# ---- mem_image_loader ----
### Signal wires on met1, mem_image_loader

Cells faint in the background.
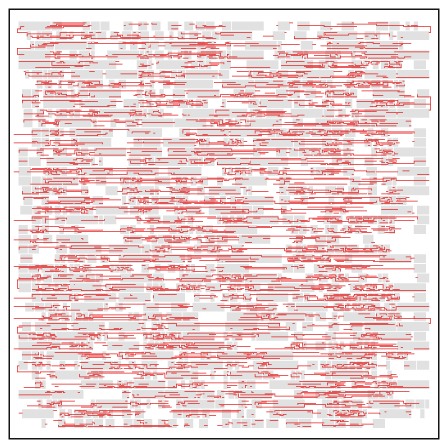
[src/rtl/mem_image_loader.sv]
// Byte-stream program loader: reads a 4-byte little-endian length header, packs the
// payload into little-endian 32-bit words and writes them upward from BASE_ADDR.
module mem_image_loader #(
    parameter logic [31:0] BASE_ADDR         = 32'h0000_0000,
    parameter int unsigned LOAD_SIZE_IN_BYTE = 16384
) (
    input  logic        clk,
    input  logic        rst_n,
    input  logic        start,
    input  logic        abort,
    input  logic        in_valid,
    input  logic [7:0]  in_data,
    output logic        in_ready,
    output logic [31:0] mem_addr,
    output logic        mem_write_enable,
    output logic [3:0]  mem_write_width,
    output logic [31:0] mem_write_data,
    output logic        busy,
    output logic        done,
    output logic        error,
    output logic [31:0] bytes_loaded
);

    typedef enum logic [2:0] {
        S_IDLE,
        S_LEN,
        S_DATA,
        S_WRITE,
        S_DONE,
        S_ERROR
    } state_t;

    state_t      state_q, state_d;
    logic [31:0] len_q, len_d;
    logic [1:0]  hdr_cnt_q, hdr_cnt_d;
    logic [1:0]  lane_q, lane_d;
    logic [31:0] word_q, word_d;
    logic [29:0] word_idx_q, word_idx_d;
    logic [31:0] bytes_q, bytes_d;

    logic        hs;
    logic [31:0] len_full;
    logic [31:0] bytes_inc;

    assign hs        = in_valid && in_ready;
    assign len_full  = {in_data, len_q[23:0]};
    assign bytes_inc = bytes_q + 32'd1;

    always_ff @(posedge clk or negedge rst_n) begin
        if (!rst_n) begin
            state_q    <= S_IDLE;
            len_q      <= '0;
            hdr_cnt_q  <= '0;
            lane_q     <= '0;
            word_q     <= '0;
            word_idx_q <= '0;
            bytes_q    <= '0;
        end else begin
            state_q    <= state_d;
            len_q      <= len_d;
            hdr_cnt_q  <= hdr_cnt_d;
            lane_q     <= lane_d;
            word_q     <= word_d;
            word_idx_q <= word_idx_d;
            bytes_q    <= bytes_d;
        end
    end

    // abort is checked first so a byte handshaking in the same cycle leaves no trace
    always_comb begin
        state_d    = state_q;
        len_d      = len_q;
        hdr_cnt_d  = hdr_cnt_q;
        lane_d     = lane_q;
        word_d     = word_q;
        word_idx_d = word_idx_q;
        bytes_d    = bytes_q;
        if (abort) begin
            state_d = S_IDLE;
        end else begin
            case (state_q)
                S_IDLE, S_DONE, S_ERROR: begin
                    if (start) begin
                        state_d    = S_LEN;
                        len_d      = '0;
                        hdr_cnt_d  = '0;
                        lane_d     = '0;
                        word_d     = '0;
                        word_idx_d = '0;
                        bytes_d    = '0;
                    end
                end
                S_LEN: begin
                    if (hs) begin
                        len_d[{hdr_cnt_q, 3'b000} +: 8] = in_data;
                        hdr_cnt_d = hdr_cnt_q + 2'd1;
                        if (hdr_cnt_q == 2'd3) begin
                            if (len_full == 32'd0)
                                state_d = S_DONE;
                            else if (len_full > 32'(LOAD_SIZE_IN_BYTE))
                                state_d = S_ERROR;
                            else
                                state_d = S_DATA;
                        end
                    end
                end
                S_DATA: begin
                    if (hs) begin
                        word_d[{lane_q, 3'b000} +: 8] = in_data;
                        bytes_d = bytes_inc;
                        lane_d  = lane_q + 2'd1;
                        if (lane_q == 2'd3 || bytes_inc == len_q)
                            state_d = S_WRITE;
                    end
                end
                S_WRITE: begin
                    word_idx_d = word_idx_q + 30'd1;
                    word_d     = '0;
                    lane_d     = '0;
                    state_d    = (bytes_q == len_q) ? S_DONE : S_DATA;
                end
                default: state_d = S_IDLE;
            endcase
        end
    end

    // Write-port outputs decode straight from state so reset drops the strobe at once
    always_comb begin
        in_ready         = (state_q == S_LEN) || (state_q == S_DATA);
        mem_write_enable = (state_q == S_WRITE);
        mem_addr         = '0;
        mem_write_width  = 4'd0;
        mem_write_data   = '0;
        if (state_q == S_WRITE) begin
            mem_addr        = BASE_ADDR + {word_idx_q, 2'b00};
            mem_write_width = 4'd4;
            mem_write_data  = word_q;
        end
        busy         = (state_q == S_LEN) || (state_q == S_DATA) || (state_q == S_WRITE);
        done         = (state_q == S_DONE);
        error        = (state_q == S_ERROR);
        bytes_loaded = bytes_q;
    end

endmodule
[config.mk]
export PLATFORM = sky130hd
export DESIGN_NAME = mem_image_loader
export DESIGN_NICKNAME = d
export VERILOG_FILES = /design/src/rtl/mem_image_loader.sv
export SDC_FILE = /design/constraint.sdc
export NUM_CORES = 1
export LEC_CHECK = 0
export CAP_MARGIN = 10
export CORE_MARGIN = 2
export CORE_UTILIZATION = 59
export DETAILED_ROUTE_END_ITERATION = 10
export PLACE_DENSITY_LB_ADDON = 0.08
export SLEW_MARGIN = 0
export SYNTH_ARGS = -nofsm -noshare
export SYNTH_HDL_FRONTEND = slang
export SYNTH_SLANG_ARGS = --single-unit
[constraint.sdc]
create_clock -name clk -period 4.8 [get_ports clk]
set_input_delay 0.96 -clock clk [delete_from_list [all_inputs] [get_ports clk]]
set_output_delay 0.96 -clock clk [all_outputs]
set_load 0.1 [all_outputs]
==> notes.md <==
impl run done, here's what came out: first element of the critical path state_q[1], terminating pin of the worst hold path word_q[30], Worst Reg2Reg Path Length in Cells 7, power in combinational cells 0.000317 W, number of vias per cell 6.02, clk sinks 133, largest net degree at the start of global routing 67, Yosys top cell by instances sky130_fd_sc_hd__nand2_1, Tcrit/Tclk final roughly 75%, core area between 10000 and 15000 um2, GRT Resource Usage Total 30.7%, final setup margin 1.21 ns, most common library cell in the layout ignoring fill and taps sky130_fd_sc_hd__nand2_1, hold violation total from the final report 0, area of the chip about 14000 um2, fin nets between 1000 and 1500, detailed-router iteration count before antenna repair 5, outcome completed, power per cell area 292 nW/um2, Final Slew Violations 0, Syn Inst Count just over 900, Switching Share 26.5%, GR Layer Usage met2 48.7%, share of power burned in registers 42.4%, worst supply voltage drop on vdd 0.000214 V, number of enable flip-flop cells 0, Crit Path Category reg -> out, std cell rows 42, clock root cell sky130_fd_sc_hd__clkbuf_16, portion of total power attributed to the clock network 46.2%, post-route DRC violation count 0, Synth Register Bits 133, Top cells excl fill/tap sky130_fd_sc_hd__nand2_1, sky130_fd_sc_hd__dfrtp_1, sky130_fd_sc_hd__o21ai_0, Seq group 0.00117 W, clock tree from TritonCTS yes, setup_tns 0 ns, Post-CTS Hold Fix Bufs 0, worst hold start word_q[30], startpoint type of the worst setup path register, antenna cells 0, fraction of layout instances using a drive strength above 1 11.8%, async set-reset flop share out of synthesis 100%
About 'Signal wires on met1' of mem_image_loader:
nets with wire on the layer = 900
share of all routed wire = 44%
longest straight run = 28.5 um
main direction = horizontal

## worst max-delay path: stages, from the launching register on
cell                              delay [ns]
sky130_fd_sc_hd__dfrtp_2                0.83
sky130_fd_sc_hd__xnor2_1                0.13
sky130_fd_sc_hd__nor2_1                 0.11
sky130_fd_sc_hd__clkdlybuf4s50_1        1.14
## per-stage QoR
stage | utilization (%) | cell area [um2] | power, W
global route | 71.6 | 9450 | 0.00285
global placement | 67.2 | 8860 | 0.00150
finish | 71.6 | 9450 | 0.00276
floorplan | - | 7960 | 0.00140
CTS | 71.6 | 9440 | 0.00276
detailed placement | 67.2 | 8860 | 0.00150
## final cells by class
class | count | area, um2
Clock inverter | 9 | 101
Timing Repair Buffer | 119 | 1010
Tap cell | 176 | 220
Inverter | 10 | 37.5
Sequential cell | 133 | 3330
Fill cell | 1046 | 3740
Clock buffer | 23 | 478
Multi-Input combinational cell | 718 | 4270
## kinds of logic (layout without fill, tap and decap cells)
logic type      after synthesis  count (layout)  synth area share [%]
simple gates                442             442                  28.3
compound gates              167             167                  13.1
flops                       133             133                  41.9
xor+xnor                     88              88                  9.70
buf+inv                      83             161                  4.63
fa+ha+maj                    10              10                  1.57
mux                           6               6                 0.787
other cells                   1               5                0.0472

# ---- field_shader_flat ----
--- config.mk ---
export PLATFORM = sky130hd
export DESIGN_NAME = field_shader_flat
export DESIGN_NICKNAME = d
export VERILOG_FILES = /design/src/rtl/field_shader_if.sv /design/src/rtl/field_shader.sv /design/src/flat_wrapper.sv
export SDC_FILE = /design/constraint.sdc
export NUM_CORES = 1
export LEC_CHECK = 0
export CAP_MARGIN = 15
export CORE_AREA = 2 2 61 63
export DETAILED_ROUTE_END_ITERATION = 6
export DIE_AREA = 0 0 63 65
export PLACE_DENSITY = 0.75
export SLEW_MARGIN = 10
export SYNTH_ARGS = -nofsm -noshare
export SYNTH_HDL_FRONTEND = slang
export SYNTH_SLANG_ARGS = --single-unit
--- constraint.sdc ---
create_clock -name clk_50mhz -period 2.3 [get_ports clk_50mhz]
set_clock_uncertainty 0.05 [all_clocks]
set_input_delay 0.345 -clock clk_50mhz [delete_from_list [all_inputs] [get_ports clk_50mhz]]
set_output_delay 0.345 -clock clk_50mhz [all_outputs]
set_load 0.01 [all_outputs]
--- src/rtl/field_shader_if.sv ---
// Pixel-stream bundle between the field evaluator / timing generator and the shader.
// master drives the raw timing and field sum; slave (the shader) returns the registered pixel.
interface field_shader_if;
  logic       display_in;
  logic       h_sync_in;
  logic       v_sync_in;
  logic [8:0] field;
  logic [1:0] r;
  logic [1:0] g;
  logic [1:0] b;
  logic       display_out;
  logic       h_sync_out;
  logic       v_sync_out;
  logic [7:0] frame_count;

  modport master (
    output display_in, h_sync_in, v_sync_in, field,
    input  r, g, b, display_out, h_sync_out, v_sync_out, frame_count
  );

  modport slave (
    input  display_in, h_sync_in, v_sync_in, field,
    output r, g, b, display_out, h_sync_out, v_sync_out, frame_count
  );
endinterface

--- src/rtl/field_shader.sv ---
// Metaball pixel output stage: threshold-band colouring with a frame-rotated palette,
// sync/blanking delayed in lockstep with the colour pipeline.
module field_shader #(
  parameter int unsigned LATENCY    = 2,
  parameter int unsigned THRESHOLD  = 10,
  parameter int unsigned BAND_SHIFT = 3,
  parameter int unsigned CYCLE_DIV  = 4
) (
  input  logic          clk_50mhz,
  input  logic          reset,
  field_shader_if.slave px
);

  typedef struct packed {
    logic [1:0] r;
    logic [1:0] g;
    logic [1:0] b;
    logic       display;
    logic       h_sync;
    logic       v_sync;
  } stage_t;

  localparam stage_t     IDLE     = '{r: 2'd0, g: 2'd0, b: 2'd0,
                                      display: 1'b0, h_sync: 1'b1, v_sync: 1'b1};
  localparam logic [8:0] THR      = 9'(THRESHOLD);
  localparam logic [7:0] DIV_LAST = 8'(CYCLE_DIV - 1);

  logic [1:0] phase;
  logic [7:0] div;
  logic [7:0] frame_count;
  logic       v_sync_prev;
  logic       fe;

  logic [8:0] excess;
  logic [8:0] shifted;
  logic [1:0] band;
  logic [1:0] idx;
  stage_t     s1;
  stage_t     pipe [LATENCY];

  always_comb begin
    fe      = v_sync_prev & ~px.v_sync_in;
    excess  = px.field - THR - 9'd1;
    shifted = excess >> BAND_SHIFT;
    band    = (shifted > 9'd3) ? 2'd3 : shifted[1:0];
    idx     = band + phase;

    s1         = IDLE;
    s1.display = px.display_in;
    s1.h_sync  = px.h_sync_in;
    s1.v_sync  = px.v_sync_in;
    if (px.display_in && (px.field > THR)) begin
      case (idx)
        2'd0:    begin s1.r = 2'd3; s1.g = 2'd3; s1.b = 2'd3; end
        2'd1:    begin s1.r = 2'd3; s1.g = 2'd2; s1.b = 2'd0; end
        2'd2:    begin s1.r = 2'd3; s1.g = 2'd0; s1.b = 2'd1; end
        default: begin s1.r = 2'd0; s1.g = 2'd1; s1.b = 2'd3; end
      endcase
    end
  end

  // Colour and timing travel as one word so no skew can develop between them.
  always_ff @(posedge clk_50mhz) begin
    if (reset) begin
      for (int unsigned i = 0; i < LATENCY; i++) pipe[i] <= IDLE;
    end else begin
      pipe[0] <= s1;
      for (int unsigned i = 1; i < LATENCY; i++) pipe[i] <= pipe[i-1];
    end
  end

  // phase updates on the fe edge, so the fe-cycle pixel still sees the old value.
  always_ff @(posedge clk_50mhz) begin
    if (reset) begin
      phase       <= '0;
      div         <= '0;
      frame_count <= '0;
      v_sync_prev <= 1'b1;
    end else begin
      v_sync_prev <= px.v_sync_in;
      if (fe) begin
        frame_count <= frame_count + 8'd1;
        if (div == DIV_LAST) begin
          div   <= '0;
          phase <= phase + 2'd1;
        end else begin
          div <= div + 8'd1;
        end
      end
    end
  end

  assign px.r           = pipe[LATENCY-1].r;
  assign px.g           = pipe[LATENCY-1].g;
  assign px.b           = pipe[LATENCY-1].b;
  assign px.display_out = pipe[LATENCY-1].display;
  assign px.h_sync_out  = pipe[LATENCY-1].h_sync;
  assign px.v_sync_out  = pipe[LATENCY-1].v_sync;
  assign px.frame_count = frame_count;

endmodule

--- src/flat_wrapper.sv ---
// flat-port wrapper written by rule: the top's interface ports become plain ports
module field_shader_flat 
#(
  parameter int unsigned LATENCY    = 2,
  parameter int unsigned THRESHOLD  = 10,
  parameter int unsigned BAND_SHIFT = 3,
  parameter int unsigned CYCLE_DIV  = 4
)
  (clk_50mhz, reset, px_display_in, px_h_sync_in, px_v_sync_in, px_field, px_r, px_g, px_b, px_display_out, px_h_sync_out, px_v_sync_out, px_frame_count);
  field_shader_if px_i ();
  input  logic clk_50mhz;
  input  logic reset;
  input wire logic [$bits(px_i.display_in)-1:0] px_display_in;
  input wire logic [$bits(px_i.h_sync_in)-1:0] px_h_sync_in;
  input wire logic [$bits(px_i.v_sync_in)-1:0] px_v_sync_in;
  input wire logic [$bits(px_i.field)-1:0] px_field;
  output wire logic [$bits(px_i.r)-1:0] px_r;
  output wire logic [$bits(px_i.g)-1:0] px_g;
  output wire logic [$bits(px_i.b)-1:0] px_b;
  output wire logic [$bits(px_i.display_out)-1:0] px_display_out;
  output wire logic [$bits(px_i.h_sync_out)-1:0] px_h_sync_out;
  output wire logic [$bits(px_i.v_sync_out)-1:0] px_v_sync_out;
  output wire logic [$bits(px_i.frame_count)-1:0] px_frame_count;
  assign px_i.display_in = px_display_in;
  assign px_i.h_sync_in = px_h_sync_in;
  assign px_i.v_sync_in = px_v_sync_in;
  assign px_i.field = px_field;
  assign px_r = px_i.r;
  assign px_g = px_i.g;
  assign px_b = px_i.b;
  assign px_display_out = px_i.display_out;
  assign px_h_sync_out = px_i.h_sync_out;
  assign px_v_sync_out = px_i.v_sync_out;
  assign px_frame_count = px_i.frame_count;
  field_shader #(.LATENCY(LATENCY), .THRESHOLD(THRESHOLD), .BAND_SHIFT(BAND_SHIFT), .CYCLE_DIV(CYCLE_DIV)) u_core (.clk_50mhz(clk_50mhz), .reset(reset), .px(px_i));
endmodule
### Signal wires on met1, field_shader_flat

Cells faint in the background.
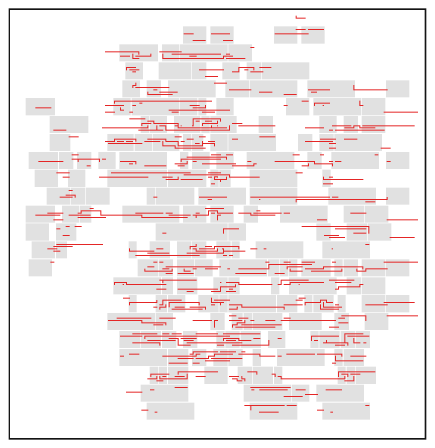
nets with wire on the layer = 178
longest straight run = 14.7 um
main direction = horizontal
wire length on this layer = 1110 um

### Metal 2, field_shader_flat

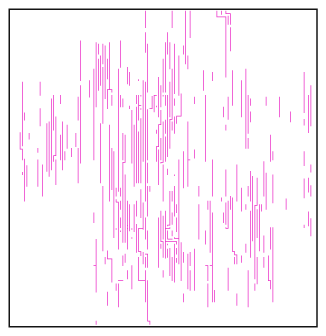
longest straight run = 25.2 um
nets with wire on the layer = 179
main direction = vertical

==> notes.md <==
impl run done, here's what came out: most common library cell in the layout ignoring fill and taps sky130_fd_sc_hd__dfxtp_1, post-route DRC violation count 0, critical path endpoint category register, yosys stat chip area 1430 um2, Final setup violation count 0, Synth Register Bits 32, cell type with the largest total area sky130_fd_sc_hd__dfxtp_1, Multiplexer share less than 1%, family with the most delay on the worst path simple AND/OR/NAND/NOR gates, TritonCTS Buffers 5, share of power burned in registers 49.3%, simple-gate share of the synthesized area 26.8%, relative slew slack between 60% and 70%, classification of the worst-slack hold path reg -> reg, detailed-router iteration count before antenna repair 4, portion of total power attributed to the clock network 40.6%, startpoint type of the worst setup path input port, biggest power consumer among the groups sequential cells, power per cell area 602 nW/um2, first element of the critical path px_field[0], Leak 0.784 nW, slowest stage cell, crit path sky130_fd_sc_hd__or4_1, Crit Path Category in -> reg, number of enable flip-flop cells 0, Internal Pwr Total 0.000925 W, number of synthesis warnings 0, hold violation total from the final report 0, share of the core filled with cells ~56%, Top-area cell share 44.8%, Top cells excl fill/tap sky130_fd_sc_hd__dfxtp_1, sky130_fd_sc_hd__clkdlybuf4s50_1, sky130_fd_sc_hd__nor2_1, clk sinks 32, outcome completed, combinational share of power a little over 10%, half-perimeter wire length of the detailed placement result around 2000 um, yosys adder share 4.02%, final antenna-violating net count 0
path summary, 6_finish.rpt:
check | endpoint | slack [ns] | depth (start not counted)
setup / recovery | u_core.pipe[0][5] | 0.06 | 9
hold / removal | u_core.pipe[0][10] | 0.38 | 1
setup reg to reg | u_core.pipe[0][5] | 0.53 | 4
hold reg to reg | u_core.pipe[0][10] | 0.38 | 1
cell type report:
class / instances / area (um2)
repair buffers: 41 / 389
well taps: 48 / 60.1
clock inverters: 1 / 30.0
multi-input cells: 108 / 768
clock buffers: 7 / 65.1
fillers: 325 / 1540
flip-flops and latches: 32 / 641
stage by stage:
step | hold WS (ns) | worst slack, ns | instance area [um2] | std cells
final | 0.380 | 0.0551 | 1950 | 237
after global routing | 0.408 | 0.00286 | 1950 | 237
after CTS | 0.383 | 0.00882 | 1930 | 237
after detailed placement | 0.357 | -0.437 | 1830 | 228
after global placement | 0.347 | -0.346 | 1830 | 228
after floorplan | 0.339 | 0.0119 | 1470 | 154
flip-flops by register name, indices dropped and copies added (netlist names):
name	flops
u_core.pipe	14
u_core.div	8
u_core.px.frame_count	8
u_core.phase	2
layer usage:
metal	wire, um	vias up
met5	0	-
met4	69	0
met3	131	7
met2	1500	48
met1	1110	565
li1	-	590

# ---- float_to_int ----
===== src/rtl/float_to_int.sv =====
// Converts an IEEE-754 single-precision operand to a signed 32-bit integer, truncating toward zero.
// The magnitude is aligned serially, one bit position per cycle.
module float_to_int #(
   parameter logic [31:0] NAN_VAL = 32'h7FFF_FFFF
) (
   input  logic               clk,
   input  logic               rst,
   input  logic               in_valid,
   output logic               in_ready,
   input  logic [31:0]        v,
   output logic               out_valid,
   input  logic               out_ready,
   output logic signed [31:0] ires,
   output logic               out_ovf,
   output logic               out_nan,
   output logic               out_inexact
);

   typedef enum logic [1:0] {IDLE, SHIFT, SIGN, DONE} state_t;

   state_t             state_q, state_d;
   logic [31:0]        mag_q, mag_d;
   logic [4:0]         cnt_q, cnt_d;
   logic               left_q, left_d;
   logic               sign_q, sign_d;
   logic               sticky_q, sticky_d;
   logic signed [31:0] ires_q, ires_d;
   logic               ovf_q, ovf_d;
   logic               nan_q, nan_d;
   logic               inex_q, inex_d;

   logic               v_sign;
   logic [7:0]         v_exp;
   logic [22:0]        v_frac;

   assign v_sign = v[31];
   assign v_exp  = v[30:23];
   assign v_frac = v[22:0];

   function automatic logic signed [31:0] sat_by_sign(input logic s);
      return s ? 32'sh8000_0000 : 32'sh7FFF_FFFF;
   endfunction

   // Magnitude is below 2^31 here, so the negation cannot overflow.
   function automatic logic signed [31:0] apply_sign(input logic s, input logic [31:0] mag);
      return s ? -$signed(mag) : $signed(mag);
   endfunction

   always_comb begin
      state_d  = state_q;
      mag_d    = mag_q;
      cnt_d    = cnt_q;
      left_d   = left_q;
      sign_d   = sign_q;
      sticky_d = sticky_q;
      ires_d   = ires_q;
      ovf_d    = ovf_q;
      nan_d    = nan_q;
      inex_d   = inex_q;
      case (state_q)
         IDLE: begin
            if (in_valid) begin
               sign_d   = v_sign;
               sticky_d = 1'b0;
               ovf_d    = 1'b0;
               nan_d    = 1'b0;
               inex_d   = 1'b0;
               state_d  = DONE;
               if (v_exp == 8'hFF && v_frac != 23'd0) begin
                  ires_d = $signed(NAN_VAL);
                  nan_d  = 1'b1;
                  ovf_d  = 1'b1;
               end else if (v_exp == 8'hFF) begin
                  ires_d = sat_by_sign(v_sign);
                  ovf_d  = 1'b1;
               end else if (v == 32'hCF00_0000) begin
                  ires_d = 32'sh8000_0000;
               end else if (v_exp >= 8'd158) begin
                  ires_d = sat_by_sign(v_sign);
                  ovf_d  = 1'b1;
               end else if (v_exp < 8'd127) begin
                  ires_d = 32'sd0;
                  inex_d = (v_exp != 8'd0) || (v_frac != 23'd0);
               end else begin
                  // Binary point sits 23 bits up; exponent 150 needs no alignment.
                  mag_d = {8'b0, 1'b1, v_frac};
                  if (v_exp > 8'd150) begin
                     left_d = 1'b1;
                     cnt_d  = 5'(v_exp - 8'd150);
                  end else begin
                     left_d = 1'b0;
                     cnt_d  = 5'(8'd150 - v_exp);
                  end
                  state_d = (v_exp == 8'd150) ? SIGN : SHIFT;
               end
            end
         end
         SHIFT: begin
            if (left_q) begin
               mag_d = mag_q << 1;
            end else begin
               mag_d    = mag_q >> 1;
               sticky_d = sticky_q | mag_q[0];
            end
            cnt_d = cnt_q - 5'd1;
            if (cnt_q == 5'd1) state_d = SIGN;
         end
         SIGN: begin
            ires_d  = apply_sign(sign_q, mag_q);
            inex_d  = sticky_q;
            state_d = DONE;
         end
         DONE: begin
            if (out_ready) state_d = IDLE;
         end
         default: state_d = IDLE;
      endcase
   end

   always_ff @(posedge clk or posedge rst) begin
      if (rst) begin
         state_q  <= IDLE;
         mag_q    <= '0;
         cnt_q    <= '0;
         left_q   <= 1'b0;
         sign_q   <= 1'b0;
         sticky_q <= 1'b0;
         ires_q   <= '0;
         ovf_q    <= 1'b0;
         nan_q    <= 1'b0;
         inex_q   <= 1'b0;
      end else begin
         state_q  <= state_d;
         mag_q    <= mag_d;
         cnt_q    <= cnt_d;
         left_q   <= left_d;
         sign_q   <= sign_d;
         sticky_q <= sticky_d;
         ires_q   <= ires_d;
         ovf_q    <= ovf_d;
         nan_q    <= nan_d;
         inex_q   <= inex_d;
      end
   end

   assign in_ready    = (state_q == IDLE);
   assign out_valid   = (state_q == DONE);
   assign ires        = ires_q;
   assign out_ovf     = ovf_q;
   assign out_nan     = nan_q;
   assign out_inexact = inex_q;

endmodule


===== config.mk =====
export PLATFORM = sky130hd
export DESIGN_NAME = float_to_int
export DESIGN_NICKNAME = d
export VERILOG_FILES = /design/src/rtl/float_to_int.sv
export SDC_FILE = /design/constraint.sdc
export NUM_CORES = 1
export LEC_CHECK = 0
export CORE_MARGIN = 2
export CORE_UTILIZATION = 35
export DETAILED_ROUTE_END_ITERATION = 7
export GPL_TIMING_DRIVEN = 0
export PLACE_DENSITY = 0.63
export REMOVE_ABC_BUFFERS = 1
export SLEW_MARGIN = 25
export SYNTH_ARGS = -nofsm -noshare
export SYNTH_HDL_FRONTEND = slang
export SYNTH_SLANG_ARGS = --single-unit

===== constraint.sdc =====
create_clock -name clk -period 2.39 [get_ports clk]
set_input_delay 0.5975 -clock clk [delete_from_list [all_inputs] [get_ports clk]]
set_output_delay 0.5975 -clock clk [all_outputs]
set_load 0.01 [all_outputs]

### M4 wires, float_to_int

The bar under the picture is 50 um long. Cells faint in the background.
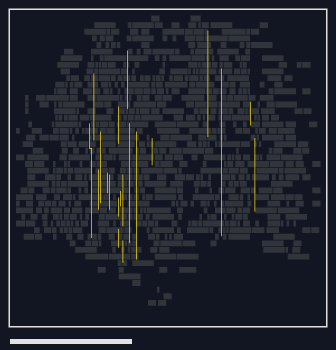
nets with wire on the layer = 16
share of all routed wire = 2.7%
main direction = vertical
longest straight run = 68.7 um

### Signal wires on met1, float_to_int

Cells faint in the background.
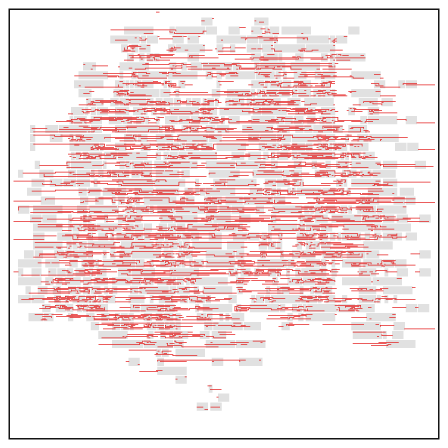
nets with wire on the layer = 694
share of all routed wire = 44%
longest straight run = 31.3 um

==> notes.md <==
impl run done, here's what came out: outcome complete, but fails checks, failing checks negative setup slack, number of tap cells inserted 216, Vias 5687, detailed-router iteration count before antenna repair 6, share of the core filled with cells 49.6%, max frequency 0.408 GHz, dpl cells 869, latest clock arrival within the worst-skew pair 0.35 ns, Synth Register Bits a little under 80, setup slack of the worst register-to-register path -0.03 ns, Comb/total area between 40 and 50%, GRT Resource Usage Total between 20 and 25%, Worst Reg2Reg Path Length in Cells 5, slew at the pin closest to its max-slew limit 0.601 ns, ClkCell Share 3.58%, half-perimeter wire length of the detailed placement result 11100 um, slowest stage cell, crit path sky130_fd_sc_hd__or4_4, global-route wire length before repair 29000 um, clk sinks 77, Critical Path Stages 7, yosys stat cell total 633, sequential fraction of the synthesis area approximately a third, Worst Clk Skew around 0.0073 ns, std cell rows 46, area growth from synthesis to layout 40.3%, CP peak stage delay 0.60 ns, power per cell area 1300 nW/um2, cell kind with the greatest summed area multi-input combinational cells, x dimension of the die 130 um, number of enable flip-flop cells 0, largest net degree at the start of global routing 53, final total power around 0.01 W, critical path endpoint category register, Total Routed Length 18700 um, worst hold slack across all endpoints between 0.4 and 0.5 ns, most used flip-flop cell sky130_fd_sc_hd__dfrtp_1, Hold Path Depth 2, worst flop-to-flop path endpoint ires[26], clk buf depth 2, area of the chip 16900 um2, Post-CTS Hold Fix Bufs 0, cell types with the highest counts after synthesis sky130_fd_sc_hd__dfrtp_1, sky130_fd_sc_hd__nand2_1, sky130_fd_sc_hd__clkbuf_1, post-route DRC violation count 0, TritonCTS Buffers 9, global route overflow 0, CP Data Arrival Time 2.69 ns, Inverters 31, Final setup violation count 10, Placement Setup Slack -1.95 ns, fin nets 774, fp util approximately 35%, final setup margin -0.0636 ns, worst hold start out_nan, count of placed standard cells in the final layout, fillers left out 947, Crit Reg-Reg Startpoint mag_q[5], Clock buffer cells 12, terminating pin of the worst hold path out_nan, startpoint type of the worst setup path input port, Boundary Pins 73, setup repair after global routing missed its margin true, post-synthesis instance area 5560 um2, Yosys top cell by instances sky130_fd_sc_hd__dfrtp_1, syn_area_per_cell 8.78 um2, sequential cell area in the final layout 1940 um2, antenna cells 0, async set-reset flop share out of synthesis 100%, number of buffer and inverter stages on the critical path 2
logic make-up after synthesis:
logic type | Yosys count | share of synthesized area [%]
buffers and inverters | 88 | 7.03
adder cells (fa/ha/maj) | 12 | 2.70
XOR/XNOR | 18 | 2.84
AND-OR/OR-AND | 177 | 22.9
multiplexers | 52 | 10.0
AND/OR/NAND/NOR | 209 | 19.8
flip-flops | 77 | 34.7
tightest hold or removal path, delay by kind of cell, from the launching register on:
| kind | cells | cell delay (ns) |
|---|---|---|
| flops | 1 | 0.35 |
| compound gates | 1 | 0.06 |
| simple gates | 1 | 0.05 |
per-layer routing:
layer / GRT usage (%) / wire length, um / vias up
met3: 3.77 / 1250 / 47
met4: 8.92 / 496 / 0
met2: 34.2 / 8730 / 264
met5: 0 / 0 / -
li1: - / - / 2559
met1: 30.4 / 8230 / 2817
repair_timing:
item,4_1_cts,5_1_grt
pin swaps,37,24
gates cloned,2,0
setup buffers,49,13
gates resized,128,61
endpoints found under the setup margin,75,70
report_power, final:
part / switching [W] / internal (W) / leakage [nW]
clock network: 0.000576 / 0.000756 / 0.138
logic: 0.00302 / 0.00298 / 1.89
registers: 0.000885 / 0.00194 / 0.916

# ---- seg_scan_decoder ----
<file path="config.mk">
export PLATFORM = sky130hd
export DESIGN_NAME = seg_scan_decoder
export DESIGN_NICKNAME = d
export VERILOG_FILES = /design/src/rtl/seg_scan_decoder.sv
export SDC_FILE = /design/constraint.sdc
export NUM_CORES = 1
export LEC_CHECK = 0
export CORE_ASPECT_RATIO = 0.9
export CORE_MARGIN = 5
export CORE_UTILIZATION = 29
export DETAILED_ROUTE_END_ITERATION = 8
export GPL_ROUTABILITY_DRIVEN = 1
export GPL_TIMING_DRIVEN = 0
export HOLD_SLACK_MARGIN = 0.06
export PLACE_DENSITY = 0.53
export RECOVER_POWER = 100
export SETUP_SLACK_MARGIN = 0.3
export SYNTH_ARGS = -nofsm -noshare
export SYNTH_HDL_FRONTEND = slang
export SYNTH_SLANG_ARGS = --single-unit
</file>
<file path="constraint.sdc">
create_clock -name clk -period 3.73 [get_ports clk]
set_input_delay 0.5595 -clock clk [delete_from_list [all_inputs] [get_ports clk]]
set_output_delay 0.5595 -clock clk [all_outputs]
set_load 0.005 [all_outputs]
</file>
<file path="src/rtl/seg_scan_decoder.sv">
// seg_scan_decoder
//
// Loop-back monitor for a multiplexed 4-digit, common-anode 7-segment
// display bus. It watches the active-low digit enables and segment lines,
// waits for each one-hot digit sample to stay still for STABLE_CYC edges,
// decodes the segment pattern back into a hex nibble and assembles a frame.
// Once all four digits have been captured, the frame is published.
//
// Parameters:
//   STABLE_CYC  - number of consecutive edges a one-hot sample must hold
//                 before it is captured (legal range 2..255)
//
// Ports:
//   clk          - system clock, all logic on the rising edge
//   rst          - synchronous active-high reset
//   an[3:0]      - digit enables, active-low (an[i]=0 selects digit i)
//   hex[6:0]     - segments, active-low, hex[6]=g ... hex[0]=a
//   digits[15:0] - last complete frame, digit i at digits[4*i+3:4*i]
//   digit_err[3:0] - per-digit undecodable flag for the last frame
//   frame_valid  - one-cycle pulse when digits/digit_err are updated
//   pat_err      - one-cycle pulse when an undecodable pattern is captured

module seg_scan_decoder #(
  parameter int STABLE_CYC = 4
) (
  input  logic        clk,
  input  logic        rst,
  input  logic [3:0]  an,
  input  logic [6:0]  hex,
  output logic [15:0] digits,
  output logic [3:0]  digit_err,
  output logic        frame_valid,
  output logic        pat_err
);

  localparam logic [7:0] STABLE_MAX = 8'(STABLE_CYC);
  localparam logic [7:0] STABLE_PRE = 8'(STABLE_CYC - 1);

  // Reverse segment lookup. Returns {error, nibble}; an unknown pattern
  // reads as nibble F with the error bit set, while an all-dark digit is a
  // legitimate blank that also maps to F but without error.
  function automatic logic [4:0] decode_seg(input logic [6:0] pat);
    logic [4:0] result;
    result = 5'b1_1111;
    case (pat)
      7'b1000000: result = 5'h00;
      7'b1111001: result = 5'h01;
      7'b0100100: result = 5'h02;
      7'b0110000: result = 5'h03;
      7'b0011001: result = 5'h04;
      7'b0010010: result = 5'h05;
      7'b0000010: result = 5'h06;
      7'b1111000: result = 5'h07;
      7'b0000000: result = 5'h08;
      7'b0010000: result = 5'h09;
      7'b0001000: result = 5'h0A;
      7'b0000011: result = 5'h0B;
      7'b1000110: result = 5'h0C;
      7'b0100001: result = 5'h0D;
      7'b0000110: result = 5'h0E;
      7'b1111111: result = 5'h0F;
      default:    result = 5'b1_1111;
    endcase
    return result;
  endfunction

  logic [3:0]  prev_an;
  logic [6:0]  prev_hex;
  logic [7:0]  run;
  logic [15:0] buffer;
  logic [3:0]  buffer_err;
  logic [3:0]  seen;

  logic        one_hot;
  logic [1:0]  sel;
  logic        same;
  logic [7:0]  run_next;
  logic        capture;
  logic [4:0]  decoded;
  logic [15:0] buffer_next;
  logic [3:0]  buffer_err_next;
  logic [3:0]  seen_next;
  logic        frame_done;

  // Recognise a single active digit enable and turn it into a digit index.
  // Blanking (all high) and multi-digit enables are not captureable.
  always_comb begin
    one_hot = 1'b0;
    sel     = 2'd0;
    case (an)
      4'b1110: begin one_hot = 1'b1; sel = 2'd0; end
      4'b1101: begin one_hot = 1'b1; sel = 2'd1; end
      4'b1011: begin one_hot = 1'b1; sel = 2'd2; end
      4'b0111: begin one_hot = 1'b1; sel = 2'd3; end
      default: begin one_hot = 1'b0; sel = 2'd0; end
    endcase
  end

  // Stability run length. The count saturates at STABLE_CYC so that a
  // digit held for a long time is captured exactly once; any change in the
  // sample restarts the count.
  always_comb begin
    same     = ({an, hex} == {prev_an, prev_hex});
    run_next = 8'd0;
    if (one_hot && same) begin
      if (run >= STABLE_MAX) begin
        run_next = STABLE_MAX;
      end else begin
        run_next = run + 8'd1;
      end
    end else if (one_hot) begin
      run_next = 8'd1;
    end
    capture = one_hot && same && (run == STABLE_PRE);
  end

  // Merge the freshly decoded digit into the assembly buffer. The frame
  // completes on the capture that fills the last missing digit, so the
  // published frame has to come from the merged value, not the old buffer.
  always_comb begin
    decoded         = decode_seg(hex);
    buffer_next     = buffer;
    buffer_err_next = buffer_err;
    buffer_next[{sel, 2'b00} +: 4] = decoded[3:0];
    buffer_err_next[sel]           = decoded[4];
    seen_next  = seen | (4'b0001 << sel);
    frame_done = capture && (seen_next == 4'hF);
  end

  // State and output registers. All outputs are registered so nothing on
  // the display pins reaches the outputs combinationally.
  always_ff @(posedge clk) begin
    if (rst) begin
      prev_an     <= 4'hF;
      prev_hex    <= 7'h7F;
      run         <= 8'd0;
      buffer      <= 16'h0000;
      buffer_err  <= 4'h0;
      seen        <= 4'h0;
      digits      <= 16'h0000;
      digit_err   <= 4'h0;
      frame_valid <= 1'b0;
      pat_err     <= 1'b0;
    end else begin
      prev_an     <= an;
      prev_hex    <= hex;
      run         <= run_next;
      frame_valid <= frame_done;
      pat_err     <= capture && decoded[4];
      if (capture) begin
        buffer     <= buffer_next;
        buffer_err <= buffer_err_next;
        if (frame_done) begin
          digits    <= buffer_next;
          digit_err <= buffer_err_next;
          seen      <= 4'h0;
        end else begin
          seen      <= seen_next;
        end
      end
    end
  end

endmodule

</file>
### Signal wires on met1, seg_scan_decoder

Cells faint in the background.
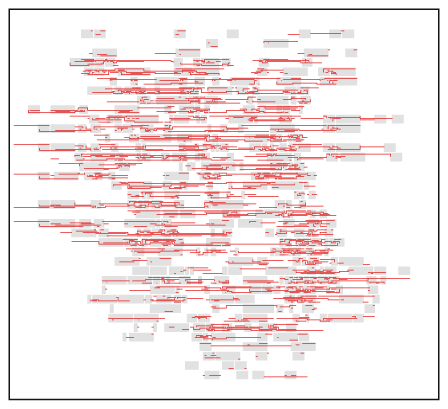
main direction = horizontal
wire length on this layer = 4410 um
share of all routed wire = 50%

### Metal 2, seg_scan_decoder

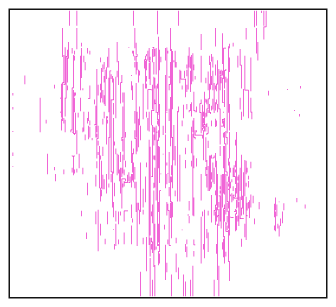
wire length on this layer = 3830 um
nets with wire on the layer = 334

==> notes.md <==
impl run done, here's what came out: outcome completed, fraction of layout instances using a drive strength above 1 between 10% and 20%, sequential cell area share 31.4%, critical path endpoint category register, terminating pin of the worst hold path buffer_err[2], first element of the critical path an[2], TritonCTS Buffers 9, Buffers, non-clock 59, number of synthesis warnings 0, clock root cell sky130_fd_sc_hd__clkbuf_16, clock tree from TritonCTS yes, cell types with the highest counts after synthesis sky130_fd_sc_hd__dfxtp_1, sky130_fd_sc_hd__nand3_1, sky130_fd_sc_hd__inv_1, crit-path cells dlygate4sd3_1, xor2_1, nand3_2, inv_2, ha_1, o22a_1, o221ai_1, a211o_1, clkbuf_2, o21a_1, buf_6, a22o_1, clk buf depth 2, fin nets 417, worst flop-to-flop path endpoint buffer[2], post-route DRC violation count 0, area of the chip between 10000 and 15000 um2, Worst Clk Skew 0.00766 ns, Boundary Pins 35, slowest stage cell, crit path sky130_fd_sc_hd__dlygate4sd3_1, final sequential cell count 65, worst hold start buffer_err[2], setup slack of the worst register-to-register path about 1.2 ns, Vias approximately 2800, Worst Reg2Reg Path Length in Cells 5, fp util 29.3%, Comb/total area 44.6%, Yosys top cell by instances sky130_fd_sc_hd__dfxtp_1, latest clock arrival within the worst-skew pair approximately 0.33 ns, Signal buf overhead 11.1%, crit-path max FO 10, Post-CTS Hold Fix Bufs 0, CP peak stage delay a little under 0.7 ns, most common library cell in the layout ignoring fill and taps sky130_fd_sc_hd__dfxtp_1, cell kind with the greatest summed area multi-input combinational cells, core area about 11000 um2, detailed-router iteration count before antenna repair 4, Worst Path Required 3.95 ns, std cell rows 37, worst hold slack across all endpoints 0.453 ns, most used flip-flop cell sky130_fd_sc_hd__dfxtp_1, share of the core filled with cells 36.5%
## cell families after synthesis
| logic type | count (synthesis) | share of synthesized area (%) |
|---|---|---|
| AOI/OAI and AO/OA | 84 | 22.6 |
| xor gates and xnor gates | 13 | 3.65 |
| adders and majority gates | 9 | 3.39 |
| buffers and inverters | 44 | 5.83 |
| DFF | 65 | 39.1 |
| muxes | 6 | 1.81 |
| other | 1 | 0.113 |
| and+or+nand+nor | 124 | 23.5 |
## report_power, final
part / switching, W / total (W) / internal [W]
Clock: 0.000295 / 0.000770 / 0.000475
Combinational: 0.0000881 / 0.000145 / 0.0000565
Sequential: 0.00000468 / 0.000710 / 0.000705
Total: 0.000388 / 0.00162 / 0.00124
## stage by stage
step	setup slack [ns]	cells
final	0.329	554
after global routing	0.158	554
after CTS	0.319	554
after detailed placement	-0.291	538
after global placement	-0.325	538
after floorplan	0.905	350
## routing by layer
| layer | vias up | track usage, % | wire length (um) |
|---|---|---|---|
| li1 | 1389 | - | - |
| met1 | 1318 | 18.2 | 4410 |
| met2 | 47 | 19.3 | 3830 |
| met3 | 12 | 3.86 | 352 |
| met4 | 0 | 5.67 | 155 |
| met5 | - | 0 | 0 |

# ---- alu16_ctl ----
$ cat config.mk
export PLATFORM = sky130hd
export DESIGN_NAME = alu16_ctl
export DESIGN_NICKNAME = d
export VERILOG_FILES = /design/src/rtl/alu16_ctl.sv
export SDC_FILE = /design/constraint.sdc
export NUM_CORES = 1
export LEC_CHECK = 0
export ABC_AREA = 1
export CAP_MARGIN = 20
export CORE_MARGIN = 2
export CORE_UTILIZATION = 39
export CTS_CLUSTER_DIAMETER = 150
export DETAILED_ROUTE_END_ITERATION = 8
export GPL_TIMING_DRIVEN = 0
export PLACE_DENSITY = 0.84
export SLEW_MARGIN = 20
export SYNTH_ARGS = -nofsm -noshare
export SYNTH_HDL_FRONTEND = slang
export SYNTH_SLANG_ARGS = --single-unit
export TNS_END_PERCENT = 10
$ cat constraint.sdc
create_clock -name clk -period 1.9 [get_ports clk]
set_input_delay 0.475 -clock clk [delete_from_list [all_inputs] [get_ports clk]]
set_output_delay 0.475 -clock clk [all_outputs]
set_load 0.01 [all_outputs]
$ cat src/rtl/alu16_ctl.sv
`timescale 1ns/1ps
`default_nettype none
// ============================================================================
//  Module   : alu16_ctl
//  Purpose  : Sequencing front end for the external 16-bit adder/logic
//             device. Latches operands from the data bus, decodes a 3-bit
//             op into the adder FUNC/C_IN/B controls, holds the adder pins
//             stable for a two-cycle window (DRIVE, SETTLE) and then
//             captures the adder result with carry and zero flags.
//  Ports    : clk, reset            - clock, asynchronous active-high reset
//             din, load_a, load_b   - operand loads (accepted in IDLE only)
//             start, op             - launch op (accepted in IDLE only)
//             busy, done            - status; done is a one-cycle pulse
//             result, carry, zero   - registered result and flags
//             alu_a/alu_b/alu_cin/alu_func - adder device inputs
//             alu_out, alu_cout     - adder device outputs
//  Revision : 1.0 - initial release
// ============================================================================
module alu16_ctl (
  input  logic        clk,
  input  logic        reset,
  input  logic [15:0] din,
  input  logic        load_a,
  input  logic        load_b,
  input  logic        start,
  input  logic [2:0]  op,
  output logic        busy,
  output logic        done,
  output logic [15:0] result,
  output logic        carry,
  output logic        zero,
  output logic [15:0] alu_a,
  output logic [15:0] alu_b,
  output logic        alu_cin,
  output logic [1:0]  alu_func,
  input  logic [15:0] alu_out,
  input  logic        alu_cout
);

  localparam logic [2:0] OP_ADD  = 3'd0;
  localparam logic [2:0] OP_ADC  = 3'd1;
  localparam logic [2:0] OP_SUB  = 3'd2;
  localparam logic [2:0] OP_SBC  = 3'd3;
  localparam logic [2:0] OP_INC  = 3'd4;
  localparam logic [2:0] OP_ANDN = 3'd5;
  localparam logic [2:0] OP_OR   = 3'd6;
  localparam logic [2:0] OP_NOT  = 3'd7;

  localparam logic [1:0] FUNC_ADD  = 2'b00;
  localparam logic [1:0] FUNC_ANDN = 2'b01;
  localparam logic [1:0] FUNC_OR   = 2'b10;
  localparam logic [1:0] FUNC_NOT  = 2'b11;

  typedef enum logic [1:0] {
    ST_IDLE   = 2'd0,
    ST_DRIVE  = 2'd1,
    ST_SETTLE = 2'd2
  } state_t;

  state_t      r_state;
  state_t      w_state_nx;
  logic [15:0] r_a;
  logic [15:0] r_b;
  logic [2:0]  r_op;

  // --------------------------------------------------------------------------
  // State register
  // --------------------------------------------------------------------------
  always_ff @(posedge clk or posedge reset) begin
    if (reset) begin
      r_state <= ST_IDLE;
    end else begin
      r_state <= w_state_nx;
    end
  end

  // --------------------------------------------------------------------------
  // Next-state logic: a fixed two-cycle pin window after START
  // --------------------------------------------------------------------------
  always_comb begin
    w_state_nx = r_state;
    case (r_state)
      ST_IDLE:   if (start) w_state_nx = ST_DRIVE;
      ST_DRIVE:  w_state_nx = ST_SETTLE;
      ST_SETTLE: w_state_nx = ST_IDLE;
      default:   w_state_nx = ST_IDLE;
    endcase
  end

  assign busy = (r_state != ST_IDLE);

  // --------------------------------------------------------------------------
  // Operand/op registers, capture and done pulse
  // --------------------------------------------------------------------------
  always_ff @(posedge clk or posedge reset) begin
    if (reset) begin
      r_a    <= '0;
      r_b    <= '0;
      r_op   <= OP_ADD;
      result <= '0;
      carry  <= 1'b0;
      zero   <= 1'b1;
      done   <= 1'b0;
    end else begin
      // Loads and START share the edge; the adder pins come from the
      // registers afterwards, so a same-edge load is seen by the op.
      if (r_state == ST_IDLE) begin
        if (load_a) r_a  <= din;
        if (load_b) r_b  <= din;
        if (start)  r_op <= op;
      end

      done <= (r_state == ST_SETTLE);

      if (r_state == ST_SETTLE) begin
        result <= alu_out;
        zero   <= (alu_out == 16'h0000);
        // Logic ops leave the carry chain untouched so a multiword
        // sequence can interleave them.
        if (r_op <= OP_INC) carry <= alu_cout;
      end
    end
  end

  // --------------------------------------------------------------------------
  // Adder pin decode from the latched op. Carry is frozen while busy, so
  // feeding it straight to C_IN gives the value seen when START was sampled.
  // --------------------------------------------------------------------------
  assign alu_a = r_a;

  always_comb begin
    alu_func = FUNC_ADD;
    alu_b    = r_b;
    alu_cin  = 1'b0;
    case (r_op)
      OP_ADD:  begin alu_func = FUNC_ADD;  alu_b = r_b;    alu_cin = 1'b0;  end
      OP_ADC:  begin alu_func = FUNC_ADD;  alu_b = r_b;    alu_cin = carry; end
      OP_SUB:  begin alu_func = FUNC_ADD;  alu_b = ~r_b;   alu_cin = 1'b1;  end
      OP_SBC:  begin alu_func = FUNC_ADD;  alu_b = ~r_b;   alu_cin = carry; end
      OP_INC:  begin alu_func = FUNC_ADD;  alu_b = 16'h0;  alu_cin = 1'b1;  end
      OP_ANDN: begin alu_func = FUNC_ANDN; alu_b = r_b;    alu_cin = 1'b0;  end
      OP_OR:   begin alu_func = FUNC_OR;   alu_b = r_b;    alu_cin = 1'b0;  end
      OP_NOT:  begin alu_func = FUNC_NOT;  alu_b = r_b;    alu_cin = 1'b0;  end
      default: begin alu_func = FUNC_ADD;  alu_b = r_b;    alu_cin = 1'b0;  end
    endcase
  end

endmodule
`default_nettype wire

### Signal wires on met1, alu16_ctl

Cells faint in the background.
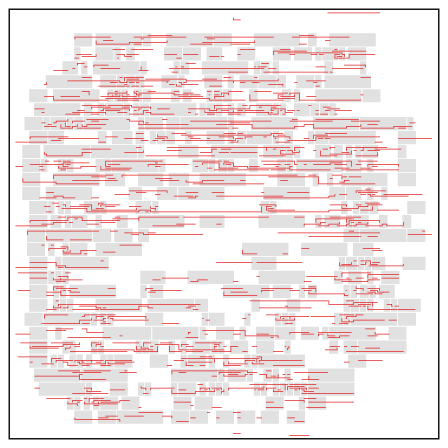
nets with wire on the layer = 383
main direction = horizontal
share of all routed wire = 45%
wire length on this layer = 2830 um

==> notes.md <==
impl run done, here's what came out: portion of total power attributed to the clock network roughly 15%, number of warnings in the stage logs 28, area after detailed placement 3500 um2, x dimension of the die between 80 and 90 um, Top cells excl fill/tap sky130_fd_sc_hd__nand2_1, sky130_fd_sc_hd__clkdlybuf4s50_1, sky130_fd_sc_hd__dfrtp_1, tally of unique sky130hd cells used after synthesis 15, final antenna-violating net count 0, GR Layer Usage met2 between 30% and 40%, number of enable flip-flop cells 0, Leak 1.80 nW, CP peak stage delay about 0.45 ns, H-Tree Level Count 2, final setup margin -0.0340 ns, Net Switching 0.00147 W, total routed wire length on the met1 layer 2830 um, number of antenna violations at the first check in global routing 0, Final setup violation count 9, number of DRC violations after detailed-routing iteration 0 107, most common library cell in the layout ignoring fill and taps sky130_fd_sc_hd__nand2_1, Placement Setup Slack -0.201 ns, Vias about 2200, most used flip-flop cell sky130_fd_sc_hd__dfrtp_1, dominant kind of combinational cell simple AND/OR/NAND/NOR gates, final total power 0.00419 W, Boundary Pins 96, Crit Path Category reg -> out, Total Routed Length 6330 um, critical path endpoint category primary output, met3 track utilization from global routing 4.17%, simple-gate share of the synthesized area 20.2%, wire length on met3 281 um, global route overflow 0, Post-CTS Hold Fix Bufs 0, Tcrit/Tclk final 102%, fin nets 428, Internal Pwr Total between 0.002 and 0.003 W, Logic cell area 865 um2, failing checks negative setup slack, Worst Clk Skew 0.00798 ns, post-route DRC violation count 0, Top-area cell share 56.1%, number of buffer and inverter stages on the critical path 4, half-perimeter wire length of the detailed placement result 4560 um, post-cts gate resize count about 50, outcome complete, but fails checks, average wire length per cell after detail routing 13.7 um, clk buf depth 2, classification of the worst-slack hold path reg -> reg, routed wl met2 between 3000 and 4000 um, area of the chip 6940 um2, terminating pin of the worst hold path zero, Synth area leaders sky130_fd_sc_hd__dfrtp_1, sky130_fd_sc_hd__nand2_1, sky130_fd_sc_hd__o21ai_2, antenna cells 0, Multiplexer share 0%, chip height between 80 and 90 um
### Register map, names as in the netlist, alu16_ctl

The bar under the picture is 20 um long. Other sequential cells in the stronger grey, the rest of the logic in the fainter grey.
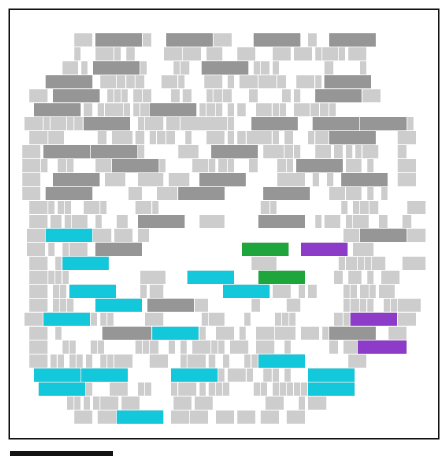
purple -> r_op  # placed flops 3
green -> r_state  # placed flops 2
cyan -> result  # placed flops 16
not coloured = 35

[how the worst max path moves through the flow]
stage | slack [ns] | end | from | cells after the start
floorplan | 0.06 | alu_a[0] | reset | 1
global placement | -0.97 | alu_a[6] | reset | 2
detailed placement | -0.20 | alu_b[4] | r_op[2] | 7
CTS | -0.17 | alu_b[7] | r_op[1] | 6
global route | -0.11 | alu_b[1] | r_op[2] | 7
finish | -0.03 | alu_b[2] | r_op[2] | 7
[cell type report]
| type | count | share of cell area, % |
|---|---|---|
| flip-flops and latches | 56 | 38.9 |
| repair buffers | 101 | 26.0 |
| multi-input cells | 183 | 24.0 |
| inverters | 29 | 3.23 |
| plain buffers | 11 | 3.12 |
| well taps | 75 | 2.60 |
| clock buffers | 6 | 2.01 |
| clock inverters | 1 | 0.139 |
[power groups by stage]
| stage | clock network, W | logic (W) | registers (W) |
|---|---|---|---|
| 2_1_floorplan | 0 | 0.000748 | 0.00183 |
| 5_1_grt | 0.000696 | 0.00199 | 0.00178 |
| 3_3_place_gp | 0 | 0.00183 | 0.00173 |
| 3_5_place_dp | 0 | 0.00187 | 0.00175 |
| 4_1_cts | 0.000637 | 0.00183 | 0.00173 |
| 6_report | 0.000624 | 0.00183 | 0.00174 |

# ---- imm_gen_pipe_flat ----
==> src/rtl/imm_gen_pkg.sv <==
// -----------------------------------------------------------------------------
// imm_gen_pkg
// Shared types and constants for the registered immediate generator.
//   - imm_fmt_e    : resolved immediate format (value is what out_fmt reports)
//   - skid_state_e : occupancy of the main register + skid slot
//   - imm_entry_t  : max-width view of one buffered entry {imm, fmt, tag}
//   - *_HI/*_LO    : instruction bit positions of every immediate field
//   - resolve_fmt  : maps the 3-bit select onto the format actually used
// Optional feature macro: ZICSR_IMM_EN (select 101 yields the CSR uimm format).
// -----------------------------------------------------------------------------
package imm_gen_pkg;

  typedef enum logic [2:0] {
    FMT_I = 3'd0,
    FMT_B = 3'd1,
    FMT_U = 3'd2,
    FMT_J = 3'd3,
    FMT_S = 3'd4,
    FMT_Z = 3'd5
  } imm_fmt_e;

  typedef enum logic [1:0] {
    ST_EMPTY = 2'd0,
    ST_ONE   = 2'd1,
    ST_FULL  = 2'd2
  } skid_state_e;

  // Widest legal XLEN / sideband; modules keep width-fitted copies of this.
  localparam int IMM_MAX_W = 64;
  localparam int TAG_MAX_W = 64;

  typedef struct packed {
    logic [IMM_MAX_W-1:0] imm;
    imm_fmt_e             fmt;
    logic [TAG_MAX_W-1:0] tag;
  } imm_entry_t;

  // Sign bit shared by every signed format.
  localparam int SIGN_BIT = 31;
  // I: inst[31:20]
  localparam int I_HI = 31;
  localparam int I_LO = 20;
  // S: {inst[31:25], inst[11:7]}
  localparam int S_HI_HI = 31;
  localparam int S_HI_LO = 25;
  localparam int S_LO_HI = 11;
  localparam int S_LO_LO = 7;
  // B: {inst[31], inst[7], inst[30:25], inst[11:8], 0}
  localparam int B_B11    = 7;
  localparam int B_MID_HI = 30;
  localparam int B_MID_LO = 25;
  localparam int B_LO_HI  = 11;
  localparam int B_LO_LO  = 8;
  // U: {inst[31:12], 12'b0}
  localparam int U_HI = 31;
  localparam int U_LO = 12;
  // J: {inst[31], inst[19:12], inst[20], inst[30:21], 0}
  localparam int J_HI_HI = 19;
  localparam int J_HI_LO = 12;
  localparam int J_B11   = 20;
  localparam int J_LO_HI = 30;
  localparam int J_LO_LO = 21;
  // Z: inst[19:15] (CSR uimm, zero-extended)
  localparam int Z_HI = 19;
  localparam int Z_LO = 15;

  // Unused and reserved selects fall back to I; 101 only means Z when CSR
  // immediates are built in.
  function automatic imm_fmt_e resolve_fmt(input logic [2:0] sel);
    imm_fmt_e fmt;
    case (sel)
      3'b000:  fmt = FMT_I;
      3'b001:  fmt = FMT_B;
      3'b010:  fmt = FMT_U;
      3'b011:  fmt = FMT_J;
      3'b100:  fmt = FMT_S;
`ifdef ZICSR_IMM_EN
      3'b101:  fmt = FMT_Z;
`else
      3'b101:  fmt = FMT_I;
`endif
      default: fmt = FMT_I;
    endcase
    return fmt;
  endfunction

endpackage

==> src/rtl/imm_gen_pipe_if.sv <==
// -----------------------------------------------------------------------------
// imm_gen_pipe_if
// Valid/ready bus of the immediate generator: instruction side (in_*) and
// immediate side (out_*).
//   slave  : the generator's view (consumes in_*, produces out_*)
//   master : the surrounding decode logic's view
// Parameters XLEN / TAG_W must match the generator instance.
// -----------------------------------------------------------------------------
interface imm_gen_pipe_if #(
  parameter int XLEN  = 32,
  parameter int TAG_W = 32
);

  logic             in_valid;
  logic             in_ready;
  logic [31:0]      in_inst;
  logic [2:0]       in_sel;
  logic [TAG_W-1:0] in_tag;

  logic             out_valid;
  logic             out_ready;
  logic [XLEN-1:0]  out_imm;
  logic [2:0]       out_fmt;
  logic [TAG_W-1:0] out_tag;

  modport slave (
    input  in_valid, in_inst, in_sel, in_tag, out_ready,
    output in_ready, out_valid, out_imm, out_fmt, out_tag
  );

  modport master (
    output in_valid, in_inst, in_sel, in_tag, out_ready,
    input  in_ready, out_valid, out_imm, out_fmt, out_tag
  );

endinterface

==> src/rtl/imm_extract.sv <==
// -----------------------------------------------------------------------------
// imm_extract
// Combinational immediate extraction for the RISC-V I/S/B/U/J (and optional
// CSR Z) layouts, extended to XLEN.
//   inst_i [31:0]     instruction (opcode bits [6:0] are not looked at)
//   sel_i  [2:0]      requested format select
//   imm_o  [XLEN-1:0] extended immediate
//   fmt_o             format actually used after remapping
// Optional feature macro: ZICSR_IMM_EN (Z extraction only exists when defined).
// -----------------------------------------------------------------------------
module imm_extract
  import imm_gen_pkg::*;
#(
  parameter int XLEN = 32
) (
  input  logic [31:0]     inst_i,
  input  logic [2:0]      sel_i,
  output logic [XLEN-1:0] imm_o,
  output imm_fmt_e        fmt_o
);

  logic [31:0] raw_s;
  logic        unused_opcode_s;

  assign unused_opcode_s = ^inst_i[6:0];

  // Build a 32-bit sign-correct immediate, then widen it to XLEN.
  always_comb begin
    fmt_o = resolve_fmt(sel_i);
    raw_s = 32'd0;
    case (fmt_o)
      FMT_I: raw_s = {{20{inst_i[SIGN_BIT]}}, inst_i[I_HI:I_LO]};
      FMT_S: raw_s = {{20{inst_i[SIGN_BIT]}}, inst_i[S_HI_HI:S_HI_LO],
                      inst_i[S_LO_HI:S_LO_LO]};
      FMT_B: raw_s = {{19{inst_i[SIGN_BIT]}}, inst_i[SIGN_BIT], inst_i[B_B11],
                      inst_i[B_MID_HI:B_MID_LO], inst_i[B_LO_HI:B_LO_LO], 1'b0};
      FMT_U: raw_s = {inst_i[U_HI:U_LO], 12'd0};
      FMT_J: raw_s = {{11{inst_i[SIGN_BIT]}}, inst_i[SIGN_BIT],
                      inst_i[J_HI_HI:J_HI_LO], inst_i[J_B11],
                      inst_i[J_LO_HI:J_LO_LO], 1'b0};
`ifdef ZICSR_IMM_EN
      // Top bit is zero, so the common sign-extension below zero-extends it.
      FMT_Z: raw_s = {27'd0, inst_i[Z_HI:Z_LO]};
`endif
      default: raw_s = {{20{inst_i[SIGN_BIT]}}, inst_i[I_HI:I_LO]};
    endcase
    // U also sign-extends from bit 31 at XLEN=64.
    imm_o = XLEN'($signed(raw_s));
  end

endmodule

==> src/rtl/imm_gen_pipe.sv <==
// -----------------------------------------------------------------------------
// imm_gen_pipe
// Registered immediate generator for the decode stage: one-cycle latency,
// valid/ready on both sides, a main output register backed by one skid slot,
// synchronous flush.
//   clk    rising-edge clock
//   rst_n  asynchronous active-low reset, discards all entries
//   flush  synchronous, drops every held entry and any beat offered with it
//   bus    imm_gen_pipe_if.slave:
//            in_valid/in_ready/in_inst/in_sel/in_tag   instruction side
//            out_valid/out_ready/out_imm/out_fmt/out_tag immediate side
// in_ready is a register (low only when both slots are full), so there is no
// combinational path from out_ready to in_ready.
// Optional feature macro: ZICSR_IMM_EN (select 101 -> CSR uimm, out_fmt=101).
// -----------------------------------------------------------------------------
module imm_gen_pipe
  import imm_gen_pkg::*;
#(
  parameter int XLEN  = 32,
  parameter int TAG_W = 32
) (
  input  logic         clk,
  input  logic         rst_n,
  input  logic         flush,
  imm_gen_pipe_if.slave bus
);

  typedef struct packed {
    logic [XLEN-1:0]  imm;
    imm_fmt_e         fmt;
    logic [TAG_W-1:0] tag;
  } entry_t;

  skid_state_e     state_q;
  entry_t          main_q;
  entry_t          skid_q;
  logic            out_valid_q;
  logic            in_ready_q;

  logic [XLEN-1:0] ext_imm_s;
  imm_fmt_e        ext_fmt_s;
  entry_t          new_s;
  logic            accept_s;
  logic            drain_s;

  imm_extract #(
    .XLEN(XLEN)
  ) u_extract (
    .inst_i(bus.in_inst),
    .sel_i (bus.in_sel),
    .imm_o (ext_imm_s),
    .fmt_o (ext_fmt_s)
  );

  assign new_s    = '{imm: ext_imm_s, fmt: ext_fmt_s, tag: bus.in_tag};
  assign accept_s = bus.in_valid && in_ready_q;
  assign drain_s  = out_valid_q && bus.out_ready;

  // Occupancy FSM with the main register, skid slot and handshake outputs.
  always_ff @(posedge clk or negedge rst_n) begin
    if (!rst_n) begin
      state_q     <= ST_EMPTY;
      main_q      <= '0;
      skid_q      <= '0;
      out_valid_q <= 1'b0;
      in_ready_q  <= 1'b1;
    end else if (flush) begin
      // Entry contents are left as-is; out_valid=0 marks them dead.
      state_q     <= ST_EMPTY;
      out_valid_q <= 1'b0;
      in_ready_q  <= 1'b1;
    end else begin
      case (state_q)
        ST_EMPTY: begin
          if (accept_s) begin
            main_q      <= new_s;
            out_valid_q <= 1'b1;
            state_q     <= ST_ONE;
          end else begin
            state_q     <= ST_EMPTY;
          end
        end
        ST_ONE: begin
          if (accept_s && drain_s) begin
            // Pass-through: the new entry replaces the draining one, no bubble.
            main_q      <= new_s;
            state_q     <= ST_ONE;
          end else if (accept_s) begin
            skid_q      <= new_s;
            in_ready_q  <= 1'b0;
            state_q     <= ST_FULL;
          end else if (drain_s) begin
            out_valid_q <= 1'b0;
            state_q     <= ST_EMPTY;
          end else begin
            state_q     <= ST_ONE;
          end
        end
        ST_FULL: begin
          // in_ready is low here, so only a drain can happen; the skid entry
          // is older than anything upstream and moves up first.
          if (drain_s) begin
            main_q      <= skid_q;
            in_ready_q  <= 1'b1;
            state_q     <= ST_ONE;
          end else begin
            state_q     <= ST_FULL;
          end
        end
        default: begin
          state_q     <= ST_EMPTY;
          out_valid_q <= 1'b0;
          in_ready_q  <= 1'b1;
        end
      endcase
    end
  end

  assign bus.in_ready  = in_ready_q;
  assign bus.out_valid = out_valid_q;
  assign bus.out_imm   = main_q.imm;
  assign bus.out_fmt   = main_q.fmt;
  assign bus.out_tag   = main_q.tag;

endmodule

==> src/flat_wrapper.sv <==
// flat-port wrapper written by rule: the top's interface ports become plain ports
module imm_gen_pipe_flat import imm_gen_pkg::*;
#(
  parameter int XLEN  = 32,
  parameter int TAG_W = 32
)
  (clk, rst_n, flush, bus_in_valid, bus_in_inst, bus_in_sel, bus_in_tag, bus_out_ready, bus_in_ready, bus_out_valid, bus_out_imm, bus_out_fmt, bus_out_tag);
  imm_gen_pipe_if #(.XLEN(XLEN), .TAG_W(TAG_W)) bus_i ();
  input  logic clk;
  input  logic rst_n;
  input  logic flush;
  input wire logic [$bits(bus_i.in_valid)-1:0] bus_in_valid;
  input wire logic [$bits(bus_i.in_inst)-1:0] bus_in_inst;
  input wire logic [$bits(bus_i.in_sel)-1:0] bus_in_sel;
  input wire logic [$bits(bus_i.in_tag)-1:0] bus_in_tag;
  input wire logic [$bits(bus_i.out_ready)-1:0] bus_out_ready;
  output wire logic [$bits(bus_i.in_ready)-1:0] bus_in_ready;
  output wire logic [$bits(bus_i.out_valid)-1:0] bus_out_valid;
  output wire logic [$bits(bus_i.out_imm)-1:0] bus_out_imm;
  output wire logic [$bits(bus_i.out_fmt)-1:0] bus_out_fmt;
  output wire logic [$bits(bus_i.out_tag)-1:0] bus_out_tag;
  assign bus_i.in_valid = bus_in_valid;
  assign bus_i.in_inst = bus_in_inst;
  assign bus_i.in_sel = bus_in_sel;
  assign bus_i.in_tag = bus_in_tag;
  assign bus_i.out_ready = bus_out_ready;
  assign bus_in_ready = bus_i.in_ready;
  assign bus_out_valid = bus_i.out_valid;
  assign bus_out_imm = bus_i.out_imm;
  assign bus_out_fmt = bus_i.out_fmt;
  assign bus_out_tag = bus_i.out_tag;
  imm_gen_pipe #(.XLEN(XLEN), .TAG_W(TAG_W)) u_core (.clk(clk), .rst_n(rst_n), .flush(flush), .bus(bus_i));
endmodule
==> config.mk <==
export PLATFORM = sky130hd
export DESIGN_NAME = imm_gen_pipe_flat
export DESIGN_NICKNAME = d
export VERILOG_FILES = /design/src/rtl/imm_gen_pkg.sv /design/src/rtl/imm_gen_pipe_if.sv /design/src/rtl/imm_extract.sv /design/src/rtl/imm_gen_pipe.sv /design/src/flat_wrapper.sv
export SDC_FILE = /design/constraint.sdc
export NUM_CORES = 1
export LEC_CHECK = 0
export ABC_AREA = 1
export CELL_PAD_IN_SITES_DETAIL_PLACEMENT = 0
export CELL_PAD_IN_SITES_GLOBAL_PLACEMENT = 1
export CORE_MARGIN = 2
export CORE_UTILIZATION = 40
export CTS_BUF_LIST = sky130_fd_sc_hd__clkbuf_16
export CTS_CLUSTER_DIAMETER = 40
export DETAILED_ROUTE_END_ITERATION = 10
export GPL_TIMING_DRIVEN = 0
export HOLD_SLACK_MARGIN = 0.02
export PLACE_DENSITY = 0.85
export SYNTH_ARGS = -nofsm -noshare
export SYNTH_HDL_FRONTEND = slang
export SYNTH_SLANG_ARGS = --single-unit
==> constraint.sdc <==
create_clock -name clk -period 3.14 [get_ports clk]
set_input_delay 0.628 -clock clk [delete_from_list [all_inputs] [get_ports clk]]
set_output_delay 0.628 -clock clk [all_outputs]
set_load 0.03 [all_outputs]
### Signal wires on met1, imm_gen_pipe_flat

Cells faint in the background.
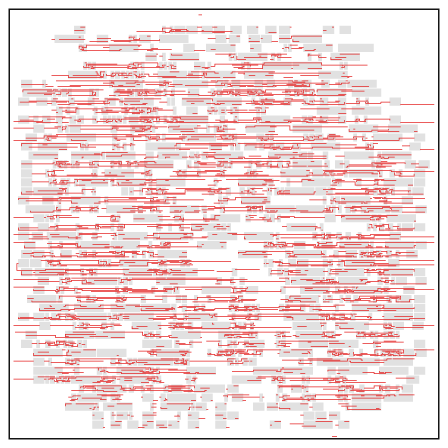
wire length on this layer = 8610 um
longest straight run = 41.9 um
share of all routed wire = 49%

### Metal 2, imm_gen_pipe_flat

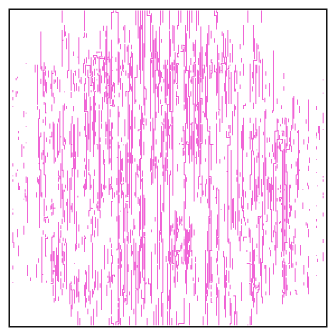
share of all routed wire = 44%
wire length on this layer = 7750 um
longest straight run = 58.8 um
nets with wire on the layer = 749
main direction = vertical

### Met3 routing, imm_gen_pipe_flat

Cells faint in the background.
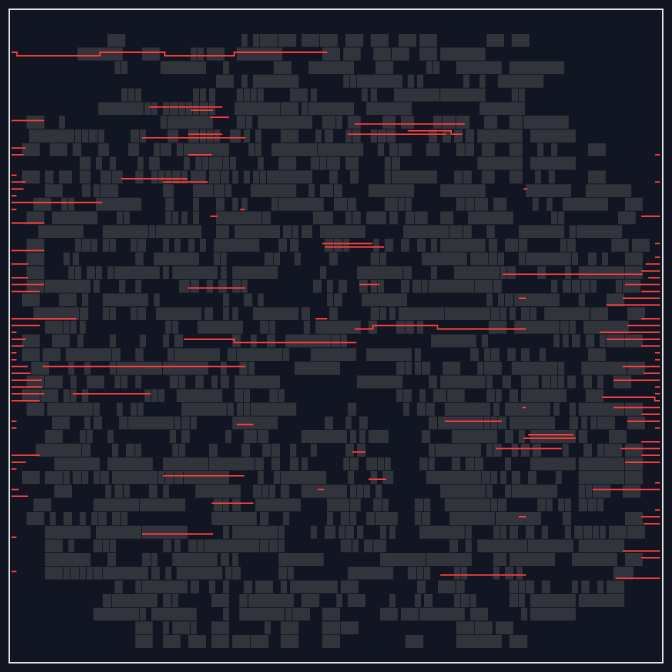
share of all routed wire = 4.7%
nets with wire on the layer = 102
longest straight run = 40.0 um
main direction = horizontal
wire length on this layer = 819 um

==> notes.md <==
impl run done, here's what came out: outcome completed, minimum period implied by the final worst setup slack between 2 and 2.5 ns, syn_area_per_cell 8.16 um2, cell types with the highest counts after synthesis sky130_fd_sc_hd__nand2_1, sky130_fd_sc_hd__dfrtp_1, sky130_fd_sc_hd__o21ai_0, area of the chip 16800 um2, number of enable flip-flop cells 0, post-CTS setup repair buffer count 0, synthesized netlist net count roughly 850, std cell rows approximately 45, post-synthesis instance area 6330 um2, GRT Resource Usage Total 22.0%, H-Tree Level Count 4, Crit Reg-Reg Startpoint u_core.bus.in_ready, summed area of non-filler cells in the final layout 8540 um2, Vias 5621, worst setup path end u_core.bus.out_imm[30], Post-CTS Hold Fix Bufs 0, hold violation total from the final report 0, vias in the first global route 5453, antenna cells 0, largest net degree at the start of global routing between 90 and 100, Boundary Pins 141, simple-gate share of the synthesized area 22.9%, x dimension of the die between 100 and 150 um, CP peak stage delay 0.45 ns, TritonCTS Buffers 17, yosys stat cell total just under 800, clock root cell sky130_fd_sc_hd__clkbuf_16, power per cell area 856 nW/um2, slowest stage cell, crit path sky130_fd_sc_hd__clkdlybuf4s50_1, Placement Setup Slack 0.382 ns, Port-buffer cells between 100 and 150, area after detailed placement just under 8000 um2, global-route wire length before repair around 28000 um, detailed-router iteration count before antenna repair 5, post-cts gate resize count 0, final antenna-violating net count 0, GP Congestion between 0.8 and 0.9, relative slew slack between 60% and 70%, slew at the pin closest to its max-slew limit 0.586 ns, CP Data Arrival Time 2.63 ns, Synth area leaders sky130_fd_sc_hd__dfrtp_1, sky130_fd_sc_hd__nand2_1, sky130_fd_sc_hd__o21ai_0, post-route DRC violation count 0, max frequency 0.429 GHz
==> stage by stage <==
| stage | hold WS [ns] | setup TNS [ns] | std cells |
|---|---|---|---|
| floorplan | 0.332 | 0 | 776 |
| global route | 0.139 | 0 | 1151 |
| CTS | 0.122 | 0 | 1151 |
| detailed placement | 0.460 | 0 | 1119 |
| finish | 0.117 | 0 | 1151 |
| global placement | 0.456 | -574.42 | 1118 |
==> final cells by class <==
type,instances,area share (%)
Timing Repair Buffer,132,15.7
Clock buffer,17,4.98
Buffer,47,2.91
Tap cell,211,3.09
Inverter,49,2.21
Multi-Input combinational cell,542,28.5
Sequential cell,138,40.4
Clock inverter,15,2.15
==> power breakdown <==
part / switching [W] / internal (W)
combinational: 0.00142 / 0.000993
sequential: 0.000351 / 0.00248
clock: 0.000758 / 0.00131
total: 0.00253 / 0.00478
==> per-layer routing <==
metal  GRT usage, %  up-vias  share of wire, %
li1               -     2826                 -
met1           32.1     2629                49
met2           33.6      149                44
met3           3.81       17               4.7
met4           7.15        0               1.5
met5              0        -                 0
==> cells by family after synthesis <==
kind of cell	after synthesis
compound gates	180
flops	138
fa+ha+maj	2
buf+inv	96
simple gates	360

# ---- gs_latch_packer_flat ----
### Signal wires on met1, gs_latch_packer_flat

Cells faint in the background.
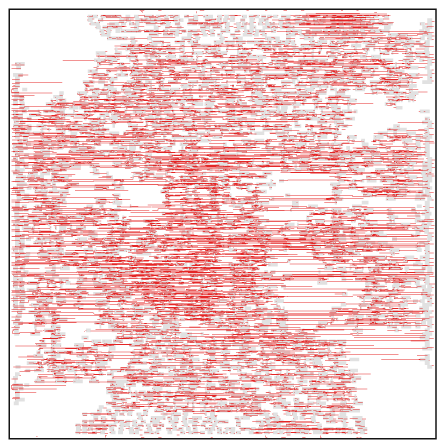
### Metal 2, gs_latch_packer_flat

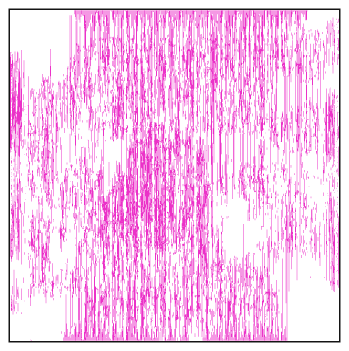
### Met3 routing, gs_latch_packer_flat

Cells faint in the background.
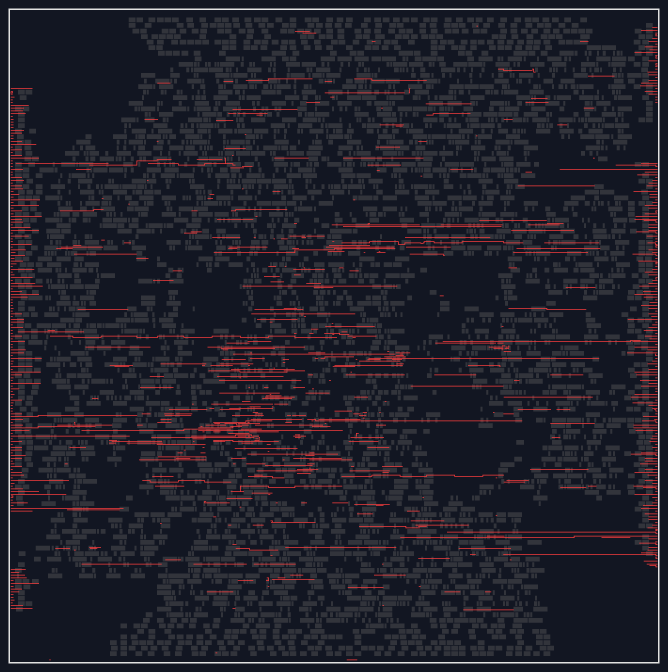
`src/rtl/gs_latch_packer_if.sv`:
```
// gs_latch_packer_if: pixel stream in, grayscale latch word out
interface gs_latch_packer_if #(parameter int NUM_CHANNELS = 16);
  localparam int LATCH_SIZE = 48*NUM_CHANNELS+1;
  logic pix_valid;
  logic pix_ready;
  logic [23:0] pix_rgb;
  logic pix_last;
  logic lat_valid;
  logic lat_ready;
  logic [LATCH_SIZE-1:0] lat_data;
  logic err_sync;
  modport master(output pix_valid, pix_rgb, pix_last, lat_ready, input pix_ready, lat_valid, lat_data, err_sync);
  modport slave(input pix_valid, pix_rgb, pix_last, lat_ready, output pix_ready, lat_valid, lat_data, err_sync);
endinterface

```
`src/rtl/gs_latch_packer.sv`:
```
// gs_latch_packer: packs 16 RGB pixels into one grayscale latch word with a one-word output slot
module gs_latch_packer #(
  parameter int NUM_CHANNELS = 16,
  parameter int SCALE_SHIFT = 0
) (
  input logic TESTCLK,
  input logic nReset,
  gs_latch_packer_if.slave bus
);
  localparam int CW = $clog2(NUM_CHANNELS+1);
  localparam logic [CW-1:0] cnt_full = CW'(NUM_CHANNELS);
  localparam logic [CW-1:0] cnt_last = CW'(NUM_CHANNELS-1);
  logic [CW-1:0] cnt;
  logic [48*NUM_CHANNELS-1:0] asm_word;
  logic [47:0] px;
  logic accept, short_grp, long_grp, xfer;
  always_comb begin
    px = {({2{bus.pix_rgb[7:0]}} >> SCALE_SHIFT), ({2{bus.pix_rgb[15:8]}} >> SCALE_SHIFT), ({2{bus.pix_rgb[23:16]}} >> SCALE_SHIFT)};
    accept = bus.pix_valid && bus.pix_ready;
    short_grp = bus.pix_last && cnt != cnt_last;
    long_grp = !bus.pix_last && cnt == cnt_last;
    xfer = cnt == cnt_full && (!bus.lat_valid || bus.lat_ready);
  end
  assign bus.pix_ready = nReset && cnt != cnt_full;
  // accept and xfer never coincide: pix_ready is low whenever cnt is full
  always_ff @(posedge TESTCLK) begin
    if (!nReset) begin
      cnt <= '0;
      asm_word <= '0;
      bus.lat_valid <= 1'b0;
      bus.lat_data <= '0;
      bus.err_sync <= 1'b0;
    end else begin
      bus.err_sync <= accept && (short_grp || long_grp);
      if (xfer) begin
        bus.lat_data <= {1'b0, asm_word};
        bus.lat_valid <= 1'b1;
        cnt <= '0;
      end else begin
        if (bus.lat_valid && bus.lat_ready) bus.lat_valid <= 1'b0;
        if (accept) begin
          cnt <= short_grp ? '0 : cnt + 1'b1;
          if (!short_grp) asm_word[48*cnt +: 48] <= px;
        end
      end
    end
  end
endmodule

```
`src/flat_wrapper.sv`:
```
// flat-port wrapper written by rule: the top's interface ports become plain ports
module gs_latch_packer_flat 
#(
  parameter int NUM_CHANNELS = 16,
  parameter int SCALE_SHIFT = 0
)
  (TESTCLK, nReset, bus_pix_valid, bus_pix_rgb, bus_pix_last, bus_lat_ready, bus_pix_ready, bus_lat_valid, bus_lat_data, bus_err_sync);
  gs_latch_packer_if #(.NUM_CHANNELS(NUM_CHANNELS)) bus_i ();
  input logic TESTCLK;
  input logic nReset;
  input wire logic [$bits(bus_i.pix_valid)-1:0] bus_pix_valid;
  input wire logic [$bits(bus_i.pix_rgb)-1:0] bus_pix_rgb;
  input wire logic [$bits(bus_i.pix_last)-1:0] bus_pix_last;
  input wire logic [$bits(bus_i.lat_ready)-1:0] bus_lat_ready;
  output wire logic [$bits(bus_i.pix_ready)-1:0] bus_pix_ready;
  output wire logic [$bits(bus_i.lat_valid)-1:0] bus_lat_valid;
  output wire logic [$bits(bus_i.lat_data)-1:0] bus_lat_data;
  output wire logic [$bits(bus_i.err_sync)-1:0] bus_err_sync;
  assign bus_i.pix_valid = bus_pix_valid;
  assign bus_i.pix_rgb = bus_pix_rgb;
  assign bus_i.pix_last = bus_pix_last;
  assign bus_i.lat_ready = bus_lat_ready;
  assign bus_pix_ready = bus_i.pix_ready;
  assign bus_lat_valid = bus_i.lat_valid;
  assign bus_lat_data = bus_i.lat_data;
  assign bus_err_sync = bus_i.err_sync;
  gs_latch_packer #(.NUM_CHANNELS(NUM_CHANNELS), .SCALE_SHIFT(SCALE_SHIFT)) u_core (.TESTCLK(TESTCLK), .nReset(nReset), .bus(bus_i));
endmodule
```
`config.mk`:
```
export PLATFORM = sky130hd
export DESIGN_NAME = gs_latch_packer_flat
export DESIGN_NICKNAME = d
export VERILOG_FILES = /design/src/rtl/gs_latch_packer_if.sv /design/src/rtl/gs_latch_packer.sv /design/src/flat_wrapper.sv
export SDC_FILE = /design/constraint.sdc
export NUM_CORES = 2
export LEC_CHECK = 0
export CAP_MARGIN = 0
export CORE_AREA = 2 2 315 317
export CTS_BUF_LIST = sky130_fd_sc_hd__clkbuf_4 sky130_fd_sc_hd__clkbuf_8
export DETAILED_ROUTE_END_ITERATION = 8
export DIE_AREA = 0 0 317 319
export PLACE_DENSITY = 0.57
export SETUP_SLACK_MARGIN = 0.4
export SYNTH_ARGS = -nofsm -noshare
export SYNTH_HDL_FRONTEND = slang
export SYNTH_SLANG_ARGS = --single-unit
```
`constraint.sdc`:
```
create_clock -name TESTCLK -period 4.8 [get_ports TESTCLK]
set_clock_uncertainty 0.15 [all_clocks]
set_input_delay 1.2 -clock TESTCLK [delete_from_list [all_inputs] [get_ports TESTCLK]]
set_output_delay 1.2 -clock TESTCLK [all_outputs]
set_load 0.05 [all_outputs]
```
==> notes.md <==
impl run done, here's what came out: post-route DRC violation count 0, portion of total power attributed to the clock network 47.8%, vias in the first global route 27200, combinational share of power 4.6%, Switching Share 24.2%, syn_area_per_cell 8.15 um2, first element of the critical path u_core.cnt[2], std cell rows 115, sequential cell area share 36.5%, number of max-cap violations 0, Buffers, non-clock about 930, Yosys top cell by instances sky130_fd_sc_hd__nand2_1, Comb/total area roughly 31%, Crit Path Category reg -> out, number of enable flip-flop cells 0, summed area of non-filler cells in the final layout around 43000 um2, Syn Inst Count 4023, Filler cells 9822, outcome completed, Leak 14.1 nW, crit-path cells inv_1, ha_1, nand3_1, buf_4, and2_1, clkdlybuf4s50_1, latest clock arrival within the worst-skew pair 0.77 ns, core area around 98000 um2, worst setup path end bus_pix_ready, power per cell area 318 nW/um2, fraction of layout instances using a drive strength above 1 under 10%, crit-path max FO 6, clock tree from TritonCTS yes, cell kind with the greatest summed area registers, clock root cell sky130_fd_sc_hd__clkbuf_8, most common library cell in the layout ignoring fill and taps sky130_fd_sc_hd__nand2_1, area after detailed placement 39500 um2, fp util approximately 34%, Worst Reg2Reg Path Length in Cells 13, half-perimeter wire length of the detailed placement result ~90000 um, family with the most delay on the worst path buffers and inverters, final sequential cell count ~780, setup repair after global routing missed its margin true, final antenna-violating net count 0, yosys stat cell total slightly above 4000, max frequency 0.238 GHz, clk sinks 775, GP Congestion 0.933, chip height 319 um, fin nets between 4000 and 5000, setup_tns 0 ns
Notes on 'Signal wires on met1' of gs_latch_packer_flat above:
share of all routed wire = 44%
nets with wire on the layer = 4108
wire length on this layer = 56.1 mm
longest straight run = 86.5 um

Notes on 'Metal 2' of gs_latch_packer_flat above:
share of all routed wire = 46%
nets with wire on the layer = 3640
longest straight run = 144 um
main direction = vertical
wire length on this layer = 58.6 mm

Notes on 'Met3 routing' of gs_latch_packer_flat above:
longest straight run = 113 um
share of all routed wire = 6.0%

[registers in the layout (all words and copies together), names as in the netlist]
name,flops
u_core.bus.err_sync,1
u_core.cnt,5
u_core.asm_word,384
u_core.bus.lat_valid,1
u_core.bus.lat_data,384
[stage by stage]
stage               hold slack [ns]  worst slack, ns  total power (W)
floorplan                     0.278            0.663          0.00692
CTS                           0.274            0.421           0.0137
global route                  0.311            0.340           0.0140
global placement              0.285            0.431          0.00719
detailed placement            0.293            0.304          0.00719
finish                        0.278            0.603           0.0135
[cells by family after synthesis]
family	count (synthesis)	share of synthesized area [%]
XOR/XNOR	10	0.393
multiplexers	141	4.38
buffers and inverters	675	12.4
AND-OR/OR-AND	885	15.8
other	1	0.0114
adder cells (fa/ha/maj)	13	0.519
flip-flops	775	47.3
AND/OR/NAND/NOR	1523	19.2
[timing repair]
action | CTS | global route
gates cloned | 0 | 0
setup buffers | 0 | 2
resized | 5 | 14
pin swaps | 0 | 3
setup endpoints to repair | 27 | 105
[routing by layer]
metal	vias to the layer above	global-route usage [%]	wire, um
met1	13900	32.2	56100
li1	14000	-	-
met5	-	0	65
met2	1065	38.4	58600
met3	214	4.50	7600
met4	10	8.99	4170

# ---- fetch_queue ----
### Signal wires on met1, fetch_queue

Cells faint in the background.
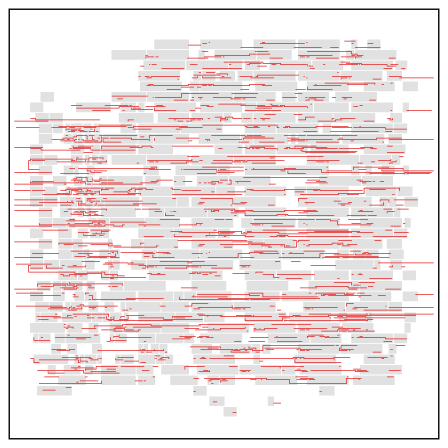
File: src/rtl/fetch_queue.sv
// fetch_queue: instruction-fetch unit with a DEPTH-entry prefetch FIFO.
// It generates the fetch PC and issues requests to a synchronous memory
// whose data returns one cycle after the request. Each returned
// instruction is buffered together with its PC, and decode drains the
// FIFO through a valid/ready handshake. A redirect empties the queue,
// drops any fetch still in flight and restarts fetching at redirect_pc_i.
//
// Ports
//   clk_i          rising-edge clock
//   rst_ni         asynchronous active-low reset
//   imem_req_o     fetch request this cycle (combinational)
//   imem_addr_o    fetch address (equals fetch_pc_o)
//   imem_data_i    memory data, valid the cycle after imem_req_o
//   redirect_i     flush the queue and restart at redirect_pc_i
//   redirect_pc_i  new fetch address
//   out_valid_o    head entry valid
//   out_ready_i    consumer accepts the head entry
//   out_instr_o    head instruction (0 when out_valid_o=0)
//   out_pc_o       head PC (0 when out_valid_o=0)
//   fetch_pc_o     next PC to request
//   count_o        number of occupied entries
module fetch_queue #(
  parameter int unsigned           PC_W     = 8,
  parameter int unsigned           INSTR_W  = 16,
  parameter int unsigned           DEPTH    = 4,
  parameter logic [PC_W-1:0]       RESET_PC = '0,
  parameter logic [PC_W-1:0]       PC_STEP  = PC_W'(1)
) (
  input  logic                         clk_i,
  input  logic                         rst_ni,
  output logic                         imem_req_o,
  output logic [PC_W-1:0]              imem_addr_o,
  input  logic [INSTR_W-1:0]           imem_data_i,
  input  logic                         redirect_i,
  input  logic [PC_W-1:0]              redirect_pc_i,
  output logic                         out_valid_o,
  input  logic                         out_ready_i,
  output logic [INSTR_W-1:0]           out_instr_o,
  output logic [PC_W-1:0]              out_pc_o,
  output logic [PC_W-1:0]              fetch_pc_o,
  output logic [$clog2(DEPTH+1)-1:0]   count_o
);

  localparam int unsigned CNT_W = $clog2(DEPTH + 1);
  localparam int unsigned PTR_W = $clog2(DEPTH);

  logic [PC_W-1:0]    fetch_pc_q, fetch_pc_d;
  logic               inflight_q, inflight_d;
  logic [PC_W-1:0]    inflight_pc_q, inflight_pc_d;
  logic [CNT_W-1:0]   count_q, count_d;
  logic [PTR_W-1:0]   rd_ptr_q, rd_ptr_d;
  logic [PTR_W-1:0]   wr_ptr_q, wr_ptr_d;

  logic [INSTR_W-1:0] instr_mem_q [DEPTH];
  logic [PC_W-1:0]    pc_mem_q    [DEPTH];

  logic               pop;
  logic               push;
  logic               credit_ok;
  logic [CNT_W:0]     occupancy;

  assign out_valid_o = (count_q != '0);
  assign out_instr_o = out_valid_o ? instr_mem_q[rd_ptr_q] : '0;
  assign out_pc_o    = out_valid_o ? pc_mem_q[rd_ptr_q]    : '0;
  assign fetch_pc_o  = fetch_pc_q;
  assign imem_addr_o = fetch_pc_q;
  assign count_o     = count_q;

  assign pop  = out_valid_o & out_ready_i;
  // A response arriving during a redirect belongs to the old stream.
  assign push = inflight_q & ~redirect_i;

  // Entries held plus the one in flight, less the one leaving this cycle.
  // Counting the pop lets a DEPTH=2 queue sustain one fetch per cycle.
  assign occupancy  = {1'b0, count_q} + (CNT_W+1)'(inflight_q) - (CNT_W+1)'(pop);
  assign credit_ok  = (occupancy < (CNT_W+1)'(DEPTH));
  // Gating with rst_ni keeps the request low the instant reset asserts.
  assign imem_req_o = rst_ni & ~redirect_i & credit_ok;

  always_comb begin
    fetch_pc_d    = fetch_pc_q;
    inflight_d    = 1'b0;
    inflight_pc_d = inflight_pc_q;
    count_d       = count_q;
    rd_ptr_d      = rd_ptr_q;
    wr_ptr_d      = wr_ptr_q;

    if (redirect_i) begin
      fetch_pc_d = redirect_pc_i;
      count_d    = '0;
      rd_ptr_d   = '0;
      wr_ptr_d   = '0;
    end else begin
      if (imem_req_o) begin
        fetch_pc_d    = fetch_pc_q + PC_STEP;
        inflight_d    = 1'b1;
        inflight_pc_d = fetch_pc_q;
      end
      if (push) begin
        wr_ptr_d = wr_ptr_q + PTR_W'(1);
      end
      if (pop) begin
        rd_ptr_d = rd_ptr_q + PTR_W'(1);
      end
      count_d = count_q + CNT_W'(push) - CNT_W'(pop);
    end
  end

  always_ff @(posedge clk_i or negedge rst_ni) begin
    if (!rst_ni) begin
      fetch_pc_q    <= RESET_PC;
      inflight_q    <= 1'b0;
      inflight_pc_q <= '0;
      count_q       <= '0;
      rd_ptr_q      <= '0;
      wr_ptr_q      <= '0;
    end else begin
      fetch_pc_q    <= fetch_pc_d;
      inflight_q    <= inflight_d;
      inflight_pc_q <= inflight_pc_d;
      count_q       <= count_d;
      rd_ptr_q      <= rd_ptr_d;
      wr_ptr_q      <= wr_ptr_d;
    end
  end

  // Storage needs no reset: contents are masked until count_q covers them.
  always_ff @(posedge clk_i) begin
    if (push) begin
      instr_mem_q[wr_ptr_q] <= imem_data_i;
      pc_mem_q[wr_ptr_q]    <= inflight_pc_q;
    end
  end

endmodule
File: config.mk
export PLATFORM = sky130hd
export DESIGN_NAME = fetch_queue
export DESIGN_NICKNAME = d
export VERILOG_FILES = /design/src/rtl/fetch_queue.sv
export SDC_FILE = /design/constraint.sdc
export NUM_CORES = 1
export LEC_CHECK = 0
export ABC_CLOCK_PERIOD_IN_PS = 2600
export CORE_MARGIN = 5
export CORE_UTILIZATION = 49
export DETAILED_ROUTE_END_ITERATION = 6
export PLACE_DENSITY = 0.75
export REMOVE_ABC_BUFFERS = 1
export SYNTH_ARGS = -nofsm -noshare
export SYNTH_HDL_FRONTEND = slang
export SYNTH_SLANG_ARGS = --single-unit
File: constraint.sdc
create_clock -name clk_i -period 2.6 [get_ports clk_i]
set_input_delay 0.52 -clock clk_i [delete_from_list [all_inputs] [get_ports clk_i]]
set_output_delay 0.52 -clock clk_i [all_outputs]
set_load 0.02 [all_outputs]
==> notes.md <==
impl run done, here's what came out: met3 track utilization from global routing 5.35%, cell types with the highest counts after synthesis sky130_fd_sc_hd__edfxtp_1, sky130_fd_sc_hd__and2_1, sky130_fd_sc_hd__dfrtp_1, sky130_fd_sc_hd__mux4_2, sky130_fd_sc_hd__nor2_1, Syn Inst Count 284, Net Switching 0.00231 W, power in combinational cells between 0.002 and 0.003 W, biggest power consumer among the groups combinational logic, slowest stage cell, crit path sky130_fd_sc_hd__or3_4, first element of the critical path count_o[2], post-synthesis instance area 4990 um2, portion of total power attributed to the clock network 32.5%, Worst Reg2Reg Path Length in Cells 9, post-cts gate resize count 111, relative slew slack 76.1%, met1 track demand over resource in global routing 21.8%, clock tree from TritonCTS yes, Total Routed Length 9930 um, GR Layer Usage met2 27.8%, Critical Path Stages 8, number of flip-flops under the largest register name 64, Top cells excl fill/tap sky130_fd_sc_hd__edfxtp_1, sky130_fd_sc_hd__clkdlybuf4s50_1, sky130_fd_sc_hd__mux4_2, most used flip-flop cell sky130_fd_sc_hd__edfxtp_1, syn_area_per_cell 17.6 um2, GP Congestion between 0.8 and 0.9, failing checks negative setup slack, sequential fraction of the synthesis area 69.8%, latest clock arrival within the worst-skew pair roughly 0.50 ns, Port-buffer cells 72, CP peak stage delay 0.40 ns, fin nets roughly 430, clock root cell sky130_fd_sc_hd__clkbuf_8, global-route wire length before repair about 16000 um, number of DRC violations after detailed-routing iteration 0 168, summed area of non-filler cells in the final layout 6840 um2, Final setup violation count 2, final setup margin -0.294 ns, top flop regs instr_mem_q: 64 flops, pc_mem_q: 32 flops, outcome complete, but fails checks, Tcrit/Tclk final 111%, worst supply voltage drop on vdd 0.000729 V, async set-reset flop share out of synthesis 20.0%, number of enable flip-flop cells 96, H-Tree Level Count 4, chip height 111 um, area after detailed placement about 6000 um2, area of the chip between 10000 and 15000 um2, Synth area leaders sky130_fd_sc_hd__edfxtp_1, sky130_fd_sc_hd__dfrtp_1, sky130_fd_sc_hd__mux4_2, Switching Share 29.3%, TritonCTS Buffers 17, combinational share of power a little over a third, tally of unique sky130hd cells used after synthesis 39, Yosys top cell by instances sky130_fd_sc_hd__edfxtp_1, total routed wire length on the met1 layer 4310 um, antenna cells 0, std cell rows 36, number of vias per cell roughly 5.3, detailed-router iteration count before antenna repair 4, family with the most delay on the worst path simple AND/OR/NAND/NOR gates, crit-path cells or3_4, nand2_2, or2_4, ha_4, a31oi_4, mux2i_2, nor3_4, buf_6, crit-path max FO 2, Crit Reg-Reg Startpoint count_o[2], final antenna-violating net count 0, GRT Resource Usage Total roughly 17%, vias in the first global route 3115, yosys stat chip area 4990 um2, CP Data Arrival Time about 2.4 ns
About 'Signal wires on met1' of fetch_queue:
wire length on this layer = 4310 um
nets with wire on the layer = 383
main direction = horizontal
longest straight run = 26.2 um
share of all routed wire = 43%

-- logic make-up after synthesis --
logic type / after synthesis / synth area share (%)
flip-flops: 120 / 69.8
AND/OR/NAND/NOR: 68 / 7.82
multiplexers: 36 / 13.5
buffers and inverters: 27 / 2.73
AND-OR/OR-AND: 17 / 2.46
adder cells (fa/ha/maj): 9 / 2.41
XOR/XNOR: 7 / 1.23
-- layout make-up --
| cell class | count | area, um2 | share of cell area [%] |
|---|---|---|---|
| Clock inverter | 15 | 249 | 3.64 |
| Sequential cell | 120 | 3480 | 50.9 |
| Timing Repair Buffer | 105 | 1070 | 15.7 |
| Multi-Input combinational cell | 137 | 1430 | 20.9 |
| Tap cell | 133 | 166 | 2.43 |
| Clock buffer | 17 | 414 | 6.05 |
| Inverter | 7 | 26.3 | 0.384 |
-- per-stage QoR --
| stage | setup WS, ns | instances | power [W] |
|---|---|---|---|
| CTS | -0.287 | 534 | 0.00783 |
| floorplan | -0.659 | 264 | 0.00388 |
| finish | -0.294 | 534 | 0.00786 |
| global route | -0.398 | 534 | 0.00824 |
| detailed placement | -0.714 | 490 | 0.00502 |
| global placement | -0.674 | 490 | 0.00497 |

# ---- math_divider_nr_seq ----
### Signal wires on met1, math_divider_nr_seq

Cells faint in the background.
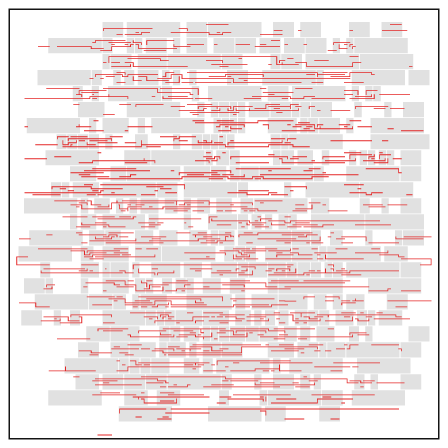
### Metal 2, math_divider_nr_seq

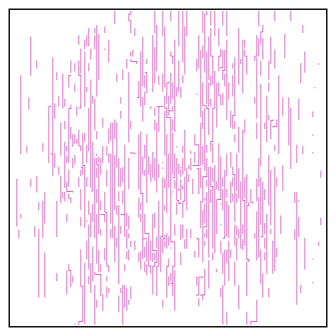
File: config.mk
export PLATFORM = sky130hd
export DESIGN_NAME = math_divider_nr_seq
export DESIGN_NICKNAME = d
export VERILOG_FILES = /design/src/rtl/math_divider_nr_seq.sv
export SDC_FILE = /design/constraint.sdc
export NUM_CORES = 1
export LEC_CHECK = 0
export CAP_MARGIN = 0
export CORE_UTILIZATION = 54
export DETAILED_ROUTE_END_ITERATION = 12
export GPL_TIMING_DRIVEN = 0
export PLACE_DENSITY = 0.79
export SLEW_MARGIN = 25
export SYNTH_ARGS = -nofsm -noshare
export SYNTH_HDL_FRONTEND = slang
export SYNTH_SLANG_ARGS = --single-unit
File: constraint.sdc
create_clock -name clk -period 3.05 [get_ports clk]
set_input_delay 0.61 -clock clk [delete_from_list [all_inputs] [get_ports clk]]
set_output_delay 0.61 -clock clk [all_outputs]
set_load 0.05 [all_outputs]
File: src/rtl/math_divider_nr_seq.sv
// Sequential unsigned non-restoring divider, one quotient bit per clock.
// Ports: clk, rst (async, active-high), start/dividend/divisor in;
//   busy, done (1-cycle pulse), quotient, remainder, div_by_zero out.
module math_divider_nr_seq #(
  parameter int W = 8
) (
  input  logic         clk,
  input  logic         rst,
  input  logic         start,
  input  logic [W-1:0] dividend,
  input  logic [W-1:0] divisor,
  output logic         busy,
  output logic         done,
  output logic [W-1:0] quotient,
  output logic [W-1:0] remainder,
  output logic         div_by_zero
);

  localparam int CW = $clog2(W);

  typedef enum logic [1:0] {
    IDLE,
    RUN,
    FIX
  } state_t;

  state_t        r_state;
  logic [W:0]    r_p;
  logic [W-1:0]  r_q;
  logic [W-1:0]  r_d;
  logic [CW-1:0] r_cnt;

  logic [W:0] w_dext;
  logic [W:0] w_shift;
  logic [W:0] w_pnext;
  logic [W:0] w_rfix;

  // The partial remainder wraps modulo 2^(W+1) after the shift;
  // the true post-add/subtract value lies in [-D, D), so the
  // wrapped result and its sign bit are still exact.
  always_comb begin
    w_dext  = {1'b0, r_d};
    w_shift = {r_p[W-1:0], r_q[W-1]};
    w_pnext = r_p[W] ? (w_shift + w_dext)
                     : (w_shift - w_dext);
    w_rfix  = r_p[W] ? (r_p + w_dext) : r_p;
  end

  always_ff @(posedge clk or posedge rst) begin
    if (rst) begin
      r_state     <= IDLE;
      r_p         <= '0;
      r_q         <= '0;
      r_d         <= '0;
      r_cnt       <= '0;
      busy        <= 1'b0;
      done        <= 1'b0;
      quotient    <= '0;
      remainder   <= '0;
      div_by_zero <= 1'b0;
    end else begin
      done <= 1'b0;
      unique case (r_state)
        IDLE: begin
          if (start) begin
            r_d     <= divisor;
            r_q     <= dividend;
            r_p     <= '0;
            r_cnt   <= CW'(W - 1);
            busy    <= 1'b1;
            r_state <= RUN;
          end
        end
        RUN: begin
          r_p   <= w_pnext;
          r_q   <= {r_q[W-2:0], ~w_pnext[W]};
          r_cnt <= r_cnt - CW'(1);
          if (r_cnt == '0) begin
            r_state <= FIX;
          end
        end
        FIX: begin
          // A zero divisor falls out naturally: every step subtracts
          // zero, so all quotient bits are 1 and r_p ends as dividend.
          quotient    <= r_q;
          remainder   <= w_rfix[W-1:0];
          div_by_zero <= (r_d == '0);
          busy        <= 1'b0;
          done        <= 1'b1;
          r_state     <= IDLE;
        end
        default: begin
          r_state <= IDLE;
        end
      endcase
    end
  end

endmodule

==> notes.md <==
impl run done, here's what came out: Hold Path Depth 1, Syn Inst Count 281, Biggest register r_p, clock tree from TritonCTS yes, chip height 72.7 um, most common library cell in the layout ignoring fill and taps sky130_fd_sc_hd__dfrtp_1, synthesized netlist net count 320, final setup margin 0.206 ns, slew at the pin closest to its max-slew limit 0.677 ns, number of enable flip-flop cells 0, hold violation total from the final report 0, sequential cell area in the final layout 1230 um2, global-route wire length before repair 9600 um, std cell rows 25, average wire length per cell after detail routing 14.7 um, CP Data Arrival Time 3.05 ns, Yosys top cell by instances sky130_fd_sc_hd__dfrtp_1, Synth area leaders sky130_fd_sc_hd__dfrtp_1, sky130_fd_sc_hd__ha_1, sky130_fd_sc_hd__nand2_1, worst setup path end r_p[8], Boundary Pins 38, crit-path cells clkbuf_1, buf_2, nor2_1, xor2_1, ha_1, a21o_1, a21oi_2, o21ai_1, a21oi_1, xnor2_1, a22o_1, number of buffer and inverter stages on the critical path 2, worst hold start r_cnt[0], most used flip-flop cell sky130_fd_sc_hd__dfrtp_1, fp util 56.8%, sequential fraction of the synthesis area 45.4%, fin nets 366, setup repair after global routing missed its margin false, Critical Path Stages 11, number of warnings in the stage logs 26, max frequency 0.352 GHz, number of flip-flops under the largest register name 9, number of DRC violations after detailed-routing iteration 0 139, cell type with the largest total area sky130_fd_sc_hd__dfrtp_1, Vias around 2200, latest clock arrival within the worst-skew pair 0.31 ns, relative slew slack between 50 and 60%, clock transition time at the flip-flop clock pins of the worst setup and hold paths approximately 0.090 ns, outcome completed, Final setup violation count 0
Notes on 'Signal wires on met1' of math_divider_nr_seq above:
nets with wire on the layer = 330
share of all routed wire = 48%
wire length on this layer = 2770 um
main direction = horizontal
longest straight run = 38.6 um

Notes on 'Metal 2' of math_divider_nr_seq above:
main direction = vertical
wire length on this layer = 2760 um
nets with wire on the layer = 305
longest straight run = 28.6 um

[logic make-up after synthesis]
family	synth area share, %
flip-flops	45.4
buffers and inverters	3.38
XOR/XNOR	5.52
AND-OR/OR-AND	15.1
adder cells (fa/ha/maj)	9.83
AND/OR/NAND/NOR	14.1
multiplexers	6.63
[stage by stage]
step / hold slack (ns) / cell area (um2) / util [%]
2_1_floorplan: 0.445 / 2700 / -
3_3_place_gp: 0.458 / 3150 / 66.3
3_5_place_dp: 0.464 / 3210 / 67.5
4_1_cts: 0.479 / 3320 / 69.8
5_1_grt: 0.503 / 3320 / 69.8
6_report: 0.474 / 3320 / 69.8
[cell type report]
class | instances | share of cell area [%]
clock buffers | 6 | 2.19
multi-input cells | 209 | 41.6
plain buffers | 11 | 1.39
repair buffers | 39 | 12.8
clock inverters | 2 | 1.17
flip-flops and latches | 49 | 36.9
inverters | 12 | 1.36
well taps | 67 | 2.53
[metal layers]
| layer | wire [um] | track usage (%) |
|---|---|---|
| met4 | 95 | 7.41 |
| met2 | 2760 | 38.8 |
| met1 | 2770 | 33.6 |
| met5 | 0 | 0 |
| met3 | 203 | 4.56 |

# ---- reset_sequencer ----
===== config.mk =====
export PLATFORM = sky130hd
export DESIGN_NAME = reset_sequencer
export DESIGN_NICKNAME = d
export VERILOG_FILES = /design/src/rtl/reset_sequencer.sv
export SDC_FILE = /design/constraint.sdc
export NUM_CORES = 1
export LEC_CHECK = 0
export CAP_MARGIN = 10
export CORE_UTILIZATION = 57
export DETAILED_ROUTE_END_ITERATION = 7
export PLACE_DENSITY = 0.86
export SYNTH_ARGS = -nofsm -noshare
export SYNTH_HDL_FRONTEND = slang
export SYNTH_SLANG_ARGS = --single-unit

===== constraint.sdc =====
create_clock -name clk -period 1.9 [get_ports clk]
set_input_delay 0.285 -clock clk [delete_from_list [all_inputs] [get_ports clk]]
set_output_delay 0.285 -clock clk [all_outputs]
set_load 0.01 [all_outputs]

===== src/rtl/reset_sequencer.sv =====
// -----------------------------------------------------------------------------
// reset_sequencer
//
// Brings a set of downstream reset domains out of reset one at a time. It
// waits for the PLL/MMCM to report a stable lock, then releases rst_out[0],
// rst_out[1], ... with DELAY_CYCLES clocks between releases. Lock loss or a
// soft restart request at any point after the hold phase puts every domain
// back into reset and runs the whole sequence again.
//
// Parameters
//   NUM_RST      number of sequenced reset outputs (2..16)
//   DELAY_CYCLES hold time in ASSERT and spacing between releases (2..65535)
//   LOCK_FILTER  consecutive locked cycles required before releasing (1..255)
//
// Ports
//   clk           single rising-edge clock
//   async_reset_n asynchronous active-low reset; release is synchronized
//                 internally through a 3-stage synchronizer
//   pll_locked    PLL/MMCM lock indication, asynchronous to clk
//   soft_rst_req  single-cycle synchronous request to re-run the sequence
//   rst_out       active-high resets, bit 0 released first (registered)
//   seq_done      high once every rst_out bit is released (registered)
//   seq_state     ASSERT=0, LOCK_WAIT=1, RELEASE=2, DONE=3 (registered)
// -----------------------------------------------------------------------------
module reset_sequencer #(
  parameter int NUM_RST      = 4,
  parameter int DELAY_CYCLES = 16,
  parameter int LOCK_FILTER  = 8
) (
  input  logic               clk,
  input  logic               async_reset_n,
  input  logic               pll_locked,
  input  logic               soft_rst_req,
  output logic [NUM_RST-1:0] rst_out,
  output logic               seq_done,
  output logic [1:0]         seq_state
);

  // The hold and delay counters run 0..DELAY_CYCLES-1; the terminal compare
  // happens on the value held during the last counted cycle, so the step to
  // DELAY_CYCLES and the wrap to 0 land on the same edge.
  localparam int DLY_W  = $clog2(DELAY_CYCLES);
  // The filter counter runs 0..LOCK_FILTER-1 for the same reason.
  localparam int FILT_W = (LOCK_FILTER > 1) ? $clog2(LOCK_FILTER) : 1;
  localparam int IDX_W  = $clog2(NUM_RST);

  localparam logic [DLY_W-1:0]  DLY_LAST  = DLY_W'(DELAY_CYCLES - 32'sd1);
  localparam logic [DLY_W-1:0]  DLY_ONE   = DLY_W'(32'sd1);
  localparam logic [DLY_W-1:0]  DLY_ZERO  = DLY_W'(32'sd0);
  localparam logic [FILT_W-1:0] FILT_LAST = FILT_W'(LOCK_FILTER - 32'sd1);
  localparam logic [FILT_W-1:0] FILT_ONE  = FILT_W'(32'sd1);
  localparam logic [FILT_W-1:0] FILT_ZERO = FILT_W'(32'sd0);
  localparam logic [IDX_W-1:0]  IDX_LAST  = IDX_W'(NUM_RST - 32'sd1);
  localparam logic [IDX_W-1:0]  IDX_ONE   = IDX_W'(32'sd1);
  localparam logic [IDX_W-1:0]  IDX_ZERO  = IDX_W'(32'sd0);

  typedef enum logic [1:0] {
    ST_ASSERT    = 2'd0,
    ST_LOCK_WAIT = 2'd1,
    ST_RELEASE   = 2'd2,
    ST_DONE      = 2'd3
  } state_e;

  logic [2:0]                      rst_sync_r;
  (* ASYNC_REG = "TRUE" *) logic [1:0] lock_sync_r;

  state_e                          state_r;
  logic [DLY_W-1:0]                hold_cnt_r;
  logic [FILT_W-1:0]               filt_cnt_r;
  logic [DLY_W-1:0]                dly_cnt_r;
  logic [IDX_W-1:0]                idx_r;
  logic [NUM_RST-1:0]              rst_out_r;
  logic                            seq_done_r;

  logic                            run_s;
  logic                            locked_s;
  logic                            restart_s;

  // Reset bridge: asserts with async_reset_n, releases three clocks later.
  always_ff @(posedge clk or negedge async_reset_n) begin
    if (!async_reset_n) begin
      rst_sync_r <= 3'b000;
    end else begin
      rst_sync_r <= {rst_sync_r[1:0], 1'b1};
    end
  end

  // Two-flop synchronizer bringing the asynchronous lock flag into clk.
  always_ff @(posedge clk or negedge async_reset_n) begin
    if (!async_reset_n) begin
      lock_sync_r <= 2'b00;
    end else begin
      lock_sync_r <= {lock_sync_r[0], pll_locked};
    end
  end

  assign run_s     = rst_sync_r[2];
  assign locked_s  = lock_sync_r[1];
  // Lock loss and a soft request have the identical effect, so a coincident
  // pair collapses into one restart.
  assign restart_s = soft_rst_req | ~locked_s;

  // Sequencer FSM; every output is a register updated here.
  always_ff @(posedge clk or negedge async_reset_n) begin
    if (!async_reset_n) begin
      state_r    <= ST_ASSERT;
      hold_cnt_r <= DLY_ZERO;
      filt_cnt_r <= FILT_ZERO;
      dly_cnt_r  <= DLY_ZERO;
      idx_r      <= IDX_ZERO;
      rst_out_r  <= {NUM_RST{1'b1}};
      seq_done_r <= 1'b0;
    end else if (!run_s) begin
      // Still inside the reset bridge: hold the reset values.
      state_r    <= ST_ASSERT;
      hold_cnt_r <= DLY_ZERO;
      filt_cnt_r <= FILT_ZERO;
      dly_cnt_r  <= DLY_ZERO;
      idx_r      <= IDX_ZERO;
      rst_out_r  <= {NUM_RST{1'b1}};
      seq_done_r <= 1'b0;
    end else if ((state_r != ST_ASSERT) && restart_s) begin
      // Common ASSERT entry from any later state.
      state_r    <= ST_ASSERT;
      hold_cnt_r <= DLY_ZERO;
      filt_cnt_r <= FILT_ZERO;
      dly_cnt_r  <= DLY_ZERO;
      idx_r      <= IDX_ZERO;
      rst_out_r  <= {NUM_RST{1'b1}};
      seq_done_r <= 1'b0;
    end else begin
      case (state_r)
        ST_ASSERT: begin
          // Lock state is ignored here; only the hold time matters.
          rst_out_r  <= {NUM_RST{1'b1}};
          seq_done_r <= 1'b0;
          if (soft_rst_req) begin
            hold_cnt_r <= DLY_ZERO;
          end else if (hold_cnt_r == DLY_LAST) begin
            hold_cnt_r <= DLY_ZERO;
            filt_cnt_r <= FILT_ZERO;
            state_r    <= ST_LOCK_WAIT;
          end else begin
            hold_cnt_r <= hold_cnt_r + DLY_ONE;
          end
        end

        ST_LOCK_WAIT: begin
          // Reaching here means locked_s=1 this cycle (a 0 restarts above).
          if (filt_cnt_r == FILT_LAST) begin
            filt_cnt_r <= FILT_ZERO;
            dly_cnt_r  <= DLY_ZERO;
            idx_r      <= IDX_ZERO;
            state_r    <= ST_RELEASE;
          end else begin
            filt_cnt_r <= filt_cnt_r + FILT_ONE;
          end
        end

        ST_RELEASE: begin
          if (dly_cnt_r == DLY_LAST) begin
            dly_cnt_r        <= DLY_ZERO;
            rst_out_r[idx_r] <= 1'b0;
            if (idx_r == IDX_LAST) begin
              state_r    <= ST_DONE;
              seq_done_r <= 1'b1;
            end else begin
              idx_r <= idx_r + IDX_ONE;
            end
          end else begin
            dly_cnt_r <= dly_cnt_r + DLY_ONE;
          end
        end

        ST_DONE: begin
          rst_out_r  <= {NUM_RST{1'b0}};
          seq_done_r <= 1'b1;
        end

        default: begin
          // Unreachable encoding: fall back to the safe, all-reset state.
          state_r    <= ST_ASSERT;
          hold_cnt_r <= DLY_ZERO;
          filt_cnt_r <= FILT_ZERO;
          dly_cnt_r  <= DLY_ZERO;
          idx_r      <= IDX_ZERO;
          rst_out_r  <= {NUM_RST{1'b1}};
          seq_done_r <= 1'b0;
        end
      endcase
    end
  end

  assign rst_out   = rst_out_r;
  assign seq_done  = seq_done_r;
  assign seq_state = state_r;

endmodule


### Signal wires on met1, reset_sequencer

Cells faint in the background.
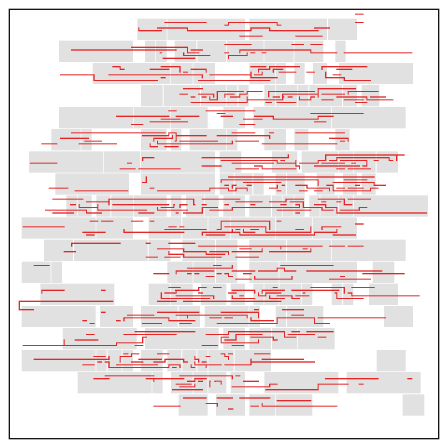
wire length on this layer = 1310 um
longest straight run = 17.9 um

### Metal 2, reset_sequencer

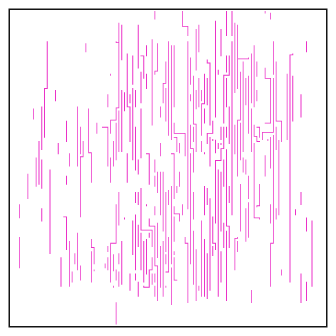
wire length on this layer = 1420 um
share of all routed wire = 50%

==> notes.md <==
impl run done, here's what came out: Final setup violation count 0, final setup margin 0.102 ns, final sequential cell count 25, Critical Path Stages 7, share of the core filled with cells 67.9%, Internal Pwr Total between 0.001 and 0.0015 W, Comb/total area 46.8%, chip height around 53 um, number of antenna violations at the first check in global routing 0, setup repair after global routing missed its margin false, global route overflow 0, portion of total power attributed to the clock network 14.2%, biggest power consumer among the groups combinational logic, power per cell area 1000 nW/um2, Multiplexer share 5.38%, clk sinks 25, global-route wire length before repair ~4800 um, worst supply voltage drop on vdd between 0.0006 and 0.0007 V, post-route DRC violation count 0, multi-input gate count a little over 100, most common library cell in the layout ignoring fill and taps sky130_fd_sc_hd__dfrtp_1, Leak just under 0.8 nW, ClkCell Share 1.58%, Worst Path Required 2.11 ns, GP Congestion 0.948, Tcrit/Tclk final about 95%, Clock buffer cells 4, Filler cells approximately 180, Post-CTS Hold Fix Bufs 0, outcome completed, summed area of non-filler cells in the final layout 1670 um2, count of placed standard cells in the final layout, fillers left out between 150 and 200, power in combinational cells ~0.00076 W, dominant kind of combinational cell AND-OR/OR-AND gates, number of DRC violations after detailed-routing iteration 0 35, Total Routed Length about 2900 um, CP Data Arrival Time about 2 ns, detailed-router iteration count before antenna repair 4, fp util 59.7%, Switching Share 37.0%, clk buf depth 2, GRT busiest layer met2, number of vias per cell ~5.8, worst flop-to-flop path endpoint idx_r[0], number of tap cells inserted 30, Logic cell area ~780 um2, Crit path top cell by count sky130_fd_sc_hd__buf_4, Vias 1099, Final Slew Violations 0, dpl cells around 180
[Yosys cell counts (4+ instances only)]
cell type                   n  share of area [%]
sky130_fd_sc_hd__nor2_1     5                1.3
sky130_fd_sc_hd__inv_1     12                3.1
sky130_fd_sc_hd__nand3_1    5                1.7
sky130_fd_sc_hd__o21a_1     4                2.0
sky130_fd_sc_hd__nand2_1   12                3.1
sky130_fd_sc_hd__dfstp_2    4                7.2
sky130_fd_sc_hd__dfrtp_1   21                 36
sky130_fd_sc_hd__nand3b_1   5                2.6
sky130_fd_sc_hd__ha_1      13                 11
sky130_fd_sc_hd__o21ai_0    6                2.0
sky130_fd_sc_hd__o211ai_1   5                2.6
sky130_fd_sc_hd__a21oi_1    7                2.4
[registers in the layout, summed over array words and instances (netlist names)]
signal / count
hold_cnt_r: 4
idx_r: 2
filt_cnt_r: 3
lock_sync_r: 2
rst_sync_r: 3
seq_state: 2
rst_out: 4
dly_cnt_r: 4
seq_done: 1
[timing repair]
action | in CTS | in global routing
buffers inserted | 0 | 0
gates resized | 0 | 3
endpoints found under the setup margin | 0 | 9

# ---- bcd_scheduler_flat ----
### Signal wires on met1, bcd_scheduler_flat

Cells faint in the background.
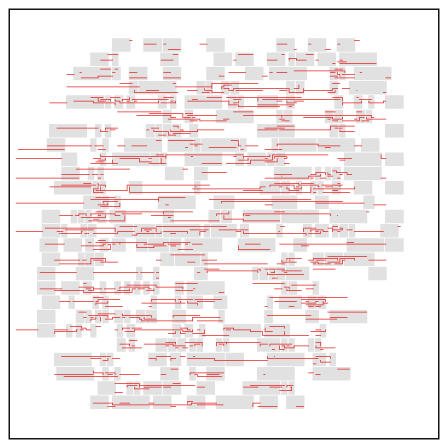
### Metal 2, bcd_scheduler_flat

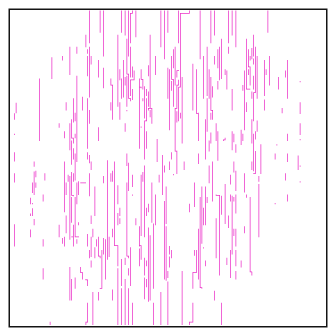
### Met3 routing, bcd_scheduler_flat

Cells faint in the background.
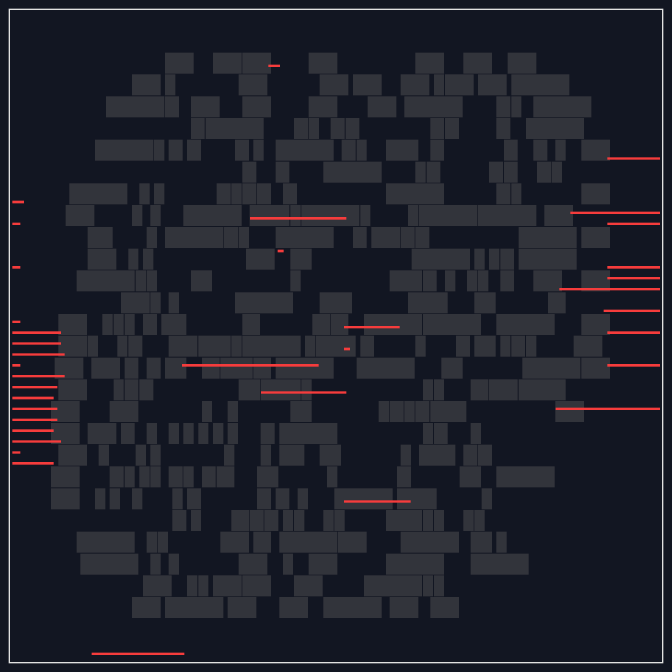
**src/rtl/bcd_scheduler_if.sv**
```systemverilog
// Link between the scheduler and the shared serial binary-to-BCD convertor.
// The scheduler drives load/data/reset; the convertor returns packed BCD and valid.
interface bcd_scheduler_if;
  logic [7:0] o_conv_data;
  logic       o_conv_load;
  logic       o_conv_rst;
  logic [7:0] i_conv_bcd;
  logic       i_conv_valid;

  modport master (
    output o_conv_data, o_conv_load, o_conv_rst,
    input  i_conv_bcd, i_conv_valid
  );

  modport slave (
    input  o_conv_data, o_conv_load, o_conv_rst,
    output i_conv_bcd, i_conv_valid
  );
endinterface

```
**src/rtl/bcd_scheduler.sv**
```systemverilog
// Round-robin scheduler sharing one serial BCD convertor between N display channels.
// Each channel's clamped value is converted in turn and the result held for the 7-segment mux.
module bcd_scheduler #(
  parameter int N       = 2,
  parameter int TIMEOUT = 16
) (
  input  logic               i_clk,
  input  logic               i_rst_n,
  input  logic [N-1:0]       i_req,
  input  logic [8*N-1:0]     i_value,
  output logic [N-1:0]       o_ack,
  output logic [8*N-1:0]     o_bcd,
  output logic [N-1:0]       o_ovf,
  output logic               o_busy,
  output logic               o_err,
  bcd_scheduler_if.master    conv
);

  localparam int PW = (N > 1) ? $clog2(N) : 1;
  localparam int CW = $clog2(TIMEOUT + 1);

  typedef enum logic {IDLE, WAIT} state_t;

  state_t         state_q, state_d;
  logic [PW-1:0]  ptr_q, gnt_q, sel_c, nxt_ptr_c;
  logic           found_c, grant_c, capture_c, timeout_c;
  logic [CW-1:0]  cnt_q;
  logic [7:0]     conv_data_q;
  logic           conv_load_q, conv_rst_q;
  logic [7:0]     sel_value_c, gnt_value_c;
  int             idx;

  function automatic logic [7:0] clamp99(input logic [7:0] v);
    return (v > 8'd99) ? 8'd99 : v;
  endfunction

  // Scan upward from ptr, wrapping modulo N, for the first pending request.
  always_comb begin
    found_c = 1'b0;
    sel_c   = '0;
    idx     = 0;
    for (int i = 0; i < N; i++) begin
      idx = int'(ptr_q) + i;
      if (idx >= N) idx = idx - N;
      if (!found_c && i_req[idx]) begin
        found_c = 1'b1;
        sel_c   = PW'(idx);
      end
    end
    nxt_ptr_c   = (int'(sel_c) == N - 1) ? '0 : sel_c + PW'(1);
    sel_value_c = i_value[8*sel_c +: 8];
    gnt_value_c = i_value[8*gnt_q +: 8];
  end

  // The first WAIT cycle (cnt_q == 0) is the load cycle, where valid may be stale.
  always_comb begin
    state_d   = state_q;
    grant_c   = 1'b0;
    capture_c = 1'b0;
    timeout_c = 1'b0;
    case (state_q)
      IDLE: begin
        if (found_c) begin
          grant_c = 1'b1;
          state_d = WAIT;
        end
      end
      WAIT: begin
        if (cnt_q != '0 && conv.i_conv_valid) begin
          capture_c = 1'b1;
          state_d   = IDLE;
        end else if (cnt_q == CW'(TIMEOUT)) begin
          timeout_c = 1'b1;
          state_d   = IDLE;
        end
      end
      default: state_d = IDLE;
    endcase
  end

  always_ff @(posedge i_clk) begin
    if (!i_rst_n) state_q <= IDLE;
    else          state_q <= state_d;
  end

  always_ff @(posedge i_clk) begin
    if (!i_rst_n) begin
      ptr_q       <= '0;
      gnt_q       <= '0;
      cnt_q       <= '0;
      conv_data_q <= '0;
      conv_load_q <= 1'b0;
      conv_rst_q  <= 1'b0;
      o_ack       <= '0;
      o_bcd       <= '0;
      o_ovf       <= '0;
      o_err       <= 1'b0;
    end else begin
      conv_load_q <= grant_c;
      conv_rst_q  <= timeout_c;
      o_ack       <= '0;
      if (grant_c) begin
        conv_data_q <= clamp99(sel_value_c);
        gnt_q       <= sel_c;
        ptr_q       <= nxt_ptr_c;
        cnt_q       <= '0;
      end else if (state_q == WAIT) begin
        cnt_q <= cnt_q + CW'(1);
      end
      if (capture_c) begin
        o_bcd[8*gnt_q +: 8] <= conv.i_conv_bcd;
        o_ovf[gnt_q]        <= (gnt_value_c > 8'd99);
        o_ack[gnt_q]        <= 1'b1;
      end
      if (timeout_c) begin
        o_err        <= 1'b1;
        o_ack[gnt_q] <= 1'b1;
      end
    end
  end

  assign o_busy           = (state_q != IDLE);
  assign conv.o_conv_data = conv_data_q;
  assign conv.o_conv_load = conv_load_q;
  assign conv.o_conv_rst  = ~i_rst_n | conv_rst_q;

endmodule
```
**src/flat_wrapper.sv**
```systemverilog
// flat-port wrapper written by rule: the top's interface ports become plain ports
module bcd_scheduler_flat 
#(
  parameter int N       = 2,
  parameter int TIMEOUT = 16
)
  (i_clk, i_rst_n, i_req, i_value, o_ack, o_bcd, o_ovf, o_busy, o_err, conv_o_conv_data, conv_o_conv_load, conv_o_conv_rst, conv_i_conv_bcd, conv_i_conv_valid);
  bcd_scheduler_if conv_i ();
  input  logic i_clk;
  input  logic i_rst_n;
  input  logic [N-1:0] i_req;
  input  logic [8*N-1:0] i_value;
  output logic [N-1:0] o_ack;
  output logic [8*N-1:0] o_bcd;
  output logic [N-1:0] o_ovf;
  output logic o_busy;
  output logic o_err;
  output wire logic [$bits(conv_i.o_conv_data)-1:0] conv_o_conv_data;
  output wire logic [$bits(conv_i.o_conv_load)-1:0] conv_o_conv_load;
  output wire logic [$bits(conv_i.o_conv_rst)-1:0] conv_o_conv_rst;
  input wire logic [$bits(conv_i.i_conv_bcd)-1:0] conv_i_conv_bcd;
  input wire logic [$bits(conv_i.i_conv_valid)-1:0] conv_i_conv_valid;
  assign conv_o_conv_data = conv_i.o_conv_data;
  assign conv_o_conv_load = conv_i.o_conv_load;
  assign conv_o_conv_rst = conv_i.o_conv_rst;
  assign conv_i.i_conv_bcd = conv_i_conv_bcd;
  assign conv_i.i_conv_valid = conv_i_conv_valid;
  bcd_scheduler #(.N(N), .TIMEOUT(TIMEOUT)) u_core (.i_clk(i_clk), .i_rst_n(i_rst_n), .i_req(i_req), .i_value(i_value), .o_ack(o_ack), .o_bcd(o_bcd), .o_ovf(o_ovf), .o_busy(o_busy), .o_err(o_err), .conv(conv_i));
endmodule
```
**config.mk**
```make
export PLATFORM = sky130hd
export DESIGN_NAME = bcd_scheduler_flat
export DESIGN_NICKNAME = d
export VERILOG_FILES = /design/src/rtl/bcd_scheduler_if.sv /design/src/rtl/bcd_scheduler.sv /design/src/flat_wrapper.sv
export SDC_FILE = /design/constraint.sdc
export NUM_CORES = 1
export LEC_CHECK = 0
export ABC_AREA = 1
export CORE_MARGIN = 5
export CORE_UTILIZATION = 34
export CTS_CLUSTER_SIZE = 16
export DETAILED_ROUTE_END_ITERATION = 10
export GPL_ROUTABILITY_DRIVEN = 0
export MAX_ROUTING_LAYER = met4
export PLACE_DENSITY_LB_ADDON = 0.12
export SYNTH_ARGS = -nofsm -noshare
export SYNTH_HDL_FRONTEND = slang
export SYNTH_SLANG_ARGS = --single-unit
export TNS_END_PERCENT = 50
```
**constraint.sdc**
```tcl
create_clock -name i_clk -period 2.05 [get_ports i_clk]
set_clock_uncertainty 0.15 [all_clocks]
set_input_delay 0.41 -clock i_clk [delete_from_list [all_inputs] [get_ports i_clk]]
set_output_delay 0.41 -clock i_clk [all_outputs]
set_load 0.005 [all_outputs]
```
==> notes.md <==
impl run done, here's what came out: outcome completed, vias in the first global route ~1500, yosys stat cell total 227, Multiplexer share 0%, Buffers, non-clock 67, number of tap cells inserted around 70, number of antenna violations at the first check in global routing 0, worst flop-to-flop path endpoint u_core.o_bcd[4], Hold Path Depth 2, count of placed standard cells in the final layout, fillers left out roughly 370, x dimension of the die a little over 80 um, fp util between 30 and 40%, Port-buffer cells 60, setup repair after global routing missed its margin false, relative slew slack approximately 70%, post-synthesis share of cell area spent on xor and xnor gates 0%, clk buf depth 2, final total power about 0.0016 W
About 'Signal wires on met1' of bcd_scheduler_flat:
main direction = horizontal
share of all routed wire = 46%
nets with wire on the layer = 289
wire length on this layer = 1950 um

About 'Metal 2' of bcd_scheduler_flat:
longest straight run = 25.5 um
share of all routed wire = 46%
nets with wire on the layer = 244

About 'Met3 routing' of bcd_scheduler_flat:
wire length on this layer = 212 um
main direction = horizontal
nets with wire on the layer = 30
share of all routed wire = 5.1%
longest straight run = 16.8 um

==> repair_timing <==
action                                  in CTS  in global routing
resized                                      1                  0
endpoints found under the setup margin       1                  0
endpoints found under the hold margin        0                  0
==> layer usage <==
metal / part of all wire, % / track usage (%)
met5: 0 / -
met1: 46 / 16.4
met2: 46 / 22.3
met3: 5.0 / 3.51
met4: 2.2 / 6.25
==> power groups by stage <==
stage / registers [W] / logic (W) / clock network, W
2_1_floorplan: 0.000826 / 0.000160 / 0
3_3_place_gp: 0.000828 / 0.000313 / 0
3_5_place_dp: 0.000828 / 0.000315 / 0
4_1_cts: 0.000811 / 0.000315 / 0.000530
5_1_grt: 0.000815 / 0.000344 / 0.000575
6_report: 0.000810 / 0.000310 / 0.000512
==> placed cells by master, fill, tap and decap left out, drive strengths merged, types with 2 or more instances in the layout <==
| cell type | instances |
|---|---|
| nand3b | 2 |
| nor2 | 19 |
| or2 | 3 |
| nor3b | 3 |
| ha | 2 |
| a21oi | 23 |
| dfxtp | 39 |
| clkdlybuf4s50 | 59 |
| clkbuf | 6 |
| nand3 | 32 |
| nand2 | 60 |
| o21ai | 6 |
| buf | 7 |
| o22ai | 2 |
| inv | 24 |


==> layout pictures side by side <==
Metal 2.
picture 1
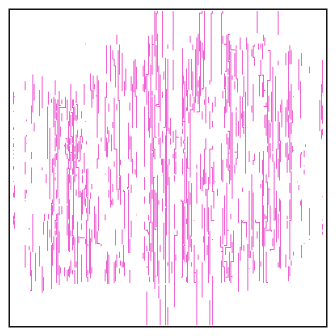
picture 2
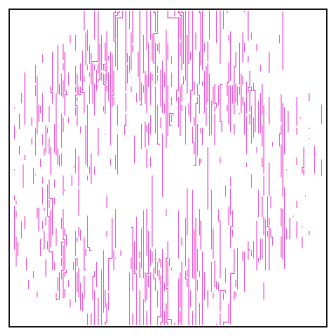
picture 3
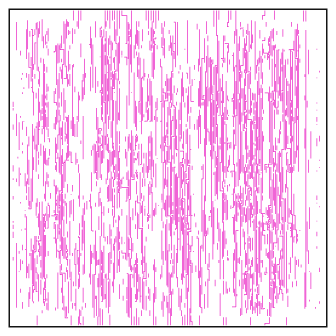
picture 4
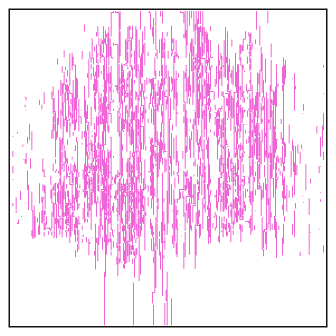
fetch_queue: picture 1
float_to_int: picture 4
alu16_ctl: picture 2
mem_image_loader: picture 3


==> screenshots <==
M4 wires.
image #1
The bar under the picture is 20 um long. Cells faint in the background.
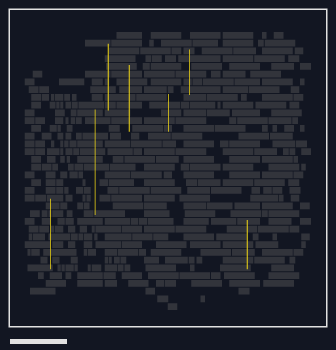
image #2
The bar under the picture is 20 um long. Cells faint in the background.
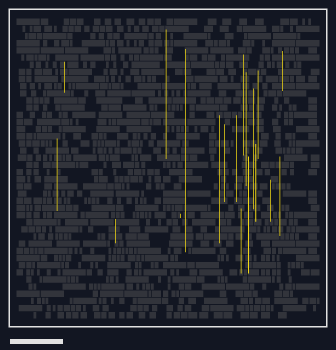
image #3
The bar under the picture is 100 um long. Cells faint in the background.
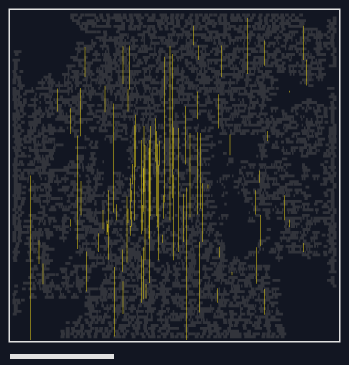
image #4
The bar under the picture is 50 um long. Cells faint in the background.
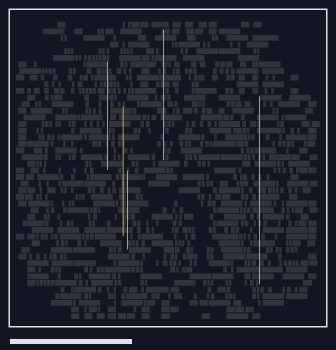
image #5
The bar under the picture is 20 um long. Cells faint in the background.
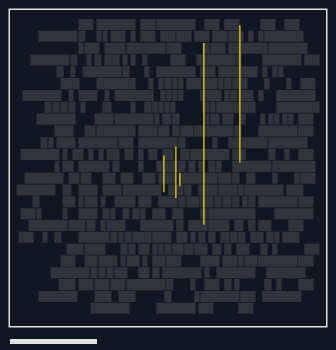
Of these, smallest die: image #5
Of these, largest die: image #3
Image #2 comes from mem_image_loader.
Image #4 comes from imm_gen_pipe_flat.
Image #3 comes from gs_latch_packer_flat.
Image #5 comes from math_divider_nr_seq.
Image #1 comes from fetch_queue.

Key to image #3:
main direction = vertical
share of all routed wire = 3.3%
longest straight run = 158 um
wire length on this layer = 4170 um
nets with wire on the layer = 66

Power figures rest on the tool's default switching activity, not on a simulated workload.
